######## design 1 ########
## config.mk

```make
export PLATFORM = sky130hd
export DESIGN_NAME = multicycle_control
export DESIGN_NICKNAME = d
export VERILOG_FILES = /design/src/rtl/cpu_ctrl_pkg.sv /design/src/rtl/mem_watchdog.sv /design/src/rtl/multicycle_control.sv
export SDC_FILE = /design/constraint.sdc
export NUM_CORES = 1
export LEC_CHECK = 0
export CAP_MARGIN = 20
export CELL_PAD_IN_SITES_DETAIL_PLACEMENT = 2
export CELL_PAD_IN_SITES_GLOBAL_PLACEMENT = 2
export CORE_UTILIZATION = 27
export CTS_CLUSTER_SIZE = 28
export DETAILED_ROUTE_END_ITERATION = 7
export PLACE_DENSITY_LB_ADDON = 0.1
export SLEW_MARGIN = 20
export SYNTH_ARGS = -nofsm -noshare
export SYNTH_HDL_FRONTEND = slang
export SYNTH_SLANG_ARGS = --single-unit
```

## constraint.sdc

```tcl
create_clock -name clk -period 1.6 [get_ports clk]
set_input_delay 0.32 -clock clk [delete_from_list [all_inputs] [get_ports clk]]
set_output_delay 0.32 -clock clk [all_outputs]
set_load 0.01 [all_outputs]
```

## src/rtl/cpu_ctrl_pkg.sv

```systemverilog
// -----------------------------------------------------------------------------
// cpu_ctrl_pkg
// Shared types for the simpleCPU multi-cycle control path:
//   - state_t      : FSM state encoding (FETCH/DECODE/EXECUTE/MEMORY/WRITEBACK)
//   - OP_*         : supported 7-bit major opcodes
//   - alu_class_t  : instruction class, encoded directly as the 2-bit alu_op
//   - op_decode_t  : result of decoding an opcode (legal flag + class)
//   - decode_opcode: opcode -> op_decode_t
// -----------------------------------------------------------------------------
package cpu_ctrl_pkg;

  typedef enum logic [2:0] {
    ST_FETCH     = 3'd0,
    ST_DECODE    = 3'd1,
    ST_EXECUTE   = 3'd2,
    ST_MEMORY    = 3'd3,
    ST_WRITEBACK = 3'd4
  } state_t;

  localparam logic [6:0] OP_R  = 7'b0110011;
  localparam logic [6:0] OP_I  = 7'b0010011;
  localparam logic [6:0] OP_LW = 7'b0000011;
  localparam logic [6:0] OP_SW = 7'b0100011;

  // The class value doubles as the alu_op presented to the ALU control decoder.
  typedef enum logic [1:0] {
    CLS_R  = 2'b00,
    CLS_LW = 2'b01,
    CLS_I  = 2'b10,
    CLS_SW = 2'b11
  } alu_class_t;

  typedef struct packed {
    logic       legal;
    alu_class_t cls;
  } op_decode_t;

  // Unsupported opcodes report legal = 0; their class is don't-care (R).
  function automatic op_decode_t decode_opcode(input logic [6:0] op);
    op_decode_t d;
    d.legal = 1'b1;
    d.cls   = CLS_R;
    case (op)
      OP_R:    d.cls = CLS_R;
      OP_I:    d.cls = CLS_I;
      OP_LW:   d.cls = CLS_LW;
      OP_SW:   d.cls = CLS_SW;
      default: d.legal = 1'b0;
    endcase
    return d;
  endfunction

endpackage

```

## src/rtl/mem_watchdog.sv

```systemverilog
// -----------------------------------------------------------------------------
// mem_watchdog
// Counts cycles a memory request waits for ready and flags a timeout when the
// count has reached TIMEOUT_CYCLES while ready is still low.
// Ports:
//   i_clk      core clock
//   i_reset    synchronous active-high reset (clears the counter)
//   i_clear    restart counting from zero (entry into a requesting state)
//   i_req      a memory request is outstanding this cycle
//   i_ready    the memory completed the request this cycle
//   o_timeout  combinational: req && !ready && count == TIMEOUT_CYCLES
// -----------------------------------------------------------------------------
module mem_watchdog #(
  parameter int TIMEOUT_CYCLES = 255
) (
  input  logic i_clk,
  input  logic i_reset,
  input  logic i_clear,
  input  logic i_req,
  input  logic i_ready,
  output logic o_timeout
);

  localparam int CNT_W = (TIMEOUT_CYCLES < 1) ? 1 : $clog2(TIMEOUT_CYCLES + 1);
  localparam logic [CNT_W-1:0] LIMIT = CNT_W'(TIMEOUT_CYCLES);

  logic [CNT_W-1:0] r_count;
  logic             w_waiting;

  assign w_waiting = i_req & ~i_ready;
  // A ready on the boundary cycle suppresses the timeout.
  assign o_timeout = w_waiting & (r_count == LIMIT);

  // Wait counter; stops at LIMIT, the owner clears it when it leaves on timeout.
  always_ff @(posedge i_clk) begin
    if (i_reset) begin
      r_count <= {CNT_W{1'b0}};
    end else if (i_clear) begin
      r_count <= {CNT_W{1'b0}};
    end else if (w_waiting && (r_count != LIMIT)) begin
      r_count <= r_count + CNT_W'(1);
    end else begin
      r_count <= r_count;
    end
  end

endmodule

```

## src/rtl/multicycle_control.sv

```systemverilog
// -----------------------------------------------------------------------------
// multicycle_control
// Main control FSM of the simpleCPU core. Sequences one instruction at a time
// through FETCH, DECODE, EXECUTE, MEMORY and WRITEBACK, handshakes with the
// instruction and data memories (with a watchdog) and counts retirements.
// Ports:
//   clk, reset      core clock, synchronous active-high reset
//   opcode          instr[6:0] from the IR (valid from DECODE onward)
//   imem_ready      instruction word valid this cycle
//   dmem_ready      data access complete this cycle
//   imem_req        instruction fetch request (FETCH)
//   dmem_req/we     data request / write enable (MEMORY; we only for SW)
//   ir_write        latch fetched word into IR (FETCH with imem_ready)
//   pc_write        PC <= PC+4 (FETCH with imem_ready)
//   alu_op          00 R, 10 I, 01 LW, 11 SW (EXECUTE..WRITEBACK)
//   alu_src_b       1 = immediate operand (I/LW/SW)
//   reg_write       register write enable (WRITEBACK)
//   mem_to_reg      writeback selects load data (WRITEBACK of LW)
//   illegal_instr   one-cycle pulse in DECODE on an unsupported opcode
//   bus_error       one-cycle pulse on a memory handshake timeout
//   instret         retired instruction count (wraps)
// All outputs read 0 while reset is high.
// -----------------------------------------------------------------------------
module multicycle_control
  import cpu_ctrl_pkg::*;
#(
  parameter int TIMEOUT_CYCLES = 255,
  parameter int INSTRET_W      = 32
) (
  input  logic                 clk,
  input  logic                 reset,
  input  logic [6:0]           opcode,
  input  logic                 imem_ready,
  input  logic                 dmem_ready,
  output logic                 imem_req,
  output logic                 dmem_req,
  output logic                 dmem_we,
  output logic                 ir_write,
  output logic                 pc_write,
  output logic [1:0]           alu_op,
  output logic                 alu_src_b,
  output logic                 reg_write,
  output logic                 mem_to_reg,
  output logic                 illegal_instr,
  output logic                 bus_error,
  output logic [INSTRET_W-1:0] instret
);

  state_t                 r_state;
  state_t                 w_next_state;
  alu_class_t             r_class;
  logic [INSTRET_W-1:0]   r_instret;
  op_decode_t             w_dec;
  logic                   w_req;
  logic                   w_ready;
  logic                   w_timeout;
  logic                   w_clear;
  logic                   w_retire;

  assign w_dec = decode_opcode(opcode);

  // Select which memory handshake the watchdog is observing.
  always_comb begin
    w_req   = 1'b0;
    w_ready = 1'b0;
    if (r_state == ST_FETCH) begin
      w_req   = 1'b1;
      w_ready = imem_ready;
    end else if (r_state == ST_MEMORY) begin
      w_req   = 1'b1;
      w_ready = dmem_ready;
    end else begin
      w_req   = 1'b0;
      w_ready = 1'b0;
    end
  end

  mem_watchdog #(
    .TIMEOUT_CYCLES(TIMEOUT_CYCLES)
  ) u_watchdog (
    .i_clk    (clk),
    .i_reset  (reset),
    .i_clear  (w_clear),
    .i_req    (w_req),
    .i_ready  (w_ready),
    .o_timeout(w_timeout)
  );

  // Next-state, retire and watchdog-clear decode.
  always_comb begin
    w_next_state = r_state;
    w_retire     = 1'b0;
    case (r_state)
      ST_FETCH: begin
        if (imem_ready) begin
          w_next_state = ST_DECODE;
        end else begin
          w_next_state = ST_FETCH;
        end
      end
      ST_DECODE: begin
        if (w_dec.legal) begin
          w_next_state = ST_EXECUTE;
        end else begin
          w_next_state = ST_FETCH;
        end
      end
      ST_EXECUTE: begin
        case (r_class)
          CLS_R, CLS_I: w_next_state = ST_WRITEBACK;
          default:      w_next_state = ST_MEMORY;
        endcase
      end
      ST_MEMORY: begin
        if (dmem_ready) begin
          if (r_class == CLS_SW) begin
            w_next_state = ST_FETCH;
            w_retire     = 1'b1;
          end else begin
            w_next_state = ST_WRITEBACK;
          end
        end else if (w_timeout) begin
          w_next_state = ST_FETCH;
        end else begin
          w_next_state = ST_MEMORY;
        end
      end
      ST_WRITEBACK: begin
        w_next_state = ST_FETCH;
        w_retire     = 1'b1;
      end
      default: begin
        w_next_state = ST_FETCH;
      end
    endcase
    // Restart the wait count on every entry to a requesting state; a timeout
    // re-enters FETCH from FETCH, so it counts as an entry too.
    w_clear = (((w_next_state == ST_FETCH) || (w_next_state == ST_MEMORY)) &&
               (w_next_state != r_state)) || w_timeout;
  end

  // State, class and retire-counter registers.
  always_ff @(posedge clk) begin
    if (reset) begin
      r_state   <= ST_FETCH;
      r_class   <= CLS_R;
      r_instret <= {INSTRET_W{1'b0}};
    end else begin
      r_state <= w_next_state;
      if ((r_state == ST_DECODE) && w_dec.legal) begin
        r_class <= w_dec.cls;
      end else begin
        r_class <= r_class;
      end
      if (w_retire) begin
        r_instret <= r_instret + INSTRET_W'(1);
      end else begin
        r_instret <= r_instret;
      end
    end
  end

  // Output decode; strobes only ever assert in their own state.
  always_comb begin
    imem_req      = 1'b0;
    dmem_req      = 1'b0;
    dmem_we       = 1'b0;
    ir_write      = 1'b0;
    pc_write      = 1'b0;
    alu_op        = 2'b00;
    alu_src_b     = 1'b0;
    reg_write     = 1'b0;
    mem_to_reg    = 1'b0;
    illegal_instr = 1'b0;
    bus_error     = 1'b0;
    if (!reset) begin
      case (r_state)
        ST_FETCH: begin
          imem_req = 1'b1;
          if (imem_ready) begin
            ir_write = 1'b1;
            pc_write = 1'b1;
          end else begin
            bus_error = w_timeout;
          end
        end
        ST_DECODE: begin
          illegal_instr = ~w_dec.legal;
        end
        ST_EXECUTE: begin
          alu_op    = r_class;
          alu_src_b = (r_class != CLS_R);
        end
        ST_MEMORY: begin
          alu_op    = r_class;
          alu_src_b = (r_class != CLS_R);
          dmem_req  = 1'b1;
          dmem_we   = (r_class == CLS_SW);
          bus_error = w_timeout;
        end
        ST_WRITEBACK: begin
          alu_op     = r_class;
          alu_src_b  = (r_class != CLS_R);
          reg_write  = 1'b1;
          mem_to_reg = (r_class == CLS_LW);
        end
        default: begin
          imem_req = 1'b0;
        end
      endcase
    end else begin
      imem_req = 1'b0;
    end
  end

  assign instret = reset ? {INSTRET_W{1'b0}} : r_instret;

endmodule

```

######## design 2 ########
`src/rtl/pipe_pkg.sv`:
```
// Shared definitions for the pipeline stage buffer: default widths,
// exception handler address, exception codes and the stage-entry layout.
package pipe_pkg;

   localparam int          PC_W_DEF       = 32;
   localparam int          DATA_W_DEF     = 96;
   localparam int          EXC_W_DEF      = 5;
   localparam logic [31:0] HANDLER_PC_DEF = 32'h0000_4180;

   // Exception cause codes carried alongside each entry
   localparam logic [EXC_W_DEF-1:0] EXC_NONE = 5'd0;
   localparam logic [EXC_W_DEF-1:0] EXC_ADEL = 5'd4;
   localparam logic [EXC_W_DEF-1:0] EXC_ADES = 5'd5;
   localparam logic [EXC_W_DEF-1:0] EXC_SYS  = 5'd8;
   localparam logic [EXC_W_DEF-1:0] EXC_BP   = 5'd9;
   localparam logic [EXC_W_DEF-1:0] EXC_RI   = 5'd10;
   localparam logic [EXC_W_DEF-1:0] EXC_OV   = 5'd12;

   // Canonical stage-entry layout at the default widths
   typedef struct packed {
      logic [PC_W_DEF-1:0]   pc;
      logic                  bd;
      logic [EXC_W_DEF-1:0]  exc;
      logic [DATA_W_DEF-1:0] data;
      logic                  bubble;
   } stage_entry_t;

endpackage

```
`src/rtl/pipe_sat_counter.sv`:
```
// Saturating up-counter with synchronous clear; sticks at all-ones.
module pipe_sat_counter #(
   parameter int CNT_W = 32
) (
   input  logic             clk,
   input  logic             clear,
   input  logic             inc,
   output logic [CNT_W-1:0] count
);

   // Count up on inc until all-ones, clear has priority
   always_ff @(posedge clk) begin
      if (clear)
         count <= '0;
      else if (inc && (count != '1))
         count <= count + 1'b1;
   end

endmodule

```
`src/rtl/pipe_stage_buf.sv`:
```
// Pipeline stage buffer: two-entry skid buffer (main + skid) with
// exception redirect and bubble insertion. Optional performance counters
// are built when PIPE_STAGE_BUF_PERF_EN is defined.
module pipe_stage_buf
   import pipe_pkg::*;
#(
   parameter int          DATA_W     = DATA_W_DEF,
   parameter int          PC_W       = PC_W_DEF,
   parameter int          EXC_W      = EXC_W_DEF,
   parameter logic [31:0] HANDLER_PC = HANDLER_PC_DEF,
   parameter int          CNT_W      = 32
) (
   input  logic              clk,
   input  logic              reset,
   input  logic              req,
   input  logic              flush,
   input  logic              in_valid,
   output logic              in_ready,
   input  logic [PC_W-1:0]   in_pc,
   input  logic              in_bd,
   input  logic [EXC_W-1:0]  in_exc,
   input  logic [DATA_W-1:0] in_data,
   output logic              out_valid,
   input  logic              out_ready,
   output logic [PC_W-1:0]   out_pc,
   output logic              out_bd,
   output logic [EXC_W-1:0]  out_exc,
   output logic [DATA_W-1:0] out_data,
   output logic              out_bubble,
   output logic [CNT_W-1:0]  stall_cnt,
   output logic [CNT_W-1:0]  bubble_cnt
);

   // Same layout as pipe_pkg::stage_entry_t, sized by this instance
   typedef struct packed {
      logic [PC_W-1:0]   pc;
      logic              bd;
      logic [EXC_W-1:0]  exc;
      logic [DATA_W-1:0] data;
      logic              bubble;
   } entry_t;

   typedef enum logic [1:0] {
      EMPTY = 2'd0,
      ONE   = 2'd1,
      FULL  = 2'd2
   } state_t;

   state_t state;
   entry_t main_p0;
   entry_t skid_p0;
   logic   vld_p0;
   logic   rdy_p0;
   entry_t in_entry;
   logic   push;
   logic   pop;

   function automatic entry_t flush_bubble(input logic [PC_W-1:0] pc,
                                           input logic bd,
                                           input logic [EXC_W-1:0] exc);
      entry_t e;
      e.pc     = pc;
      e.bd     = bd;
      e.exc    = exc;
      e.data   = '0;
      e.bubble = 1'b1;
      return e;
   endfunction

   function automatic entry_t handler_bubble();
      return flush_bubble(PC_W'(HANDLER_PC), 1'b0, EXC_W'(EXC_NONE));
   endfunction

   assign in_entry = '{pc: in_pc, bd: in_bd, exc: in_exc, data: in_data, bubble: 1'b0};
   assign push     = in_valid & rdy_p0;
   assign pop      = vld_p0 & out_ready;

   // Buffer FSM: reset > req > flush > push/pop, all outputs registered
   always_ff @(posedge clk) begin
      if (reset) begin
         state   <= EMPTY;
         main_p0 <= '0;
         skid_p0 <= '0;
         vld_p0  <= 1'b0;
         rdy_p0  <= 1'b1;
      end else if (req) begin
         state   <= ONE;
         main_p0 <= handler_bubble();
         skid_p0 <= '0;
         vld_p0  <= 1'b1;
         rdy_p0  <= 1'b1;
      end else if (flush) begin
         skid_p0 <= '0;
         rdy_p0  <= 1'b1;
         if (in_valid) begin
            state   <= ONE;
            main_p0 <= flush_bubble(in_pc, in_bd, in_exc);
            vld_p0  <= 1'b1;
         end else begin
            state   <= EMPTY;
            vld_p0  <= 1'b0;
         end
      end else begin
         case (state)
            EMPTY: begin
               if (push) begin
                  state   <= ONE;
                  main_p0 <= in_entry;
                  vld_p0  <= 1'b1;
               end
            end
            ONE: begin
               if (push && pop) begin
                  main_p0 <= in_entry;
               end else if (push) begin
                  state   <= FULL;
                  skid_p0 <= in_entry;
                  rdy_p0  <= 1'b0;
               end else if (pop) begin
                  state   <= EMPTY;
                  vld_p0  <= 1'b0;
               end
            end
            FULL: begin
               if (pop) begin
                  state   <= ONE;
                  main_p0 <= skid_p0;
                  rdy_p0  <= 1'b1;
               end
            end
            default: begin
               state  <= EMPTY;
               vld_p0 <= 1'b0;
               rdy_p0 <= 1'b1;
            end
         endcase
      end
   end

   assign in_ready   = rdy_p0;
   assign out_valid  = vld_p0;
   assign out_pc     = main_p0.pc;
   assign out_bd     = main_p0.bd;
   assign out_exc    = main_p0.exc;
   assign out_data   = main_p0.data;
   assign out_bubble = main_p0.bubble;

`ifdef PIPE_STAGE_BUF_PERF_EN
   pipe_sat_counter #(.CNT_W(CNT_W)) u_stall_cnt (
      .clk   (clk),
      .clear (reset),
      .inc   (vld_p0 & ~out_ready),
      .count (stall_cnt)
   );

   pipe_sat_counter #(.CNT_W(CNT_W)) u_bubble_cnt (
      .clk   (clk),
      .clear (reset),
      .inc   (req | flush),
      .count (bubble_cnt)
   );
`else
   assign stall_cnt  = '0;
   assign bubble_cnt = '0;
`endif

endmodule

```
`config.mk`:
```
export PLATFORM = sky130hd
export DESIGN_NAME = pipe_stage_buf
export DESIGN_NICKNAME = d
export VERILOG_FILES = /design/src/rtl/pipe_pkg.sv /design/src/rtl/pipe_sat_counter.sv /design/src/rtl/pipe_stage_buf.sv
export SDC_FILE = /design/constraint.sdc
export NUM_CORES = 1
export LEC_CHECK = 0
export CORE_ASPECT_RATIO = 1.1
export CORE_MARGIN = 4
export CORE_UTILIZATION = 45
export CTS_BUF_LIST = sky130_fd_sc_hd__clkbuf_8
export DETAILED_ROUTE_END_ITERATION = 8
export PLACE_DENSITY = 0.74
export SLEW_MARGIN = 20
export SYNTH_ARGS = -nofsm -noshare
export SYNTH_HDL_FRONTEND = slang
export SYNTH_SLANG_ARGS = --single-unit
export TNS_END_PERCENT = 50
```
`constraint.sdc`:
```
create_clock -name clk -period 5.1 [get_ports clk]
set_input_delay 0.51 -clock clk [delete_from_list [all_inputs] [get_ports clk]]
set_output_delay 0.51 -clock clk [all_outputs]
set_load 0.03 [all_outputs]
```
######## design 3 ########
===== src/rtl/add_seq_ctrl_if.sv =====
// Request/response handshake bundle for add_seq_ctrl.
// The master side produces operands and consumes results.
interface add_seq_ctrl_if #(
    parameter int unsigned NBYTES = 4
) ();
    logic                  req_valid;
    logic                  req_ready;
    logic [8*NBYTES-1:0]   req_a;
    logic [8*NBYTES-1:0]   req_b;
    logic                  req_cin;
    logic                  req_sub;
    logic                  rsp_valid;
    logic                  rsp_ready;
    logic [8*NBYTES-1:0]   rsp_sum;
    logic                  rsp_cout;

    modport master (
        output req_valid, req_a, req_b, req_cin, req_sub, rsp_ready,
        input  req_ready, rsp_valid, rsp_sum, rsp_cout
    );

    modport slave (
        input  req_valid, req_a, req_b, req_cin, req_sub, rsp_ready,
        output req_ready, rsp_valid, rsp_sum, rsp_cout
    );
endinterface


===== src/rtl/add_seq_ctrl.sv =====
// Multi-byte add/subtract sequencer that time-multiplexes one external
// combinational 8-bit adder, one byte slice per cycle, LSB first.
module add_seq_ctrl #(
    parameter int unsigned NBYTES = 4
) (
    input  logic          clk,
    input  logic          rst_n,
    add_seq_ctrl_if.slave bus,
    output logic [7:0]    add_a,
    output logic [7:0]    add_b,
    output logic          add_cin,
    input  logic [7:0]    add_sum,
    input  logic          add_cout,
    output logic          busy
);
    localparam int unsigned W  = 8 * NBYTES;
    localparam int unsigned IW = (NBYTES > 1) ? $clog2(NBYTES) : 1;
    localparam logic [IW-1:0] LastIdx = IW'(NBYTES - 1);

    typedef enum logic [1:0] {StIdle, StRun, StDone} state_e;

    state_e         state_q, state_d;
    logic [W-1:0]   a_q, b_q, sum_q;
    logic [IW-1:0]  idx_q;
    logic           carry_q, cout_q;
    logic           accept, last;

    always_ff @(posedge clk or negedge rst_n) begin
        if (!rst_n) begin
            state_q <= StIdle;
        end else begin
            state_q <= state_d;
        end
    end

    always_comb begin
        state_d       = state_q;
        bus.req_ready = 1'b0;
        bus.rsp_valid = 1'b0;
        busy          = 1'b0;
        add_a         = 8'h00;
        add_b         = 8'h00;
        add_cin       = 1'b0;
        accept        = 1'b0;
        last          = 1'b0;
        unique case (state_q)
            StIdle: begin
                bus.req_ready = 1'b1;
                if (bus.req_valid) begin
                    accept  = 1'b1;
                    state_d = StRun;
                end
            end
            StRun: begin
                busy    = 1'b1;
                add_a   = a_q[8*idx_q +: 8];
                add_b   = b_q[8*idx_q +: 8];
                add_cin = carry_q;
                last    = (idx_q == LastIdx);
                if (last) begin
                    state_d = StDone;
                end
            end
            StDone: begin
                busy          = 1'b1;
                bus.rsp_valid = 1'b1;
                if (bus.rsp_ready) begin
                    state_d = StIdle;
                end
            end
            default: state_d = StIdle;
        endcase
    end

    // Subtraction is A + ~B + 1, so B is inverted at capture and carry seeded with 1.
    always_ff @(posedge clk or negedge rst_n) begin
        if (!rst_n) begin
            a_q     <= '0;
            b_q     <= '0;
            sum_q   <= '0;
            idx_q   <= '0;
            carry_q <= 1'b0;
            cout_q  <= 1'b0;
        end else if (accept) begin
            a_q     <= bus.req_a;
            b_q     <= bus.req_sub ? ~bus.req_b : bus.req_b;
            carry_q <= bus.req_sub | bus.req_cin;
            idx_q   <= '0;
            sum_q   <= '0;
        end else if (state_q == StRun) begin
            sum_q[8*idx_q +: 8] <= add_sum;
            carry_q             <= add_cout;
            idx_q               <= idx_q + 1'b1;
            if (last) begin
                cout_q <= add_cout;
            end
        end
    end

    assign bus.rsp_sum  = sum_q;
    assign bus.rsp_cout = cout_q;

endmodule


===== src/flat_wrapper.sv =====
// flat-port wrapper written by rule: the top's interface ports become plain ports
module add_seq_ctrl_flat 
#(
    parameter int unsigned NBYTES = 4
)
  (clk, rst_n, add_a, add_b, add_cin, add_sum, add_cout, busy, bus_req_valid, bus_req_a, bus_req_b, bus_req_cin, bus_req_sub, bus_rsp_ready, bus_req_ready, bus_rsp_valid, bus_rsp_sum, bus_rsp_cout);
  add_seq_ctrl_if #(.NBYTES(NBYTES)) bus_i ();
  input  logic clk;
  input  logic rst_n;
  output logic [7:0] add_a;
  output logic [7:0] add_b;
  output logic add_cin;
  input  logic [7:0] add_sum;
  input  logic add_cout;
  output logic busy;
  input wire logic [$bits(bus_i.req_valid)-1:0] bus_req_valid;
  input wire logic [$bits(bus_i.req_a)-1:0] bus_req_a;
  input wire logic [$bits(bus_i.req_b)-1:0] bus_req_b;
  input wire logic [$bits(bus_i.req_cin)-1:0] bus_req_cin;
  input wire logic [$bits(bus_i.req_sub)-1:0] bus_req_sub;
  input wire logic [$bits(bus_i.rsp_ready)-1:0] bus_rsp_ready;
  output wire logic [$bits(bus_i.req_ready)-1:0] bus_req_ready;
  output wire logic [$bits(bus_i.rsp_valid)-1:0] bus_rsp_valid;
  output wire logic [$bits(bus_i.rsp_sum)-1:0] bus_rsp_sum;
  output wire logic [$bits(bus_i.rsp_cout)-1:0] bus_rsp_cout;
  assign bus_i.req_valid = bus_req_valid;
  assign bus_i.req_a = bus_req_a;
  assign bus_i.req_b = bus_req_b;
  assign bus_i.req_cin = bus_req_cin;
  assign bus_i.req_sub = bus_req_sub;
  assign bus_i.rsp_ready = bus_rsp_ready;
  assign bus_req_ready = bus_i.req_ready;
  assign bus_rsp_valid = bus_i.rsp_valid;
  assign bus_rsp_sum = bus_i.rsp_sum;
  assign bus_rsp_cout = bus_i.rsp_cout;
  add_seq_ctrl #(.NBYTES(NBYTES)) u_core (.clk(clk), .rst_n(rst_n), .bus(bus_i), .add_a(add_a), .add_b(add_b), .add_cin(add_cin), .add_sum(add_sum), .add_cout(add_cout), .busy(busy));
endmodule

===== config.mk =====
export PLATFORM = sky130hd
export DESIGN_NAME = add_seq_ctrl_flat
export DESIGN_NICKNAME = d
export VERILOG_FILES = /design/src/rtl/add_seq_ctrl_if.sv /design/src/rtl/add_seq_ctrl.sv /design/src/flat_wrapper.sv
export SDC_FILE = /design/constraint.sdc
export NUM_CORES = 1
export LEC_CHECK = 0
export ABC_AREA = 1
export CAP_MARGIN = 20
export CORE_MARGIN = 4
export CORE_UTILIZATION = 38
export DETAILED_ROUTE_END_ITERATION = 6
export PLACE_DENSITY_LB_ADDON = 0.25
export SYNTH_ARGS = -nofsm -noshare
export SYNTH_HDL_FRONTEND = slang
export SYNTH_SLANG_ARGS = --single-unit
export TNS_END_PERCENT = 5

===== constraint.sdc =====
create_clock -name clk -period 1.74 [get_ports clk]
set_input_delay 0.348 -clock clk [delete_from_list [all_inputs] [get_ports clk]]
set_output_delay 0.348 -clock clk [all_outputs]
set_load 0.01 [all_outputs]


==> layout pictures side by side <==
Sequential cells coloured by netlist name.
panel A
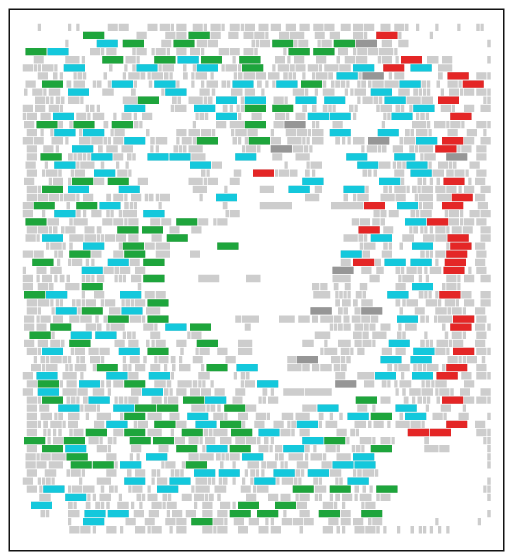
panel B
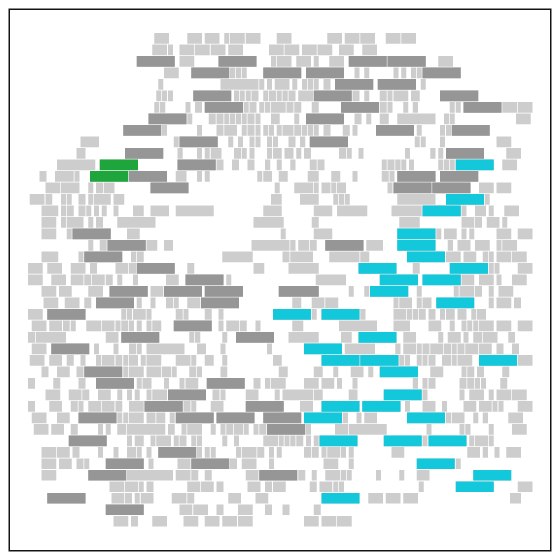
panel C
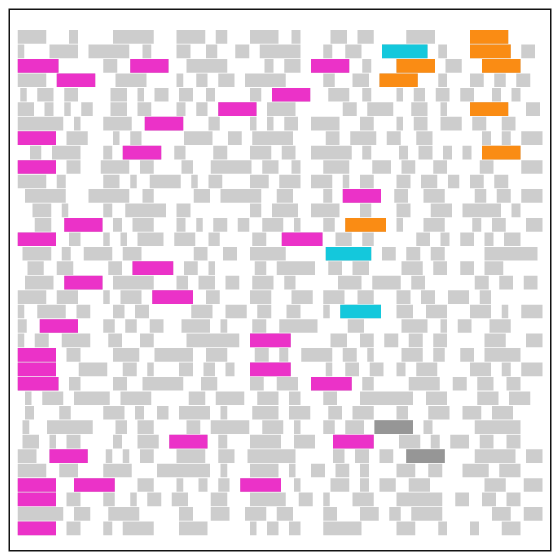
Design 3 is panel B.
Design 2 is panel A.
Design 1 is panel C.
- fewest sequential cells: panel C
- fewest cells: panel C

Fig. 1: design 1, port wiring
The bar under the picture is 20 um long.
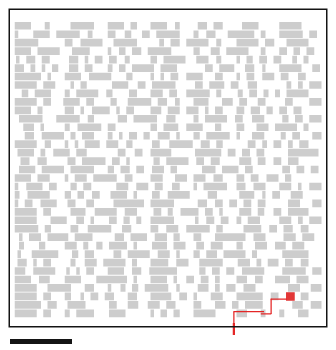
`alu_src_b`: shown in red, bits 1, direction output, edge bottom, end cells 1, wire 26.9 um.

==> summary.txt, design 1 <==
Synthesis and PnR results.

- The clock network latency to the later pin of the worst-skew pair reads roughly 0.32 ns.
- The area taken by multi-input combinational cells is reported as around 0.0025 mm^2.
- The run finished, with violations left.
- The first-pass GRT wire length reads ~23000 um.
- The filler cell count in the final layout reads about 920.
- The mean cell area of the mapped netlist reads 8.17 um^2.
- The final reports fail on negative setup slack.
- The register area is 926 um^2.
- The H-tree depth reads 2.
- The deepest clock path buffer count is 2.
- Before placement the cells fill 28.5% of the core.
- The internal power component reads between 1.5 and 2 mW.
- According to the floorplan report, the placeable core area is between 0.009 and 0.01 mm^2.
- The number of buffers created by CTS is 5.
- The worst hold-check path type reads flop to flop.
- Among the non-sequential cells, simple AND/OR/NAND/NOR gates take the most area.
- The DRC violation count after routing reads 0.
- The setup slack of the critical path after layout reads -0.428 ns.
- The CTS tree is done.
- The number of failing setup endpoints in the final timing report is ~60.
- The critical path data required time reads around 1.3 ns.
- The power in the clock group reads around 0.82 mW.
- The dominant cell by count in the synthesized netlist is dfxtp_1.
- The reported combinational group power reads around 0.31 mW.
- The switching portion of total power is between 20 and 30%.
- The area share of and/or/nand/nor cells after synthesis reads between 30% and 40%.
==> design 1: layer usage <==
| metal | wire length (um) | track usage, % | up-vias |
|---|---|---|---|
| li1 | - | - | 1530 |
| met1 | 6860 | 30.7 | 1812 |
| met2 | 9620 | 59.0 | 120 |
| met3 | 545 | 4.90 | 57 |
| met4 | 779 | 9.92 | 0 |
| met5 | 0 | 0 | - |
==> design 1: critical path: stages (launching register included) <==
cell and delay (ns):
dfxtp_4 0.37, or3_4 0.39, buf_6 0.14, a2111oi_4 0.29
buf_2 0.20
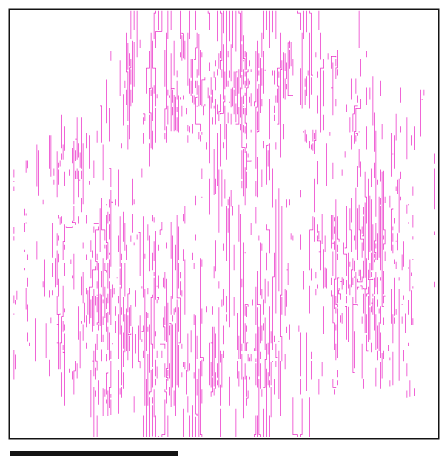
Fig. 2. Met2 routing (design 3).
The bar under the picture is 50 um long.
The layer carries 6690 um of wire. The wires run mostly vertical. The layer holds 47% of the routed length. 679 nets have wire on it. The longest straight run is 43.2 um.

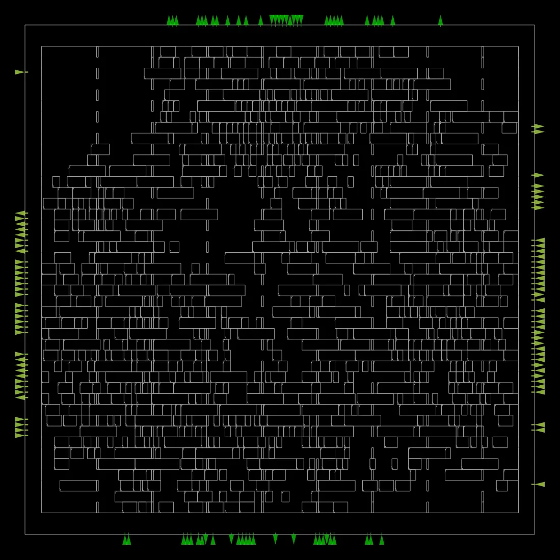
Fig. 3. Placement view (design 3).
layout filler cell count: 1319
sequential share of cell area: 34.1%
tapcell count: 180
final core utilization: 53.5%
sequential cell count: 102

==> summary.txt, design 3 <==
Synthesis and PnR results.

- The critical path in the final layout is reported with a setup slack of -0.0733 ns.
- The final reports fail on negative setup slack.
- The run finished, with violations left.
- The tally of max-capacitance violations is 0.
- The number of buffers inserted by port buffering is between 100 and 150.
- The capture instance of the worst register-to-register path reads u_core.bus.rsp_sum[25].
- The pin slew with the least headroom to its limit is ~0.36 ns.
- The top cell type by area accounts for about 47% of the synthesized area.
- The busiest metal layer after global routing reads met2.
- The cell at the root of the clock tree reads clkbuf_16.
- The biggest area contributor in the post-synthesis netlist is dfrtp_1.
- The timing report gives the biggest stage delay along the critical path as about 0.44 ns.
- The kind of capture point of the worst setup path is an output pin.
- The vias per cell reads ~4.7.
- After synthesis the netlist holds a flip-flop and latch count of 102.
- The number of failing setup endpoints in the final timing report is 16.
## design 3: placed cells by master (no fill, tap or decap), types with 10 or more instances in the layout
cell and count:
inv_1 81, a21oi_2 12, nand2_1 192, nor2_1 22
dfrtp_1 101, buf_12 10, o21ai_2 28, buf_4 12
nand3_1 44, clkdlybuf4s50_1 109, buf_2 19, o21ai_0 41
nand2_2 28, nand3_2 15, xnor2_1 32
## design 3: worst reg2reg max path: cells and delay by family (launching register included)
family                     cells  cell delay, ns
DFF                            1            0.44
buffers and inverters          3            0.37
adders and majority gates      1            0.32
and+or+nand+nor                1            0.27
AOI/OAI and AO/OA              1            0.24
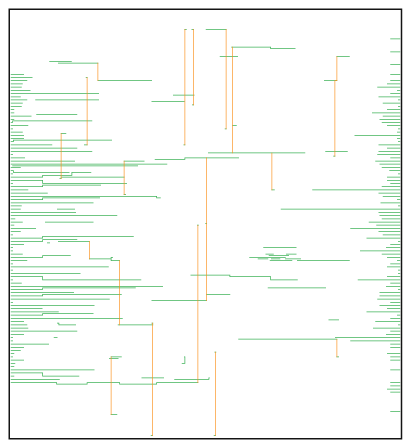
Fig. 4. Signal wires by layer (design 2).
Only two layers are drawn.
met4: shown in orange, wire length 573 um. met3: shown in green, wire length 3120 um.

==> summary.txt, design 2 <==
Synthesis and PnR results.

- The run finished with clean final reports.
- The clock arrives with ~0.015 ns of skew.
- The mapped netlist covers roughly 0.012 mm^2.
- The number of buffers created by CTS is about 45.
- The global router's overall resource usage reads 20.8%.
- The number of cells traversed by the worst register-to-register path is 6.
- The H-tree depth reads 2.
- The largest net degree at the start of global routing is 102.
- The share of the clock period used by the worst path reads about two thirds.
- Leaving out fill and tap cells, the most frequent cell in the layout is nand2_1.
- The share of synthesized area spent on multiplexers reads between 20% and 30%.
- Dividing the synthesized area by the synthesized cell count gives between 8 and 9 um^2.
- The switching portion of total power is roughly 27%.
- The number of buffers inserted by hold repair at cts reads 0.
- The fraction of synthesized cell area taken by the top area cell type reads between 40 and 50%.
- STA on the placed design reports a worst setup slack of approximately 1.2 ns.
- The layout inverter count without the clock tree is 5.
- STA classifies the critical path startpoint as a flop.
- The critical setup path kind reads flop to flop.
-- design 2: layer usage --
| metal | vias to the layer above | track usage [%] | share of wire, % |
|---|---|---|---|
| met4 | 0 | 5.12 | 1.8 |
| met5 | - | 0 | 0 |
| met3 | 42 | 8.03 | 9.6 |
| li1 | 5049 | - | - |
| met1 | 4789 | 25.2 | 41 |
| met2 | 315 | 34.7 | 48 |
-- design 2: power by group through the flow --
stage	logic (mW)	registers (mW)	clock network, mW
after detailed placement	0.810	2.27	0
after CTS	0.814	2.22	2.03
after global placement	0.803	2.27	0
after floorplan	0.465	2.35	0
after global routing	0.866	2.23	2.13
final	0.809	2.22	1.97

######## design 4 ########
Fig. 5: design 4, port wiring
The bar under the picture is 20 um long.
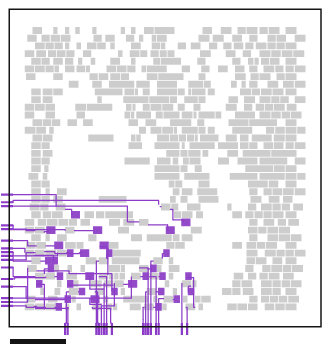

--- config.mk ---
export PLATFORM = sky130hd
export DESIGN_NAME = mem_port_arbiter
export DESIGN_NICKNAME = d
export VERILOG_FILES = /design/src/rtl/riscv_pipe_pkg.sv /design/src/rtl/mem_lat_timer.sv /design/src/rtl/mem_port_arbiter.sv
export SDC_FILE = /design/constraint.sdc
export NUM_CORES = 1
export LEC_CHECK = 0
export CAP_MARGIN = 20
export CORE_AREA = 5 5 105 107
export CTS_BUF_LIST = sky130_fd_sc_hd__clkbuf_8
export DETAILED_ROUTE_END_ITERATION = 10
export DIE_AREA = 0 0 110 112
export SETUP_SLACK_MARGIN = 0.15
export SLEW_MARGIN = 30
export SYNTH_ARGS = -nofsm -noshare
export SYNTH_HDL_FRONTEND = slang
export SYNTH_SLANG_ARGS = --single-unit
--- constraint.sdc ---
create_clock -name clk -period 2.1 [get_ports clk]
set_input_delay 0.42 -clock clk [delete_from_list [all_inputs] [get_ports clk]]
set_output_delay 0.42 -clock clk [all_outputs]
set_load 0.01 [all_outputs]
--- src/rtl/riscv_pipe_pkg.sv ---
// Shared types and default parameters for the IF/MEM memory-port arbiter.
// Holds the FSM state and owner encodings plus the default latency/window.
// No logic; imported by mem_port_arbiter and its latency timer.
package riscv_pipe_pkg;

  localparam int DEF_MEM_LAT  = 2;
  localparam int DEF_MAX_DWIN = 3;

  typedef enum logic [0:0] {
    IDLE = 1'b0,
    WAIT = 1'b1
  } arb_state_t;

  typedef enum logic [1:0] {
    OWN_NONE = 2'd0,
    OWN_I    = 2'd1,
    OWN_D    = 2'd2
  } arb_owner_t;

endpackage

--- src/rtl/mem_lat_timer.sv ---
// Latency counter: loaded with MEM_LAT-1 on a grant, counts down to zero.
// zero_o is high when the count is exhausted (response cycle while waiting).
// No backpressure; a load always wins over the decrement.
module mem_lat_timer
  import riscv_pipe_pkg::*;
#(
  parameter int MEM_LAT = DEF_MEM_LAT
) (
  input  logic clk,
  input  logic rst,
  input  logic load_i,
  output logic zero_o
);

  localparam int CW = (MEM_LAT > 1) ? $clog2(MEM_LAT) : 1;

  logic [CW-1:0] cnt_q;
  logic [CW-1:0] cnt_d;

  // Next count: reload on grant, otherwise run down and hold at zero.
  always_comb begin
    cnt_d = cnt_q;
    if (load_i) begin
      cnt_d = CW'(MEM_LAT - 1);
    end else if (cnt_q != '0) begin
      cnt_d = cnt_q - CW'(1);
    end
  end

  // Count register; reset drops any access in flight.
  always_ff @(posedge clk or posedge rst) begin
    if (rst) cnt_q <= '0;
    else     cnt_q <= cnt_d;
  end

  assign zero_o = (cnt_q == '0);

endmodule

--- src/rtl/mem_port_arbiter.sv ---
// Arbitrates the IF fetch port and MEM data port onto one single-port memory.
// Fixed MEM_LAT cycles grant->response; regrant possible in the response cycle.
// Stalls each port while its request is pending; ARB_PERF_CNT_EN adds perf counters.
module mem_port_arbiter
  import riscv_pipe_pkg::*;
#(
  parameter int ADDR_W   = 32,
  parameter int DATA_W   = 32,
  parameter int MEM_LAT  = DEF_MEM_LAT,
  parameter int MAX_DWIN = DEF_MAX_DWIN
) (
  input  logic                clk,
  input  logic                rst,
  input  logic                flush,
  input  logic                i_req,
  input  logic [ADDR_W-1:0]   i_addr,
  output logic [DATA_W-1:0]   i_rdata,
  output logic                i_valid,
  output logic                i_stall,
  input  logic                d_req,
  input  logic                d_we,
  input  logic [ADDR_W-1:0]   d_addr,
  input  logic [DATA_W-1:0]   d_wdata,
  input  logic [DATA_W/8-1:0] d_be,
  output logic [DATA_W-1:0]   d_rdata,
  output logic                d_valid,
  output logic                d_stall,
`ifdef ARB_PERF_CNT_EN
  output logic [31:0]         conflict_cnt,
  output logic [31:0]         istall_cnt,
`endif
  output logic                mem_req,
  output logic                mem_we,
  output logic [ADDR_W-1:0]   mem_addr,
  output logic [DATA_W-1:0]   mem_wdata,
  output logic [DATA_W/8-1:0] mem_be,
  input  logic [DATA_W-1:0]   mem_rdata
);

  localparam int DW = (MAX_DWIN > 0) ? $clog2(MAX_DWIN + 1) : 1;

  arb_state_t state_q, state_d;
  arb_owner_t owner_q, owner_d;
  logic [DW-1:0] dwin_q, dwin_d;
  logic          kill_q, kill_d;
  logic          we_q, we_d;
  logic          lat_zero;
  logic          resp, can_grant, i_elig, d_elig, grant_i, grant_d;

  mem_lat_timer #(.MEM_LAT(MEM_LAT)) u_timer (
    .clk    (clk),
    .rst    (rst),
    .load_i (grant_i | grant_d),
    .zero_o (lat_zero)
  );

  // Response cycle, eligibility and priority; a port never regrants itself in its own response cycle.
  always_comb begin
    resp      = (state_q == WAIT) && lat_zero;
    can_grant = !rst && ((state_q == IDLE) || resp);
    i_elig    = !rst && i_req && !flush && !(resp && owner_q == OWN_I);
    d_elig    = !rst && d_req && !(resp && owner_q == OWN_D);
    grant_i   = can_grant && i_elig && (!d_elig || (dwin_q == DW'(MAX_DWIN)));
    grant_d   = can_grant && d_elig && !grant_i;
  end

  // FSM, owner, D-window and sticky flush-kill next state.
  always_comb begin
    state_d = state_q;
    owner_d = owner_q;
    dwin_d  = dwin_q;
    kill_d  = kill_q;
    we_d    = we_q;
    if (grant_i || grant_d) begin
      state_d = WAIT;
      owner_d = grant_i ? OWN_I : OWN_D;
      we_d    = grant_d && d_we;
    end else if (resp) begin
      state_d = IDLE;
      owner_d = OWN_NONE;
      we_d    = 1'b0;
    end
    if (grant_i || (grant_d && !i_req)) begin
      dwin_d = '0;
    end else if (grant_d && dwin_q != DW'(MAX_DWIN)) begin
      dwin_d = dwin_q + DW'(1);
    end
    // Memory cannot cancel, so a flushed fetch is waited out and its data dropped.
    if (state_q == WAIT && !resp && owner_q == OWN_I && flush) begin
      kill_d = 1'b1;
    end else if (resp || state_q == IDLE) begin
      kill_d = 1'b0;
    end
  end

  // Arbiter state registers.
  always_ff @(posedge clk or posedge rst) begin
    if (rst) begin
      state_q <= IDLE;
      owner_q <= OWN_NONE;
      dwin_q  <= '0;
      kill_q  <= 1'b0;
      we_q    <= 1'b0;
    end else begin
      state_q <= state_d;
      owner_q <= owner_d;
      dwin_q  <= dwin_d;
      kill_q  <= kill_d;
      we_q    <= we_d;
    end
  end

  // Responses, stalls and the memory bus, all forced to zero when not qualified.
  always_comb begin
    i_valid   = resp && owner_q == OWN_I && !kill_q && !flush;
    d_valid   = resp && owner_q == OWN_D;
    i_rdata   = i_valid ? mem_rdata : '0;
    d_rdata   = (d_valid && !we_q) ? mem_rdata : '0;
    i_stall   = !rst && i_req && !i_valid;
    d_stall   = !rst && d_req && !d_valid;
    mem_req   = grant_i || grant_d;
    mem_we    = grant_d && d_we;
    mem_addr  = grant_i ? i_addr : (grant_d ? d_addr : '0);
    mem_wdata = grant_d ? d_wdata : '0;
    mem_be    = grant_d ? d_be : '0;
  end

`ifdef ARB_PERF_CNT_EN
  logic [31:0] conflict_cnt_q, istall_cnt_q;

  // Saturating counters for both-eligible cycles and fetch-stall cycles.
  always_ff @(posedge clk or posedge rst) begin
    if (rst) begin
      conflict_cnt_q <= '0;
      istall_cnt_q   <= '0;
    end else begin
      if (i_elig && d_elig && conflict_cnt_q != '1) conflict_cnt_q <= conflict_cnt_q + 32'd1;
      if (i_stall && istall_cnt_q != '1)            istall_cnt_q   <= istall_cnt_q + 32'd1;
    end
  end

  assign conflict_cnt = conflict_cnt_q;
  assign istall_cnt   = istall_cnt_q;
`endif

endmodule
######## design 5 ########
===== src/rtl/irq_dispatcher.sv =====
// Interrupt dispatcher: reads flag/mask registers over Wishbone, hands the
// highest-priority pending source to a handler, then clears its flag bit.
module irq_dispatcher #(
    parameter int          NUM_SOURCES = 4,
    parameter logic [15:0] FLAG_ADR    = 16'h0000,
    parameter logic [15:0] MASK_ADR    = 16'h0002,
    parameter int          TIMEOUT     = 255
) (
    input  logic        wb_clk_i,
    input  logic        wb_rst_ni,
    output logic        wbm_cyc_o,
    output logic        wbm_stb_o,
    output logic        wbm_we_o,
    output logic [15:0] wbm_adr_o,
    output logic [15:0] wbm_dat_o,
    input  logic [15:0] wbm_dat_i,
    input  logic        wbm_ack_i,
    input  logic        irq_i,
    input  logic        enable_i,
    output logic        svc_valid_o,
    output logic [3:0]  svc_id_o,
    input  logic        svc_done_i,
    output logic        busy_o,
    output logic        err_o,
    output logic [7:0]  spurious_cnt_o
);

    localparam int TW = (TIMEOUT < 2) ? 1 : $clog2(TIMEOUT + 1);
    localparam logic [TW-1:0] TMO_LAST = TW'(TIMEOUT - 1);
    // Only flag bits [NUM_SOURCES:0] are meaningful; the rest of the bus word is ignored.
    localparam logic [15:0] SRC_MASK = 16'((32'd1 << (NUM_SOURCES + 1)) - 32'd1);

    typedef enum logic [2:0] {
        IDLE,
        RD_FLAG,
        RD_MASK,
        PICK,
        DISPATCH,
        CLEAR,
        HOLDOFF
    } state_t;

    state_t          state, state_next;
    logic [15:0]     flag_q;
    logic [15:0]     mask_q;
    logic [15:0]     pending;
    logic [3:0]      pick_id;
    logic [3:0]      svc_id_q;
    logic [TW-1:0]   tmo_cnt;
    logic [7:0]      spurious_cnt;
    logic            err_q;
    logic            bus_active;
    logic            tmo_hit;

    always_comb begin
        bus_active = (state == RD_FLAG) || (state == RD_MASK) || (state == CLEAR);
        tmo_hit    = bus_active && !wbm_ack_i && (tmo_cnt == TMO_LAST);
        pending    = flag_q & mask_q & SRC_MASK;
    end

    // Lowest index wins, so scan downward and let lower hits overwrite.
    always_comb begin
        pick_id = 4'd0;
        for (int i = 15; i >= 0; i--) begin
            if (pending[i]) begin
                pick_id = 4'(i);
            end
        end
    end

    always_comb begin
        state_next = state;
        case (state)
            IDLE: begin
                if (irq_i && enable_i) begin
                    state_next = RD_FLAG;
                end
            end
            RD_FLAG: begin
                if (wbm_ack_i) begin
                    state_next = RD_MASK;
                end else if (tmo_hit) begin
                    state_next = HOLDOFF;
                end
            end
            RD_MASK: begin
                if (wbm_ack_i) begin
                    state_next = PICK;
                end else if (tmo_hit) begin
                    state_next = HOLDOFF;
                end
            end
            PICK: begin
                if (pending == 16'd0) begin
                    state_next = HOLDOFF;
                end else begin
                    state_next = DISPATCH;
                end
            end
            DISPATCH: begin
                if (svc_done_i) begin
                    state_next = CLEAR;
                end
            end
            CLEAR: begin
                if (wbm_ack_i || tmo_hit) begin
                    state_next = HOLDOFF;
                end
            end
            HOLDOFF: begin
                state_next = IDLE;
            end
            default: begin
                state_next = IDLE;
            end
        endcase
    end

    always_ff @(posedge wb_clk_i or negedge wb_rst_ni) begin
        if (!wb_rst_ni) begin
            state <= IDLE;
        end else begin
            state <= state_next;
        end
    end

    // Every state change starts a fresh bus access window for the timeout.
    always_ff @(posedge wb_clk_i or negedge wb_rst_ni) begin
        if (!wb_rst_ni) begin
            tmo_cnt <= '0;
        end else if (state_next != state) begin
            tmo_cnt <= '0;
        end else if (bus_active) begin
            tmo_cnt <= tmo_cnt + 1'b1;
        end
    end

    always_ff @(posedge wb_clk_i or negedge wb_rst_ni) begin
        if (!wb_rst_ni) begin
            flag_q <= 16'd0;
            mask_q <= 16'd0;
        end else begin
            if (state == RD_FLAG && wbm_ack_i) begin
                flag_q <= wbm_dat_i;
            end
            if (state == RD_MASK && wbm_ack_i) begin
                mask_q <= wbm_dat_i;
            end
        end
    end

    always_ff @(posedge wb_clk_i or negedge wb_rst_ni) begin
        if (!wb_rst_ni) begin
            svc_id_q     <= 4'd0;
            spurious_cnt <= 8'd0;
            err_q        <= 1'b0;
        end else begin
            err_q <= tmo_hit;
            if (state == PICK) begin
                if (pending != 16'd0) begin
                    svc_id_q <= pick_id;
                end else if (spurious_cnt != 8'hFF) begin
                    spurious_cnt <= spurious_cnt + 8'd1;
                end
            end
        end
    end

    // Bus outputs decode straight from the state register so reset kills them at once.
    always_comb begin
        wbm_cyc_o = bus_active;
        wbm_stb_o = bus_active;
        wbm_we_o  = (state == CLEAR);
        wbm_adr_o = 16'd0;
        wbm_dat_o = 16'd0;
        case (state)
            RD_FLAG: wbm_adr_o = FLAG_ADR;
            RD_MASK: wbm_adr_o = MASK_ADR;
            CLEAR: begin
                wbm_adr_o = FLAG_ADR;
                wbm_dat_o = ~(16'd1 << svc_id_q);
            end
            default: wbm_adr_o = 16'd0;
        endcase
    end

    always_comb begin
        busy_o         = (state != IDLE);
        svc_valid_o    = (state == DISPATCH);
        svc_id_o       = svc_id_q;
        err_o          = err_q;
        spurious_cnt_o = spurious_cnt;
    end

endmodule

===== config.mk =====
export PLATFORM = sky130hd
export DESIGN_NAME = irq_dispatcher
export DESIGN_NICKNAME = d
export VERILOG_FILES = /design/src/rtl/irq_dispatcher.sv
export SDC_FILE = /design/constraint.sdc
export NUM_CORES = 1
export LEC_CHECK = 0
export CAP_MARGIN = 20
export CORE_UTILIZATION = 39
export DETAILED_ROUTE_END_ITERATION = 16
export GPL_TIMING_DRIVEN = 0
export HOLD_SLACK_MARGIN = 0.08
export PLACE_DENSITY = 0.78
export SLEW_MARGIN = 0
export SYNTH_ARGS = -nofsm -noshare
export SYNTH_HDL_FRONTEND = slang
export SYNTH_SLANG_ARGS = --single-unit

===== constraint.sdc =====
create_clock -name wb_clk_i -period 2.4 [get_ports wb_clk_i]
set_clock_uncertainty 0.2 [all_clocks]
set_input_delay 0.48 -clock wb_clk_i [delete_from_list [all_inputs] [get_ports wb_clk_i]]
set_output_delay 0.48 -clock wb_clk_i [all_outputs]
set_load 0.01 [all_outputs]

Fig. 6: design 5, port wiring
The bar under the picture is 20 um long.
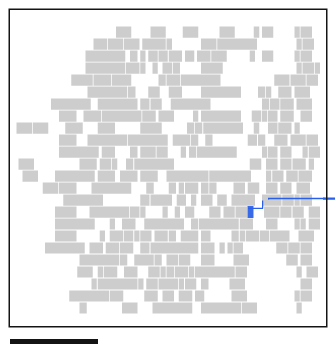
`svc_valid_o`: shown in blue, bits 1, direction output, edge right, end cells 1, wire 17.7 um.
count of buffers from port buffering: 44
boundary pin count: 72

==> summary.txt, design 5 <==
Synthesis and PnR results.

- Summing all flip-flop and latch instances after layout gives 828 um^2.
- The critical path data required time is approximately 1.7 ns.
- In this run the standard cell core region covers approximately 0.0045 mm^2.
- Together, buffers and inverters on the worst path number 5.
- The number of distinct library cell variants in the gate-level netlist after synthesis is between 40 and 50.
- The count of inserted antenna diode cells reads 0.
- The count of vias placed by the detailed router is approximately 1600.
- Once the floorplan was initialized, standard cells occupied a little over two fifths of the core.
- The footprint of the multi-input gates reads 888 um^2.
- According to the timing report, the critical path is launched from state[1].
- The area fraction in compound gates after synthesis is between 10% and 20%.
- Per the final timing report, the hold violations number 0.
- The switching portion of total power reads 34.9%.
- The dominant cell by count in the synthesized netlist reads dfrtp_1.
- The worst register-to-register path has a setup slack of between 0.3 and 0.4 ns.
- The stage logs contain a warning count of 38.
- The number of core rows reads 24.
- The clock network latency to the later pin of the worst-skew pair reads ~0.29 ns.
- The share of total power in combinational logic reads 43.9%.
- The global router's overall resource usage reads ~16%.
- The flow ran to the end, and the final reports show no timing, DRC or antenna violations.
- Yosys attributes the largest share of cell area to dfrtp_1 44%, buf_4 9.9%, mux2_2 7.1%, xor2_1 4.2%, a31oi_1 2.6%.
- The yosys synthesis warning count is 0.
- The placement-stage cell area reads 0.00245 mm^2.
- The number of global-route vias before repair reads between 1000 and 1500.
- For this design the ratio of total power to cell area is roughly 970 mW/mm^2.
- The post-CTS clock slew at the launch and capture registers of the worst setup and hold paths reads ~0.06 ns.
- A synthesized cell averages ~10 um^2.
- After global routing the overflow that remains totals 0.
- Counting pins that exceed their max-slew limit in the final report gives 0.
- The share of post-route cells with drive strength above 1 is between 20% and 30%.
- The most frequent logic cell in the layout reads buf_4.
- The horizontal die dimension reported for this design is around 72 um.
- At the placement stage, the worst setup path has a slack of -0.225 ns.
- The biggest cell delay along the critical path reads ~0.44 ns.
- The synthesized design contains 0 enable-type register cells.
[design 5: timing repair]
item / 4_1_cts / 5_1_grt
setup endpoints to repair: 22 / 13
hold endpoints to repair: 33 / 0
hold buffers: 1 / 0
gates cloned: 1 / 0
setup buffers: 6 / 3
gates resized: 28 / 11
pin swaps: 1 / 1
[design 5: power by group through the flow]
stage	Clock, mW	Sequential, mW	Combinational (mW)
6_report	0.538	0.902	1.13
2_1_floorplan	0	0.876	0.655
4_1_cts	0.542	0.896	1.08
3_3_place_gp	0	0.894	1.03
5_1_grt	0.568	0.935	1.24
3_5_place_dp	0	0.902	1.05
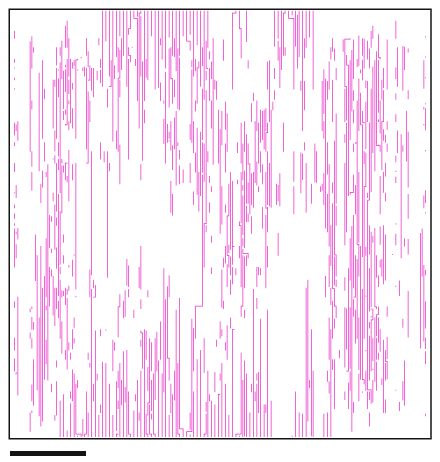
Fig. 7. Met2 routing (design 4).
The bar under the picture is 20 um long.
The wires run mostly vertical. The layer holds 53% of the routed length.

About Fig. 5:
`d_wdata`: shown in purple, bits 32, direction input, edge 16 bottom, 16 left, end cells 32, wire 778 um.

==> summary.txt, design 4 <==
Synthesis and PnR results.

- The count of multi-input combinational gates reads 170.
- The tightest slew margin relative to the limit reads between 80 and 90%.
- The tally of clock buffers in the finished layout reads 3.
- The worst setup path endpoint is mem_addr[8].
- The final reports fail on negative setup slack.
- Per the CTS log, the root buffer master is clkbuf_8.
- The setup slack of the critical path after layout reads -0.310 ns.
- The share of total power dissipated in sequential elements is a little under an eighth.
- The total power consumption of the routed design is around 1.7 mW.
- The number of buffers created by CTS reads 3.
- The number of failing setup endpoints in the final timing report reads ~140.
- Sorting the synthesized cells by area gives the leading types as and2_1 42%, a22o_1 19%, dfrtp_1 13%, clkbuf_1 2.2%, nand2b_1 2.1%.
- The count of sequential standard cells is 8.
- The clock network is responsible for 10.6% of the overall power.
- After routing, the total negative slack on setup checks comes to -27.29 ns.
- The launch point of the critical path was reported as u_timer.cnt_q.
- On the reported timing paths, the clock transition at the registers reads ~0.050 ns.
- The footprint of the multi-input gates is about 0.0014 mm^2.
- The flow reports an fmax of 0.415 GHz.
- The flow ran to the end, but the final reports show violations.
- The share of synthesized area spent on multiplexers is 0%.
- The report shows a maximum critical-path fanout of 8.
- The proportion of final cell area spent on non-clock buffers is 66.9%.
- In the final routing, the length of wire on met1 measures 4240 um.
- The total iterations of the first detailed-routing run reads 4.
- The dominant register cell in the synthesized netlist reads dfrtp_1.
- The final critical-path required period reads ~2.4 ns.
- Counting endpoints that fail hold in the final report gives 0.
- The share of post-route cells with drive strength above 1 is 57.8%.
- The switching portion of total power reads around 32%.
- The area taken by sequential standard cells is reported as 200 um^2.
- The global routing met2 resource utilization is around 34%.
- The clock tree has to reach 8 sinks.
- The area share of and/or/nand/nor cells after synthesis is 53.5%.
- The first-pass GRT wire length reads around 17000 um.
- The synthesis area per yosys reads about 0.0015 mm^2.
-- design 4: power groups by stage --
stage | sequential (mW) | clock [mW] | combinational, mW
finish | 0.208 | 0.185 | 1.35
global route | 0.213 | 0.201 | 1.43
CTS | 0.208 | 0.191 | 1.14
detailed placement | 0.207 | 0 | 1.03
global placement | 0.206 | 0 | 1.02
floorplan | 0.203 | 0 | 0.347
-- design 4: worst max-delay path, cell delays in order (launching register included) --
cell,delay [ns]
dfrtp_1,0.40
and4bb_2,0.36
nor3_4,0.05
buf_4,0.13
o311a_4,0.14
buf_12,0.14
clkbuf_16,0.15
a22o_1,0.24
buf_6,0.12

==> gallery <==
Signal wires by layer.
Only two layers are drawn.
image #1
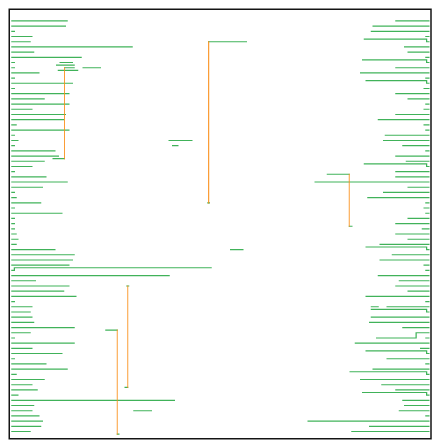
image #2
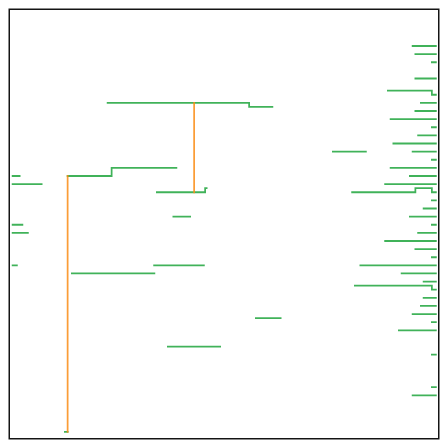
design 4 -> image #1
design 5 -> image #2
- most wire: image #1

Key to image #1:
met4: shown in orange, wire length 133 um. met3: shown in green, wire length 1550 um.


######## design 6 ########
Fig. 8: design 6, sequential cells coloured by netlist name
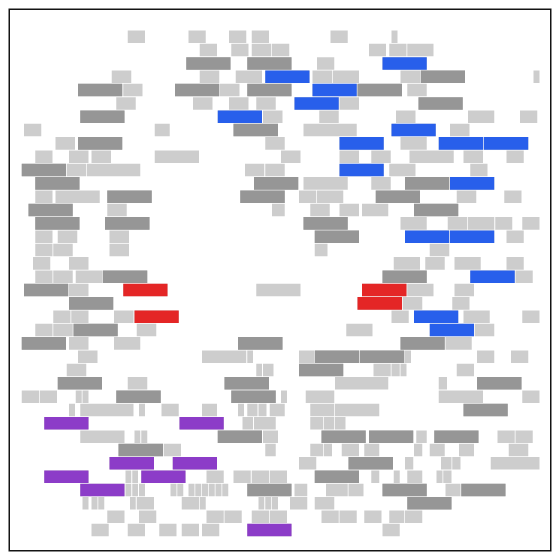

--- src/rtl/logic_op_issuer.sv ---
// Command issuer for the 8-bit logic unit: 2-entry command FIFO, issue FSM, result handshake.
// Optional golden-model self-check built when LOGIC_OP_ISSUER_SELFCHECK_EN is defined.
module logic_op_issuer #(
   parameter int DEPTH = 2
) (
   input  logic       clk,
   input  logic       rst_n,
   input  logic       cmd_valid,
   output logic       cmd_ready,
   input  logic [1:0] cmd_op,
   input  logic [7:0] cmd_a,
   input  logic [7:0] cmd_b,
   output logic [7:0] lu_a,
   output logic [7:0] lu_b,
   output logic [1:0] lu_sel,
   input  logic [7:0] lu_f,
   output logic       res_valid,
   input  logic       res_ready,
   output logic [7:0] res_data,
   output logic [1:0] res_op,
   output logic       res_err,
   output logic       err_sticky,
   output logic [7:0] op_count
);

   typedef enum logic [1:0] {IDLE, ISSUE, RESP} state_t;

   localparam logic [1:0] FULL = 2'(DEPTH);

   state_t     state;
   logic [1:0] fifo_op [DEPTH];
   logic [7:0] fifo_a  [DEPTH];
   logic [7:0] fifo_b  [DEPTH];
   logic       wr_ptr;
   logic       rd_ptr;
   logic [1:0] count;
   logic [1:0] count_nxt;
   logic       push;
   logic       pop;
   logic [1:0] head_op;
   logic [7:0] head_a;
   logic [7:0] head_b;

   assign push      = cmd_valid && cmd_ready;
   assign pop       = (state == ISSUE);
   assign count_nxt = count + {1'b0, push} - {1'b0, pop};
   assign head_op   = fifo_op[rd_ptr];
   assign head_a    = fifo_a[rd_ptr];
   assign head_b    = fifo_b[rd_ptr];

   always_ff @(posedge clk or negedge rst_n) begin
      if (!rst_n) begin
         for (int i = 0; i < DEPTH; i++) begin
            fifo_op[i] <= 2'b00;
            fifo_a[i]  <= 8'h00;
            fifo_b[i]  <= 8'h00;
         end
         wr_ptr    <= 1'b0;
         rd_ptr    <= 1'b0;
         count     <= 2'd0;
         cmd_ready <= 1'b0;
         state     <= IDLE;
         lu_a      <= 8'h00;
         lu_b      <= 8'h00;
         lu_sel    <= 2'b00;
         res_valid <= 1'b0;
         res_data  <= 8'h00;
         res_op    <= 2'b00;
         op_count  <= 8'h00;
      end else begin
         if (push) begin
            fifo_op[wr_ptr] <= cmd_op;
            fifo_a[wr_ptr]  <= cmd_a;
            fifo_b[wr_ptr]  <= cmd_b;
            wr_ptr          <= ~wr_ptr;
         end
         if (pop) rd_ptr <= ~rd_ptr;
         count     <= count_nxt;
         // Registered from the post-edge count: no path from the handshakes.
         cmd_ready <= (count_nxt != FULL);
         case (state)
            IDLE: begin
               if (count != 2'd0) begin
                  state  <= ISSUE;
                  lu_a   <= head_a;
                  lu_b   <= head_b;
                  lu_sel <= head_op;
               end
            end
            ISSUE: begin
               state     <= RESP;
               res_data  <= lu_f;
               res_op    <= head_op;
               res_valid <= 1'b1;
            end
            RESP: begin
               if (res_ready) begin
                  res_valid <= 1'b0;
                  op_count  <= op_count + 8'd1;
                  if (count != 2'd0) begin
                     state  <= ISSUE;
                     lu_a   <= head_a;
                     lu_b   <= head_b;
                     lu_sel <= head_op;
                  end else begin
                     state <= IDLE;
                  end
               end
            end
            default: state <= IDLE;
         endcase
      end
   end

`ifdef LOGIC_OP_ISSUER_SELFCHECK_EN
   logic [7:0] expect_f;

   always_comb begin
      expect_f = 8'h00;
      unique case (1'b1)
         (head_op == 2'b00): expect_f = head_a & head_b;
         (head_op == 2'b01): expect_f = head_a | head_b;
         (head_op == 2'b10): expect_f = head_a ^ head_b;
         (head_op == 2'b11): expect_f = ~head_a;
      endcase
   end

   always_ff @(posedge clk or negedge rst_n) begin
      if (!rst_n) begin
         res_err    <= 1'b0;
         err_sticky <= 1'b0;
      end else if (state == ISSUE) begin
         res_err <= (lu_f != expect_f);
         if (lu_f != expect_f) err_sticky <= 1'b1;
      end
   end
`else
   assign res_err    = 1'b0;
   assign err_sticky = 1'b0;
`endif

endmodule
--- config.mk ---
export PLATFORM = sky130hd
export DESIGN_NAME = logic_op_issuer
export DESIGN_NICKNAME = d
export VERILOG_FILES = /design/src/rtl/logic_op_issuer.sv
export SDC_FILE = /design/constraint.sdc
export NUM_CORES = 1
export LEC_CHECK = 0
export CAP_MARGIN = 40
export CORE_MARGIN = 2
export CORE_UTILIZATION = 30
export DETAILED_ROUTE_END_ITERATION = 10
export GPL_ROUTABILITY_DRIVEN = 0
export SLEW_MARGIN = 30
export SYNTH_ARGS = -nofsm -noshare
export SYNTH_HDL_FRONTEND = slang
export SYNTH_SLANG_ARGS = --single-unit
--- constraint.sdc ---
create_clock -name clk -period 4.9 [get_ports clk]
set_input_delay 0.49 -clock clk [delete_from_list [all_inputs] [get_ports clk]]
set_output_delay 0.49 -clock clk [all_outputs]
set_load 0.02 [all_outputs]
######## design 7 ########
$ cat src/rtl/dsp_mac_pkg.sv
// Shared types and constants for the DSP48A1 MAC sequencer.
package dsp_mac_pkg;

    localparam int A_W = 18;
    localparam int B_W = 18;
    localparam int P_W = 48;

    // X=M, Z=0: first product of a frame overwrites P
    localparam logic [7:0] OPM_MUL = 8'h01;
    // X=M, Z=P, add: later products accumulate into P
    localparam logic [7:0] OPM_MAC = 8'h09;

    typedef enum logic [1:0] {
        IDLE,
        RUN,
        DRAIN,
        OUT
    } state_t;

    // One delay-line slot: a real sample (vld) and whether it opens the frame
    typedef struct packed {
        logic vld;
        logic first;
    } pipe_ent_t;

    // OPMODE for the sample sitting in a slot; bubbles drive 0
    function automatic logic [7:0] opm_sel(input pipe_ent_t e);
        if (!e.vld) return 8'h00;
        return e.first ? OPM_MUL : OPM_MAC;
    endfunction

endpackage

$ cat src/rtl/dsp_mac_sequencer_valid_pipe.sv
// Delay line that shadows the slice pipeline. Slot 0 is the current-cycle
// fire (combinational); slots 1..MAC_LAT-1 are registered, so slot k holds
// the sample that fired k cycles ago.
module dsp_valid_pipe
    import dsp_mac_pkg::*;
#(
    parameter int MAC_LAT = 3,
    parameter int OP_LEAD = 1
) (
    input  logic      clk,
    input  logic      rst_n,
    input  pipe_ent_t din,
    output pipe_ent_t opm_tap,
    output pipe_ent_t p_tap,
    output logic      empty
);

    pipe_ent_t [MAC_LAT-1:0] tap;
    pipe_ent_t [MAC_LAT-1:1] pipe_q;
    pipe_ent_t [MAC_LAT-1:1] pipe_d;

    // Shift by one slot every cycle; a non-fire cycle shifts in a bubble
    always_comb begin
        pipe_d[1] = din;
        for (int k = 2; k < MAC_LAT; k++) begin
            pipe_d[k] = pipe_q[k-1];
        end
    end

    // Flatten input and registered slots into one tap view; flag empty
    always_comb begin
        tap[0] = din;
        empty  = 1'b1;
        for (int k = 1; k < MAC_LAT; k++) begin
            tap[k] = pipe_q[k];
            if (pipe_q[k].vld) empty = 1'b0;
        end
    end

    assign opm_tap = tap[MAC_LAT-1-OP_LEAD];
    assign p_tap   = tap[MAC_LAT-1];

    // Delay-line registers, cleared asynchronously so in-flight samples vanish
    always_ff @(posedge clk or negedge rst_n) begin
        if (!rst_n) pipe_q <= '0;
        else        pipe_q <= pipe_d;
    end

endmodule

$ cat src/rtl/dsp_mac_sequencer.sv
// Frame-based multiply-accumulate controller for a DSP48A1 slice
// (A1REG=B1REG=MREG=PREG=OPMODEREG=1, A0REG=B0REG=0).
module dsp_mac_sequencer
    import dsp_mac_pkg::*;
#(
    parameter int LEN_W   = 8,
    parameter int MAC_LAT = 3,
    parameter int OP_LEAD = 1
) (
    input  logic             clk,
    input  logic             rst_n,
    input  logic             start,
    input  logic [LEN_W-1:0] cfg_len,
    output logic             busy,
    input  logic             s_valid,
    output logic             s_ready,
    input  logic [A_W-1:0]   s_a,
    input  logic [B_W-1:0]   s_b,
    output logic [A_W-1:0]   dsp_a,
    output logic [B_W-1:0]   dsp_b,
    output logic [7:0]       dsp_opmode,
    output logic             dsp_cea,
    output logic             dsp_ceb,
    output logic             dsp_cem,
    output logic             dsp_ceopmode,
    output logic             dsp_cep,
    output logic             dsp_rstp,
    input  logic [P_W-1:0]   dsp_p,
    output logic             m_valid,
    input  logic             m_ready,
    output logic [P_W-1:0]   m_result
);

    localparam logic [LEN_W-1:0] ONE = LEN_W'(1);

    state_t           state_q, state_d;
    logic [LEN_W-1:0] len_q, len_d;
    logic [LEN_W-1:0] cnt_q, cnt_d;
    logic             first_q, first_d;
    logic             busy_q, busy_d;
    logic             m_valid_q, m_valid_d;
    logic [P_W-1:0]   m_result_q, m_result_d;

    logic             start_acc;
    logic             fire;
    pipe_ent_t        pipe_in;
    pipe_ent_t        opm_tap;
    pipe_ent_t        p_tap;
    logic             pipe_empty;

    assign start_acc = (state_q == IDLE) && start;
    assign s_ready   = (state_q == RUN) && (cnt_q < len_q);
    assign fire      = s_valid && s_ready;

    // Only real samples enter the delay line; bubbles keep the first flag
    assign pipe_in.vld   = fire;
    assign pipe_in.first = fire && first_q;

    dsp_valid_pipe #(
        .MAC_LAT (MAC_LAT),
        .OP_LEAD (OP_LEAD)
    ) u_vpipe (
        .clk     (clk),
        .rst_n   (rst_n),
        .din     (pipe_in),
        .opm_tap (opm_tap),
        .p_tap   (p_tap),
        .empty   (pipe_empty)
    );

    // Next-state and output-register logic for the frame FSM
    always_comb begin
        state_d    = state_q;
        len_d      = len_q;
        cnt_d      = cnt_q;
        first_d    = first_q;
        busy_d     = busy_q;
        m_valid_d  = m_valid_q;
        m_result_d = m_result_q;
        case (state_q)
            IDLE: begin
                if (start) begin
                    len_d   = cfg_len;
                    cnt_d   = '0;
                    first_d = 1'b1;
                    busy_d  = 1'b1;
                    if (cfg_len == '0) begin
                        state_d    = OUT;
                        m_result_d = '0;
                        m_valid_d  = 1'b1;
                    end else begin
                        state_d = RUN;
                    end
                end
            end
            RUN: begin
                if (fire) begin
                    cnt_d   = cnt_q + ONE;
                    first_d = 1'b0;
                    if (cnt_q + ONE == len_q) state_d = DRAIN;
                end
            end
            DRAIN: begin
                // Empty means the last P edge happened at the end of last cycle
                if (pipe_empty) begin
                    m_result_d = dsp_p;
                    m_valid_d  = 1'b1;
                    state_d    = OUT;
                end
            end
            OUT: begin
                if (m_ready) begin
                    m_valid_d = 1'b0;
                    busy_d    = 1'b0;
                    state_d   = IDLE;
                end
            end
            default: state_d = IDLE;
        endcase
    end

    // FSM state and registered outputs
    always_ff @(posedge clk or negedge rst_n) begin
        if (!rst_n) begin
            state_q    <= IDLE;
            len_q      <= '0;
            cnt_q      <= '0;
            first_q    <= 1'b0;
            busy_q     <= 1'b0;
            m_valid_q  <= 1'b0;
            m_result_q <= '0;
        end else begin
            state_q    <= state_d;
            len_q      <= len_d;
            cnt_q      <= cnt_d;
            first_q    <= first_d;
            busy_q     <= busy_d;
            m_valid_q  <= m_valid_d;
            m_result_q <= m_result_d;
        end
    end

    assign busy     = busy_q;
    assign m_valid  = m_valid_q;
    assign m_result = m_result_q;

    assign dsp_a        = s_a;
    assign dsp_b        = s_b;
    assign dsp_cea      = busy_q;
    assign dsp_ceb      = busy_q;
    assign dsp_cem      = busy_q;
    assign dsp_ceopmode = busy_q;
    assign dsp_opmode   = opm_sel(opm_tap);
    assign dsp_cep      = p_tap.vld;
    // Held during reset so the slice P is flushed along with the controller
    assign dsp_rstp     = !rst_n || start_acc;

endmodule

$ cat config.mk
export PLATFORM = sky130hd
export DESIGN_NAME = dsp_mac_sequencer
export DESIGN_NICKNAME = d
export VERILOG_FILES = /design/src/rtl/dsp_mac_pkg.sv /design/src/rtl/dsp_mac_sequencer_valid_pipe.sv /design/src/rtl/dsp_mac_sequencer.sv
export SDC_FILE = /design/constraint.sdc
export NUM_CORES = 1
export LEC_CHECK = 0
export ABC_AREA = 1
export CORE_MARGIN = 1
export CORE_UTILIZATION = 38
export CTS_CLUSTER_DIAMETER = 200
export DETAILED_ROUTE_END_ITERATION = 16
export GPL_TIMING_DRIVEN = 0
export PLACE_DENSITY = 0.81
export REMOVE_ABC_BUFFERS = 1
export SLEW_MARGIN = 20
export SYNTH_ARGS = -nofsm -noshare
export SYNTH_HDL_FRONTEND = slang
export SYNTH_SLANG_ARGS = --single-unit
$ cat constraint.sdc
create_clock -name clk -period 1.9 [get_ports clk]
set_clock_uncertainty 0.15 [all_clocks]
set_input_delay 0.57 -clock clk [delete_from_list [all_inputs] [get_ports clk]]
set_output_delay 0.57 -clock clk [all_outputs]
set_load 0.01 [all_outputs]
######## design 8 ########
==> src/rtl/maze_key_scan.sv <==
// maze_key_scan: 4x4 matrix keypad scanner and debouncer for the Maze game.
//
// Walks an active-low one-hot strobe across the four columns, samples the
// active-low rows at the end of each column slot, and assembles a 16-bit
// snapshot per frame. A new key map is accepted only after DEBOUNCE_SCANS
// consecutive identical frames. An IDLE/HELD event FSM emits one key_valid
// pulse (with the lowest pressed index in key_code) on each new press.
//
// Optional feature macro: KEY_REPEAT_EN. When defined, a held key re-pulses
// key_valid after REPEAT_DELAY stable frames, then every REPEAT_RATE frames.
//
// Ports:
//   clk         system clock, rising edge
//   nst         asynchronous active-high reset
//   key_row     row sense, active-low
//   key_col     column strobe, active-low one-hot
//   key_code    reported key index (col*4 + row)
//   key_valid   one-cycle pulse qualifying key_code
//   key_pressed debounced "any key held" level
//   key_map     debounced 16-bit pressed map
module maze_key_scan #(
  parameter int SCAN_DIV       = 1000,
  parameter int DEBOUNCE_SCANS = 4,
  parameter int REPEAT_DELAY   = 50,
  parameter int REPEAT_RATE    = 10
) (
  input  logic        clk,
  input  logic        nst,
  input  logic [3:0]  key_row,
  output logic [3:0]  key_col,
  output logic [3:0]  key_code,
  output logic        key_valid,
  output logic        key_pressed,
  output logic [15:0] key_map
);

  localparam int DIV_W = (SCAN_DIV > 2) ? $clog2(SCAN_DIV) : 1;
  localparam int STB_W = $clog2(DEBOUNCE_SCANS + 1);
  localparam logic [DIV_W-1:0] DIV_LAST = DIV_W'(SCAN_DIV - 1);
  localparam logic [STB_W-1:0] STB_FULL = STB_W'(DEBOUNCE_SCANS);

  typedef enum logic [0:0] {
    ST_IDLE = 1'b0,
    ST_HELD = 1'b1
  } state_t;

  logic [DIV_W-1:0] div_cnt_r;
  logic [1:0]       col_idx_r;
  logic [3:0]       key_col_r;
  logic [15:0]      snap_r;
  logic [15:0]      prev_snap_r;
  logic [STB_W-1:0] stable_cnt_r;
  logic [15:0]      key_map_r;
  logic             key_pressed_r;
  logic [3:0]       key_code_r;
  logic             key_valid_r;
  state_t           state_r;

  logic             last_s;
  logic             frame_end_s;
  logic [15:0]      snap_next_s;
  logic [STB_W-1:0] stable_next_s;
  logic             accept_s;

  // Lowest set index of a key map; zero when the map is empty.
  function automatic logic [3:0] lowest_idx(input logic [15:0] map);
    logic [3:0] idx;
    idx = 4'd0;
    for (int i = 15; i >= 0; i--) begin
      if (map[i]) begin
        idx = 4'(i);
      end else begin
        idx = idx;
      end
    end
    return idx;
  endfunction

  // Slot timing and the frame snapshot including the column being sampled now.
  always_comb begin
    last_s      = (div_cnt_r == DIV_LAST);
    frame_end_s = last_s && (col_idx_r == 2'd3);
    snap_next_s = snap_r;
    snap_next_s[{col_idx_r, 2'b00} +: 4] = ~key_row;
  end

  // Debounce decision evaluated for the frame-end cycle.
  always_comb begin
    stable_next_s = 1'b1 ? STB_W'(1) : stable_cnt_r;
    if (snap_next_s == prev_snap_r) begin
      if (stable_cnt_r == STB_FULL) begin
        stable_next_s = stable_cnt_r;
      end else begin
        stable_next_s = stable_cnt_r + STB_W'(1);
      end
    end else begin
      stable_next_s = STB_W'(1);
    end
    accept_s = frame_end_s && (stable_next_s == STB_FULL) && (snap_next_s != key_map_r);
  end

  // Column scan, snapshot capture, debounce counter and accepted key map.
  always_ff @(posedge clk or posedge nst) begin
    if (nst) begin
      div_cnt_r     <= '0;
      col_idx_r     <= 2'd0;
      key_col_r     <= 4'b1110;
      snap_r        <= 16'h0000;
      prev_snap_r   <= 16'h0000;
      stable_cnt_r  <= '0;
      key_map_r     <= 16'h0000;
      key_pressed_r <= 1'b0;
    end else begin
      if (last_s) begin
        div_cnt_r <= '0;
        col_idx_r <= col_idx_r + 2'd1;
        snap_r    <= snap_next_s;
        case (col_idx_r)
          2'd0:    key_col_r <= 4'b1101;
          2'd1:    key_col_r <= 4'b1011;
          2'd2:    key_col_r <= 4'b0111;
          default: key_col_r <= 4'b1110;
        endcase
      end else begin
        div_cnt_r <= div_cnt_r + DIV_W'(1);
      end
      if (frame_end_s) begin
        prev_snap_r  <= snap_next_s;
        stable_cnt_r <= stable_next_s;
      end
      if (accept_s) begin
        key_map_r     <= snap_next_s;
        key_pressed_r <= (snap_next_s != 16'h0000);
      end
    end
  end

`ifdef KEY_REPEAT_EN
  localparam int RPT_MAX = (REPEAT_DELAY > REPEAT_RATE) ? REPEAT_DELAY : REPEAT_RATE;
  localparam int RPT_W   = $clog2(RPT_MAX + 1);
  logic [RPT_W-1:0] rpt_cnt_r;
  logic             rpt_armed_r;
`endif

  // Press event FSM: one pulse on 0 -> nonzero accepted map, none on release.
  always_ff @(posedge clk or posedge nst) begin
    if (nst) begin
      state_r     <= ST_IDLE;
      key_valid_r <= 1'b0;
      key_code_r  <= 4'd0;
`ifdef KEY_REPEAT_EN
      rpt_cnt_r   <= '0;
      rpt_armed_r <= 1'b0;
`endif
    end else begin
      key_valid_r <= 1'b0;
      case (state_r)
        ST_IDLE: begin
          if (accept_s && (snap_next_s != 16'h0000)) begin
            state_r     <= ST_HELD;
            key_valid_r <= 1'b1;
            key_code_r  <= lowest_idx(snap_next_s);
`ifdef KEY_REPEAT_EN
            rpt_cnt_r   <= '0;
            rpt_armed_r <= 1'b0;
`endif
          end else begin
            state_r <= ST_IDLE;
          end
        end
        ST_HELD: begin
          if (accept_s) begin
            state_r <= (snap_next_s == 16'h0000) ? ST_IDLE : ST_HELD;
`ifdef KEY_REPEAT_EN
            rpt_cnt_r   <= '0;
            rpt_armed_r <= 1'b0;
`endif
          end else begin
            state_r <= ST_HELD;
`ifdef KEY_REPEAT_EN
            // A non-accepting frame end at full stability means map is unchanged.
            if (frame_end_s && (stable_next_s == STB_FULL)) begin
              if ((!rpt_armed_r && (rpt_cnt_r + RPT_W'(1) == RPT_W'(REPEAT_DELAY))) ||
                  ( rpt_armed_r && (rpt_cnt_r + RPT_W'(1) == RPT_W'(REPEAT_RATE)))) begin
                key_valid_r <= 1'b1;
                rpt_cnt_r   <= '0;
                rpt_armed_r <= 1'b1;
              end else begin
                rpt_cnt_r <= rpt_cnt_r + RPT_W'(1);
              end
            end else begin
              rpt_cnt_r <= rpt_cnt_r;
            end
`endif
          end
        end
        default: begin
          state_r <= ST_IDLE;
        end
      endcase
    end
  end

  assign key_col     = key_col_r;
  assign key_code    = key_code_r;
  assign key_valid   = key_valid_r;
  assign key_pressed = key_pressed_r;
  assign key_map     = key_map_r;

endmodule

==> config.mk <==
export PLATFORM = sky130hd
export DESIGN_NAME = maze_key_scan
export DESIGN_NICKNAME = d
export VERILOG_FILES = /design/src/rtl/maze_key_scan.sv
export SDC_FILE = /design/constraint.sdc
export NUM_CORES = 1
export LEC_CHECK = 0
export CAP_MARGIN = 5
export CELL_PAD_IN_SITES_DETAIL_PLACEMENT = 0
export CELL_PAD_IN_SITES_GLOBAL_PLACEMENT = 1
export CORE_MARGIN = 2
export CORE_UTILIZATION = 41
export CTS_CLUSTER_SIZE = 28
export DETAILED_ROUTE_END_ITERATION = 12
export PLACE_DENSITY = 0.8
export SLEW_MARGIN = 30
export SYNTH_ARGS = -nofsm -noshare
export SYNTH_HDL_FRONTEND = slang
export SYNTH_SLANG_ARGS = --single-unit
==> constraint.sdc <==
create_clock -name clk -period 3.3 [get_ports clk]
set_input_delay 0.66 -clock clk [delete_from_list [all_inputs] [get_ports clk]]
set_output_delay 0.66 -clock clk [all_outputs]
set_load 0.03 [all_outputs]
######## design 9 ########
[config.mk]
export PLATFORM = sky130hd
export DESIGN_NAME = scan_chain_ctrl
export DESIGN_NICKNAME = d
export VERILOG_FILES = /design/src/rtl/scan_chain_ctrl.sv
export SDC_FILE = /design/constraint.sdc
export NUM_CORES = 2
export LEC_CHECK = 0
export ABC_AREA = 1
export CAP_MARGIN = 5
export CORE_AREA = 3 3 635 637
export CTS_CLUSTER_DIAMETER = 30
export CTS_CLUSTER_SIZE = 8
export DETAILED_ROUTE_END_ITERATION = 10
export DIE_AREA = 0 0 638 640
export DONT_BUFFER_PORTS = 1
export HOLD_SLACK_MARGIN = 0.08
export SLEW_MARGIN = 20
export SYNTH_ARGS = -nofsm -noshare
export SYNTH_HDL_FRONTEND = slang
export SYNTH_SLANG_ARGS = --single-unit
[constraint.sdc]
create_clock -name scan_clk -period 43.2 [get_ports scan_clk]
set_clock_uncertainty 0.15 [all_clocks]
set_input_delay 8.64 -clock scan_clk [delete_from_list [all_inputs] [get_ports scan_clk]]
set_output_delay 8.64 -clock scan_clk [all_outputs]
set_load 0.02 [all_outputs]
[src/rtl/scan_chain_ctrl.sv]
// Serial scan controller: shifts an address then a data word into one of
// NUM_CHAINS configuration registers, with simultaneous readback on scan_out.
module scan_chain_ctrl #(
  parameter int unsigned                         ADDR_W      = 12,
  parameter int unsigned                         DATA_W      = 160,
  parameter int unsigned                         NUM_CHAINS  = 5,
  parameter logic [NUM_CHAINS*ADDR_W-1:0]        CHAIN_ADDRS = {12'd2, 12'd5, 12'd1, 12'd3, 12'd4},
  parameter logic [NUM_CHAINS*DATA_W-1:0]        RESET_VALS  = '0,
  parameter logic [NUM_CHAINS-1:0]               RDBK_EXT    = '0
) (
  input  logic                         scan_clk,
  input  logic                         reset,
  input  logic                         scan_en,
  input  logic                         scan_in,
  output logic                         scan_out,
  input  logic [NUM_CHAINS*DATA_W-1:0] chain_rd_data,
  output logic [NUM_CHAINS*DATA_W-1:0] chain_out,
  output logic [NUM_CHAINS-1:0]        chain_update,
  output logic                         txn_done,
  output logic [1:0]                   txn_status
);

  localparam int unsigned AC_W  = $clog2(ADDR_W + 1);
  localparam int unsigned DC_W  = $clog2(DATA_W + 2);
  localparam int unsigned IDX_W = (NUM_CHAINS > 1) ? $clog2(NUM_CHAINS) : 1;

  localparam logic [1:0] ST_OK    = 2'b00;
  localparam logic [1:0] ST_MISS  = 2'b01;
  localparam logic [1:0] ST_LEN   = 2'b10;
  localparam logic [1:0] ST_ABORT = 2'b11;

  typedef enum logic [1:0] {
    IDLE = 2'd0,
    ADDR = 2'd1,
    DATA = 2'd2
  } state_t;

  state_t             state;
  logic [ADDR_W-1:0]  addr_reg;
  logic [AC_W-1:0]    addr_cnt;
  logic [DC_W-1:0]    data_cnt;
  logic [DATA_W-1:0]  sh;
  logic               hit;
  logic [IDX_W-1:0]   hit_idx;

  logic [ADDR_W-1:0]  addr_nxt_c;
  logic [AC_W-1:0]    addr_cnt_nxt_c;
  logic               addr_last_c;
  logic [DATA_W-1:0]  sh_nxt_c;
  logic               hit_c;
  logic [IDX_W-1:0]   hit_idx_c;
  logic [DATA_W-1:0]  rdbk_c;

  assign scan_out = sh[DATA_W-1];

  // Shift helpers; truncating the concatenation keeps the 1-bit-wide cases legal.
  always_comb begin
    addr_nxt_c     = ADDR_W'({addr_reg, scan_in});
    sh_nxt_c       = DATA_W'({sh, scan_in});
    addr_cnt_nxt_c = (state == IDLE) ? AC_W'(1) : addr_cnt + AC_W'(1);
    addr_last_c    = (addr_cnt_nxt_c == AC_W'(ADDR_W));
  end

  // Address decode on the incoming address; lowest matching chain wins.
  always_comb begin
    hit_c     = 1'b0;
    hit_idx_c = '0;
    rdbk_c    = '0;
    for (int unsigned i = 0; i < NUM_CHAINS; i++) begin
      if (!hit_c && (addr_nxt_c == CHAIN_ADDRS[i*ADDR_W +: ADDR_W])) begin
        hit_c     = 1'b1;
        hit_idx_c = IDX_W'(i);
        rdbk_c    = RDBK_EXT[i] ? chain_rd_data[i*DATA_W +: DATA_W]
                                : chain_out[i*DATA_W +: DATA_W];
      end
    end
  end

  always_ff @(posedge scan_clk or posedge reset) begin
    if (reset) begin
      state        <= IDLE;
      addr_reg     <= '0;
      addr_cnt     <= '0;
      data_cnt     <= '0;
      sh           <= '0;
      hit          <= 1'b0;
      hit_idx      <= '0;
      chain_out    <= RESET_VALS;
      chain_update <= '0;
      txn_done     <= 1'b0;
      txn_status   <= ST_OK;
    end else begin
      chain_update <= '0;
      txn_done     <= 1'b0;
      case (state)
        IDLE, ADDR: begin
          if (scan_en) begin
            addr_reg <= addr_nxt_c;
            addr_cnt <= addr_cnt_nxt_c;
            if (addr_last_c) begin
              // Preload readback so its MSB is on scan_out before the first data edge.
              hit      <= hit_c;
              hit_idx  <= hit_idx_c;
              sh       <= rdbk_c;
              data_cnt <= '0;
              state    <= DATA;
            end else begin
              state <= ADDR;
            end
          end else if (state == ADDR) begin
            txn_done   <= 1'b1;
            txn_status <= ST_ABORT;
            addr_cnt   <= '0;
            state      <= IDLE;
          end
        end
        DATA: begin
          if (scan_en) begin
            sh <= sh_nxt_c;
            if (data_cnt != DC_W'(DATA_W + 1)) begin
              data_cnt <= data_cnt + DC_W'(1);
            end
          end else begin
            if (hit && (data_cnt == DC_W'(DATA_W))) begin
              txn_status <= ST_OK;
              for (int unsigned i = 0; i < NUM_CHAINS; i++) begin
                if (hit_idx == IDX_W'(i)) begin
                  chain_out[i*DATA_W +: DATA_W] <= sh;
                  chain_update[i]               <= 1'b1;
                end
              end
            end else if (!hit) begin
              txn_status <= ST_MISS;
            end else begin
              txn_status <= ST_LEN;
            end
            txn_done <= 1'b1;
            sh       <= '0;
            addr_cnt <= '0;
            data_cnt <= '0;
            hit      <= 1'b0;
            state    <= IDLE;
          end
        end
        default: state <= IDLE;
      endcase
    end
  end

endmodule

Fig. 9: design 9, sequential cells coloured by netlist name
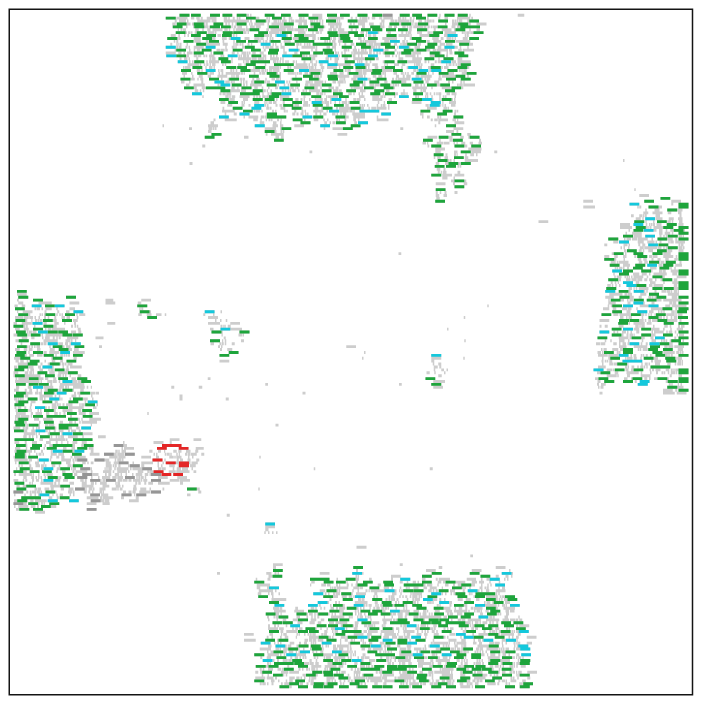
`addr_reg`: shown in red, flops 11. `sh`: shown in cyan, flops 160, where spread over the die. `chain_out`: shown in green, flops 800, where spread over the die.
sequential share of cell area: 41.5%
FF+latch area: 0.0249 mm^2

==> summary.txt, design 9 <==
Synthesis and PnR results.

- The run finished with clean final reports.
- The fraction of synthesized cell area taken by the top area cell type reads ~54%.
- Looking at the hold checks, the worst path lands on sh[36].
- The count of inserted antenna diode cells is 6.
- The tightest slew margin relative to the limit reads approximately 19%.
- The biggest fanout along the worst timing path is about 88.
- The clock network latency to the later pin of the worst-skew pair is slightly above 0.9 ns.
- Warnings reported by Yosys during synthesis add up to 0.
- The share of the clock period used by the worst path is 26.5%.
- The area added between synthesis and finish reads 30.7%.
- Entering global routing, the biggest net connects between 100 and 150 pins.
- By instance count, the leading cell after synthesis is nand2_1.
- The initial utilization of the core area, before any placement, comes to a little under an eighth.
- The number of flip-flops under the largest register name is ~800.
- The detail route stage leaves a number of antenna-violating nets equal to 0.
- The floorplan die area is ~0.41 mm^2.
- The post-synthesis async set-or-reset flop share is 100%.
- The launch instance of the worst min-delay path reads sh[36].
- The setup slack of the critical path after layout is between 30 and 40 ns.
- The tally of clock buffers in the finished layout is 304.
- Counting only logic cells after layout, the most numerous master is nand2_1.
## design 9: kinds of logic (layout without fill, tap and decap cells)
logic type	Yosys count	count (layout)	share of synthesized area, %
other	0	6	0
DFF	997	997	54.3
adders and majority gates	8	8	0.218
xor gates and xnor gates	3	3	0.0572
buffers and inverters	733	885	7.80
AOI/OAI and AO/OA	911	911	11.9
and+or+nand+nor	2933	2933	25.7
## design 9: power breakdown
part	total (mW)	internal [mW]	switching [mW]
Sequential	1.05	1.00	0.0487
Clock	1.99	1.37	0.615
Combinational	0.724	0.0986	0.625
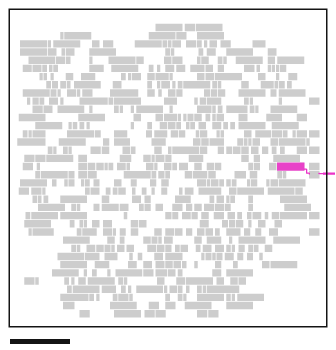
Fig. 10. Port wiring (design 8).
The bar under the picture is 20 um long.
`key_valid`: shown in magenta, bits 1, direction output, edge right, end cells 1, wire 5.30 um.

==> summary.txt, design 8 <==
Synthesis and PnR results.

- The maximum vdd drop is around 200 uV.
- The library cells used most frequently in the layout, excluding fill and tap cells, are 69 x dfrtp_1, 61 x buf_4, 43 x o21ai_0, 42 x nand2_1, 42 x nor2_1.
- The tally of max-capacitance violations is 0.
- The global routing met2 resource utilization reads 33.1%.
- The worst path buffer plus inverter count reads 1.
- The xor/xnor cell area share of the yosys netlist reads between 7 and 8%.
- The count of vias placed by the detailed router reads 3712.
- The utilization after layout is about 54%.
- Looking at the critical path, the highest net fanout was 13.
- The post-CTS setup repair buffer count is 0.
- The number of cells traversed by the worst register-to-register path is 10.
- The placed wire-length estimate reads between 8000 and 9000 um.
- Before any placement, the netlist area is recorded as 0.00419 mm^2.
- The count of inserted tapcells reads roughly 130.
- The worst setup timing slack at the placement stage reads -0.212 ns.
- The net count reported at finish is roughly 560.
- The cell family contributing the most delay on the critical path reads simple AND/OR/NAND/NOR gates.
- By instance count, the cell type seen most on the critical path is nand4_1.
- The flow ran to the end, and the final reports show no timing, DRC or antenna violations.
- The final layout reports a setup TNS of 0 ns.
- The top cell type in the final layout, fill and taps aside, is dfrtp_1.
- The logic share of the area reads a little over two fifths.
- The initial antenna violation count came to 0.
- The number of failing setup endpoints in the final timing report is 0.
design 8: sequential cells by signal (all words and copies together) (netlist names):
| signal | cells |
|---|---|
| prev_snap_r | 16 |
| col_idx_r | 2 |
| key_code | 4 |
| snap_r | 16 |
| div_cnt_r | 10 |
| key_col | 4 |
| key_valid | 1 |
| key_map | 16 |
| key_pressed | 1 |
| stable_cnt_r | 3 |
design 8: where the power goes:
| part | switching, mW | internal (mW) | leakage [nW] |
|---|---|---|---|
| combinational | 0.0472 | 0.0323 | 1.35 |
| sequential | 0.00115 | 0.895 | 0.847 |
| clock | 0.328 | 0.431 | 0.113 |
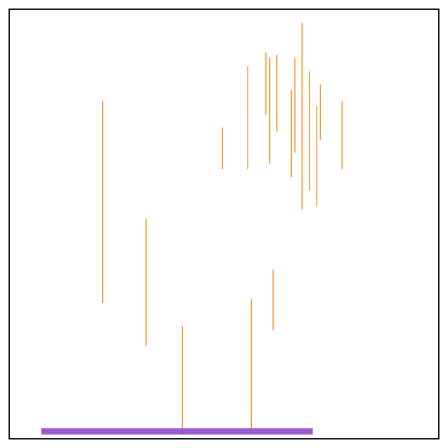
Fig. 11. Signal wires by layer (design 7).
Only two layers are drawn.
met5: shown in purple, wire length 67.2 um. met4: shown in orange, wire length 435 um.
overall global routing resource usage: 25.0%
detailed-route wire length per cell: 18.7 um
routed vias: 3946
total wirelength of the detailed-routed design: 14300 um

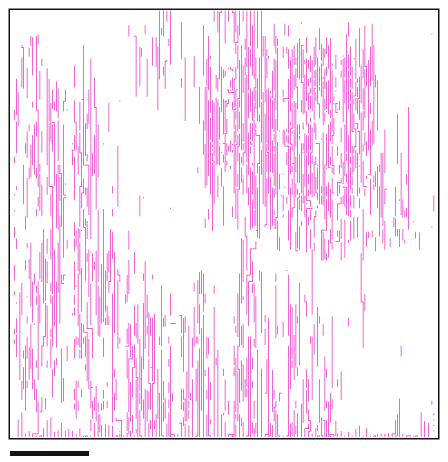
Fig. 12. Met2 routing (design 7).
The bar under the picture is 20 um long.
660 nets have wire on it. The longest straight run is 45.6 um. The layer carries 6770 um of wire.
grt met2 use: 37.9%

==> summary.txt, design 7 <==
Synthesis and PnR results.

- The H-tree generated during clock tree synthesis spans 3 levels.
- The area added between synthesis and finish is 52.3%.
- The utilization after layout is 60.0%.
- The proportion of power drawn by flip-flops and latches is 25.2%.
- The critical setup path kind is flop to output pin.
- Before placement the cells fill 39.4% of the core.
- Per the CTS log, the buffer count on the longest clock path is 2.
- Per STA, the startpoint of the critical path is len_q[7].
- The leakage power in the latest report is around 3.0 nW.
- The synthesis area per yosys reads 0.00431 mm^2.
- The mean cell area of the mapped netlist reads about 9.0 um^2.
- The summed area of non-filler cells in the final layout reads approximately 0.0066 mm^2.
- In this run, power in the clock network comes to 1.66 mW.
- The number of failing setup endpoints in the final timing report is approximately 60.
- The area fraction in full adders, half adders and majority gates reads 4.07%.
- The vias per cell reads approximately 5.
- The critical path endpoint has a required time of 1.18 ns.
- The floorplan die area reads between 0.01 and 0.015 mm^2.
- In the post-synthesis netlist, the biggest area contributors are dfrtp_1 42%, nand3_2 9.3%, buf_4 8.2%, o21ai_2 8.1%, inv_1 7.1%.
- After layout, the worst setup slack is -0.468 ns.
- The routed length on met3 reads between 1500 and 2000 um.
- The placement-stage cell area is between 0.005 and 0.006 mm^2.
- The count of endpoints failing hold in the final timing report reads 0.
- The I/O pin count reads 198.
- Entering global routing, the biggest net connects 47 pins.
- The flow ran to the end, but the final reports show violations.
- Summed over all combinational cells, the power is 6.26 mW.
- The amount of wire on met2 after detailed routing reads 6770 um.
- The internal power component reads approximately 6.2 mW.
- The busiest metal layer after global routing is met2.
- The run reported a max-capacitance violation count of 0.
- The endpoint arrival time on the critical path is approximately 1.7 ns.
- The kind of capture point of the worst setup path is an output pin.
- The final reports fail on negative setup slack.
- The library cell occupying the most area in the post-synthesis netlist reads dfrtp_1.
- The count of nets left with antenna violations once routing finished came out at 0.
[design 7: worst max-delay path: stages (launching register included)]
cell and delay [ns]:
dfrtp_1 0.36, inv_1 0.07, ha_1 0.31, a21oi_2 0.13, o21a_1 0.16, nand2_1 0.06, nor2_1 0.08, buf_2 0.14
[design 7: area by class of cell]
type	instances	area (um^2)	area share [%]
Clock buffer	10	239	3.64
Clock inverter	6	51.3	0.782
Inverter	83	319	4.86
Multi-Input combinational cell	265	2040	31.0
Sequential cell	72	1800	27.5
Tap cell	140	175	2.67
Timing Repair Buffer	190	1940	29.5
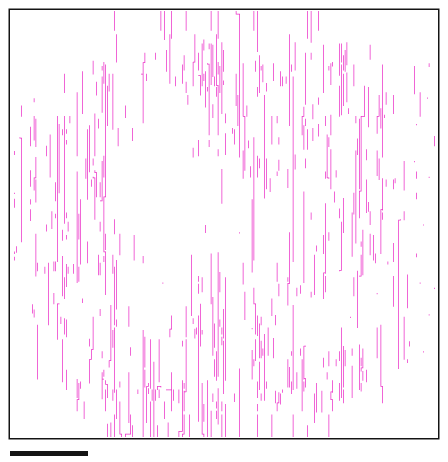
Fig. 13. Met2 routing (design 6).
The bar under the picture is 20 um long.
The wires run mostly vertical. The layer carries 3060 um of wire. The longest straight run is 47.6 um.

About Fig. 8:
`fifo_b`: shown in blue, flops 16. `fifo_op`: shown in red, flops 4. `res_data`: shown in purple, flops 8, where lower left.
sequential share of cell area: 43.8%
final core utilization: 41.8%
FF+latch area: 0.00200 mm^2

==> summary.txt, design 6 <==
Synthesis and PnR results.

- The run finished with clean final reports.
- Counting flops with a built-in enable in the synthesized netlist gives 0.
- The number of buffers created by CTS reads 9.
- The kind of capture point of the worst setup path is a flop.
- The number of failing setup endpoints in the final timing report reads 0.
- Yosys attributes the largest share of cell area to dfrtp_1 59%, mux2_2 18%, mux2_4 7.5%, nand2_1 3.4%, xnor2_1 1.3%.
- CTS reports a maximum clock tree buffer depth of 2.
- The number of global-route vias before repair is about 2100.
- The xor/xnor cell area share of the yosys netlist is roughly 2.6%.
- The post-synthesis register bit count reads 80.
- The dominant cell by count in the synthesized netlist is dfrtp_1.
- The beginning of the critical path reads res_ready.
- The worst clock skew is approximately 0.0073 ns.
- The number of distinct library cell variants in the gate-level netlist after synthesis is 34.
- The net count reported at finish is roughly 340.
- The total routed wirelength reads 6690 um.
- The die width is roughly 110 um.
- The highest layer touched by signal routing is met4.
- The largest net degree at the start of global routing reads a little over 80.
- The post-synthesis async set-or-reset flop share reads 100%.
- Sequential cells were found to cover 59.2% of the synthesized design area.
- The critical path's slowest stage uses the library cell clkdlybuf4s50_1.
- The count of vias placed by the detailed router reads around 2000.
- The instance tally after logic synthesis reads around 230.
- The largest non-sequential cell family by area is multiplexers.
- The design received a total of approximately 140 well taps at floorplan.
- Total global-route track usage over all layers is roughly an eighth.
- In this run, the synthesized area fraction spent on and/or/nand/nor cells is recorded as under 10%.
- Cell internal power was estimated by the tool at between 2 and 2.5 mW.
- Summing the areas of all compound-gate instances in the mapped netlist gives 0.666% of the synthesized area.
- The register-to-register setup slack is between 2 and 3 ns.
- The script extracted a net switching power of approximately 1.1 mW.
- The area recorded from the Yosys report for this design is roughly 0.0034 mm^2.
design 6: power groups by stage:
stage	clock, mW	combinational [mW]	sequential, mW
floorplan	0	0.821	1.32
global placement	0	1.36	1.22
detailed placement	0	1.42	1.21
CTS	0.855	1.43	1.20
global route	0.875	1.53	1.24
finish	0.824	1.40	1.19
design 6: flip-flops by register name, summed over array words and instances (netlist names):
signal,cells
lu_b,8
res_op,2
rd_ptr,1
lu_a,8
cmd_ready,1
wr_ptr,1
fifo_a,16
state,2
fifo_op,4
fifo_b,16
res_data,8
op_count,8
lu_sel,2
res_valid,1
count,2


## Gallery

Port wiring.
picture 1
The bar under the picture is 20 um long.
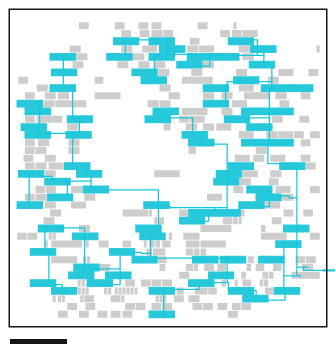
picture 2
The bar under the picture is 50 um long.
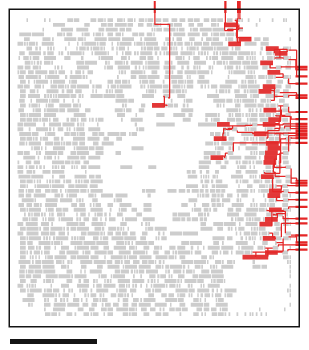
picture 3
The bar under the picture is 20 um long.
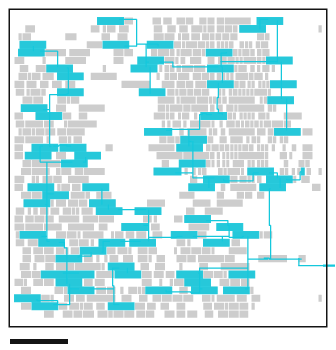
picture 4
The bar under the picture is 200 um long.
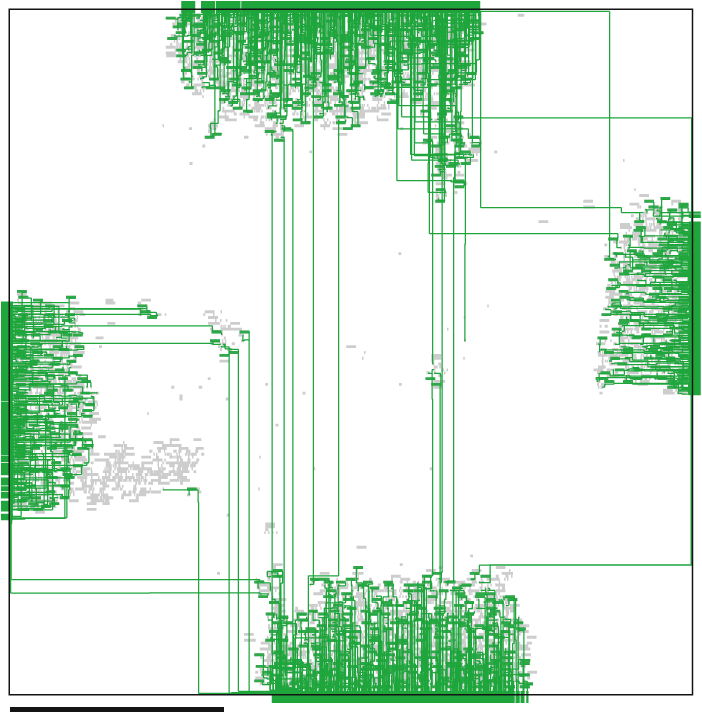
picture 5
The bar under the picture is 50 um long.
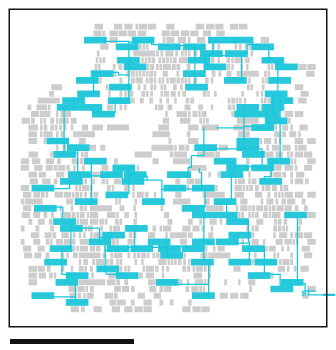
The one with the fewest cells is picture 1.
The one with the most cells is picture 4.
picture 5 -> design 3
picture 1 -> design 6
picture 2 -> design 2
picture 4 -> design 9
picture 3 -> design 7


==> gallery <==
Placement view.
(a)
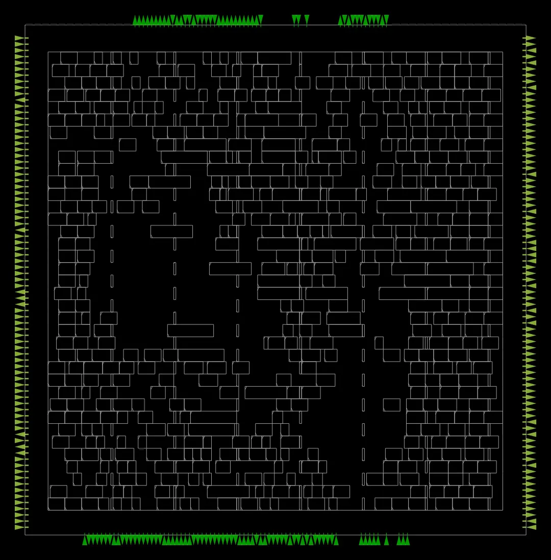
(b)
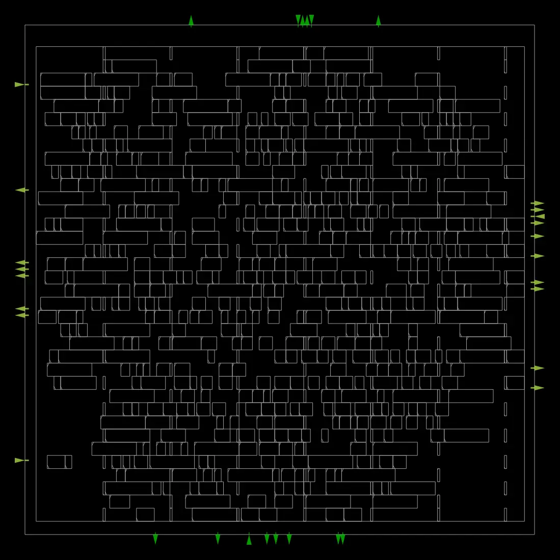
(c)
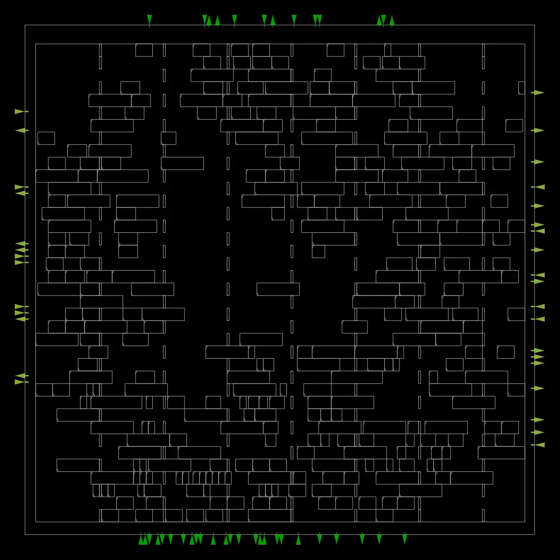
(d)
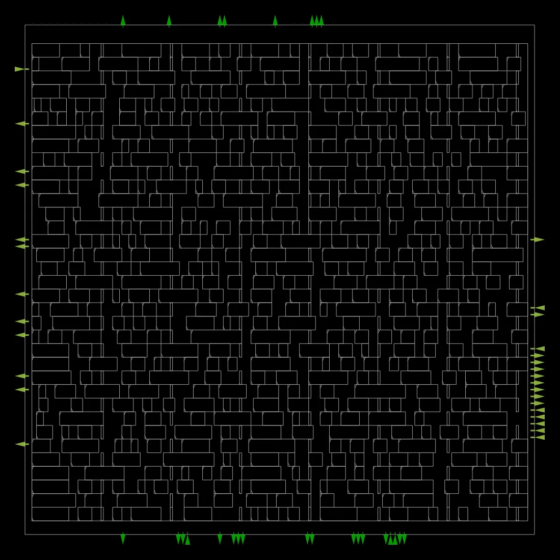
(e)
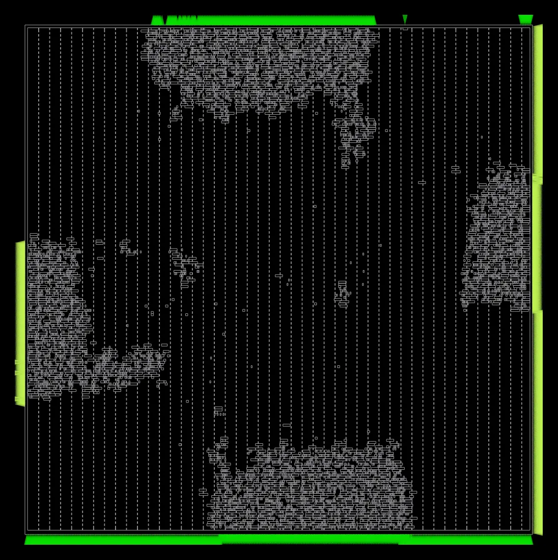
(f)
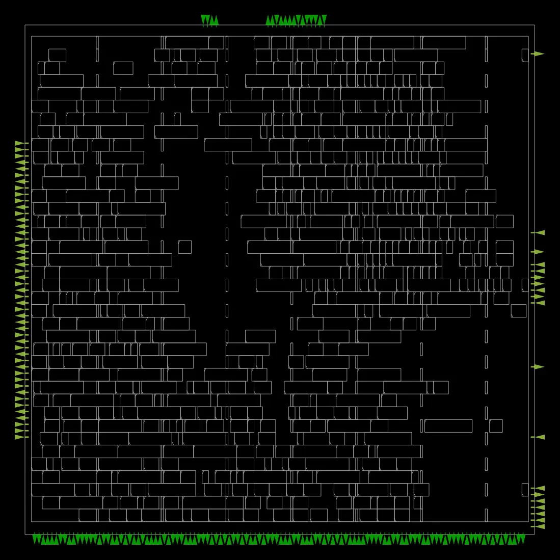
- lowest utilization: (e)
- most cells: (e)
design 7 -> (f)
design 6 -> (c)
design 9 -> (e)
design 4 -> (a)
design 8 -> (b)
design 1 -> (d)

Power and IR drop assume default switching activity.
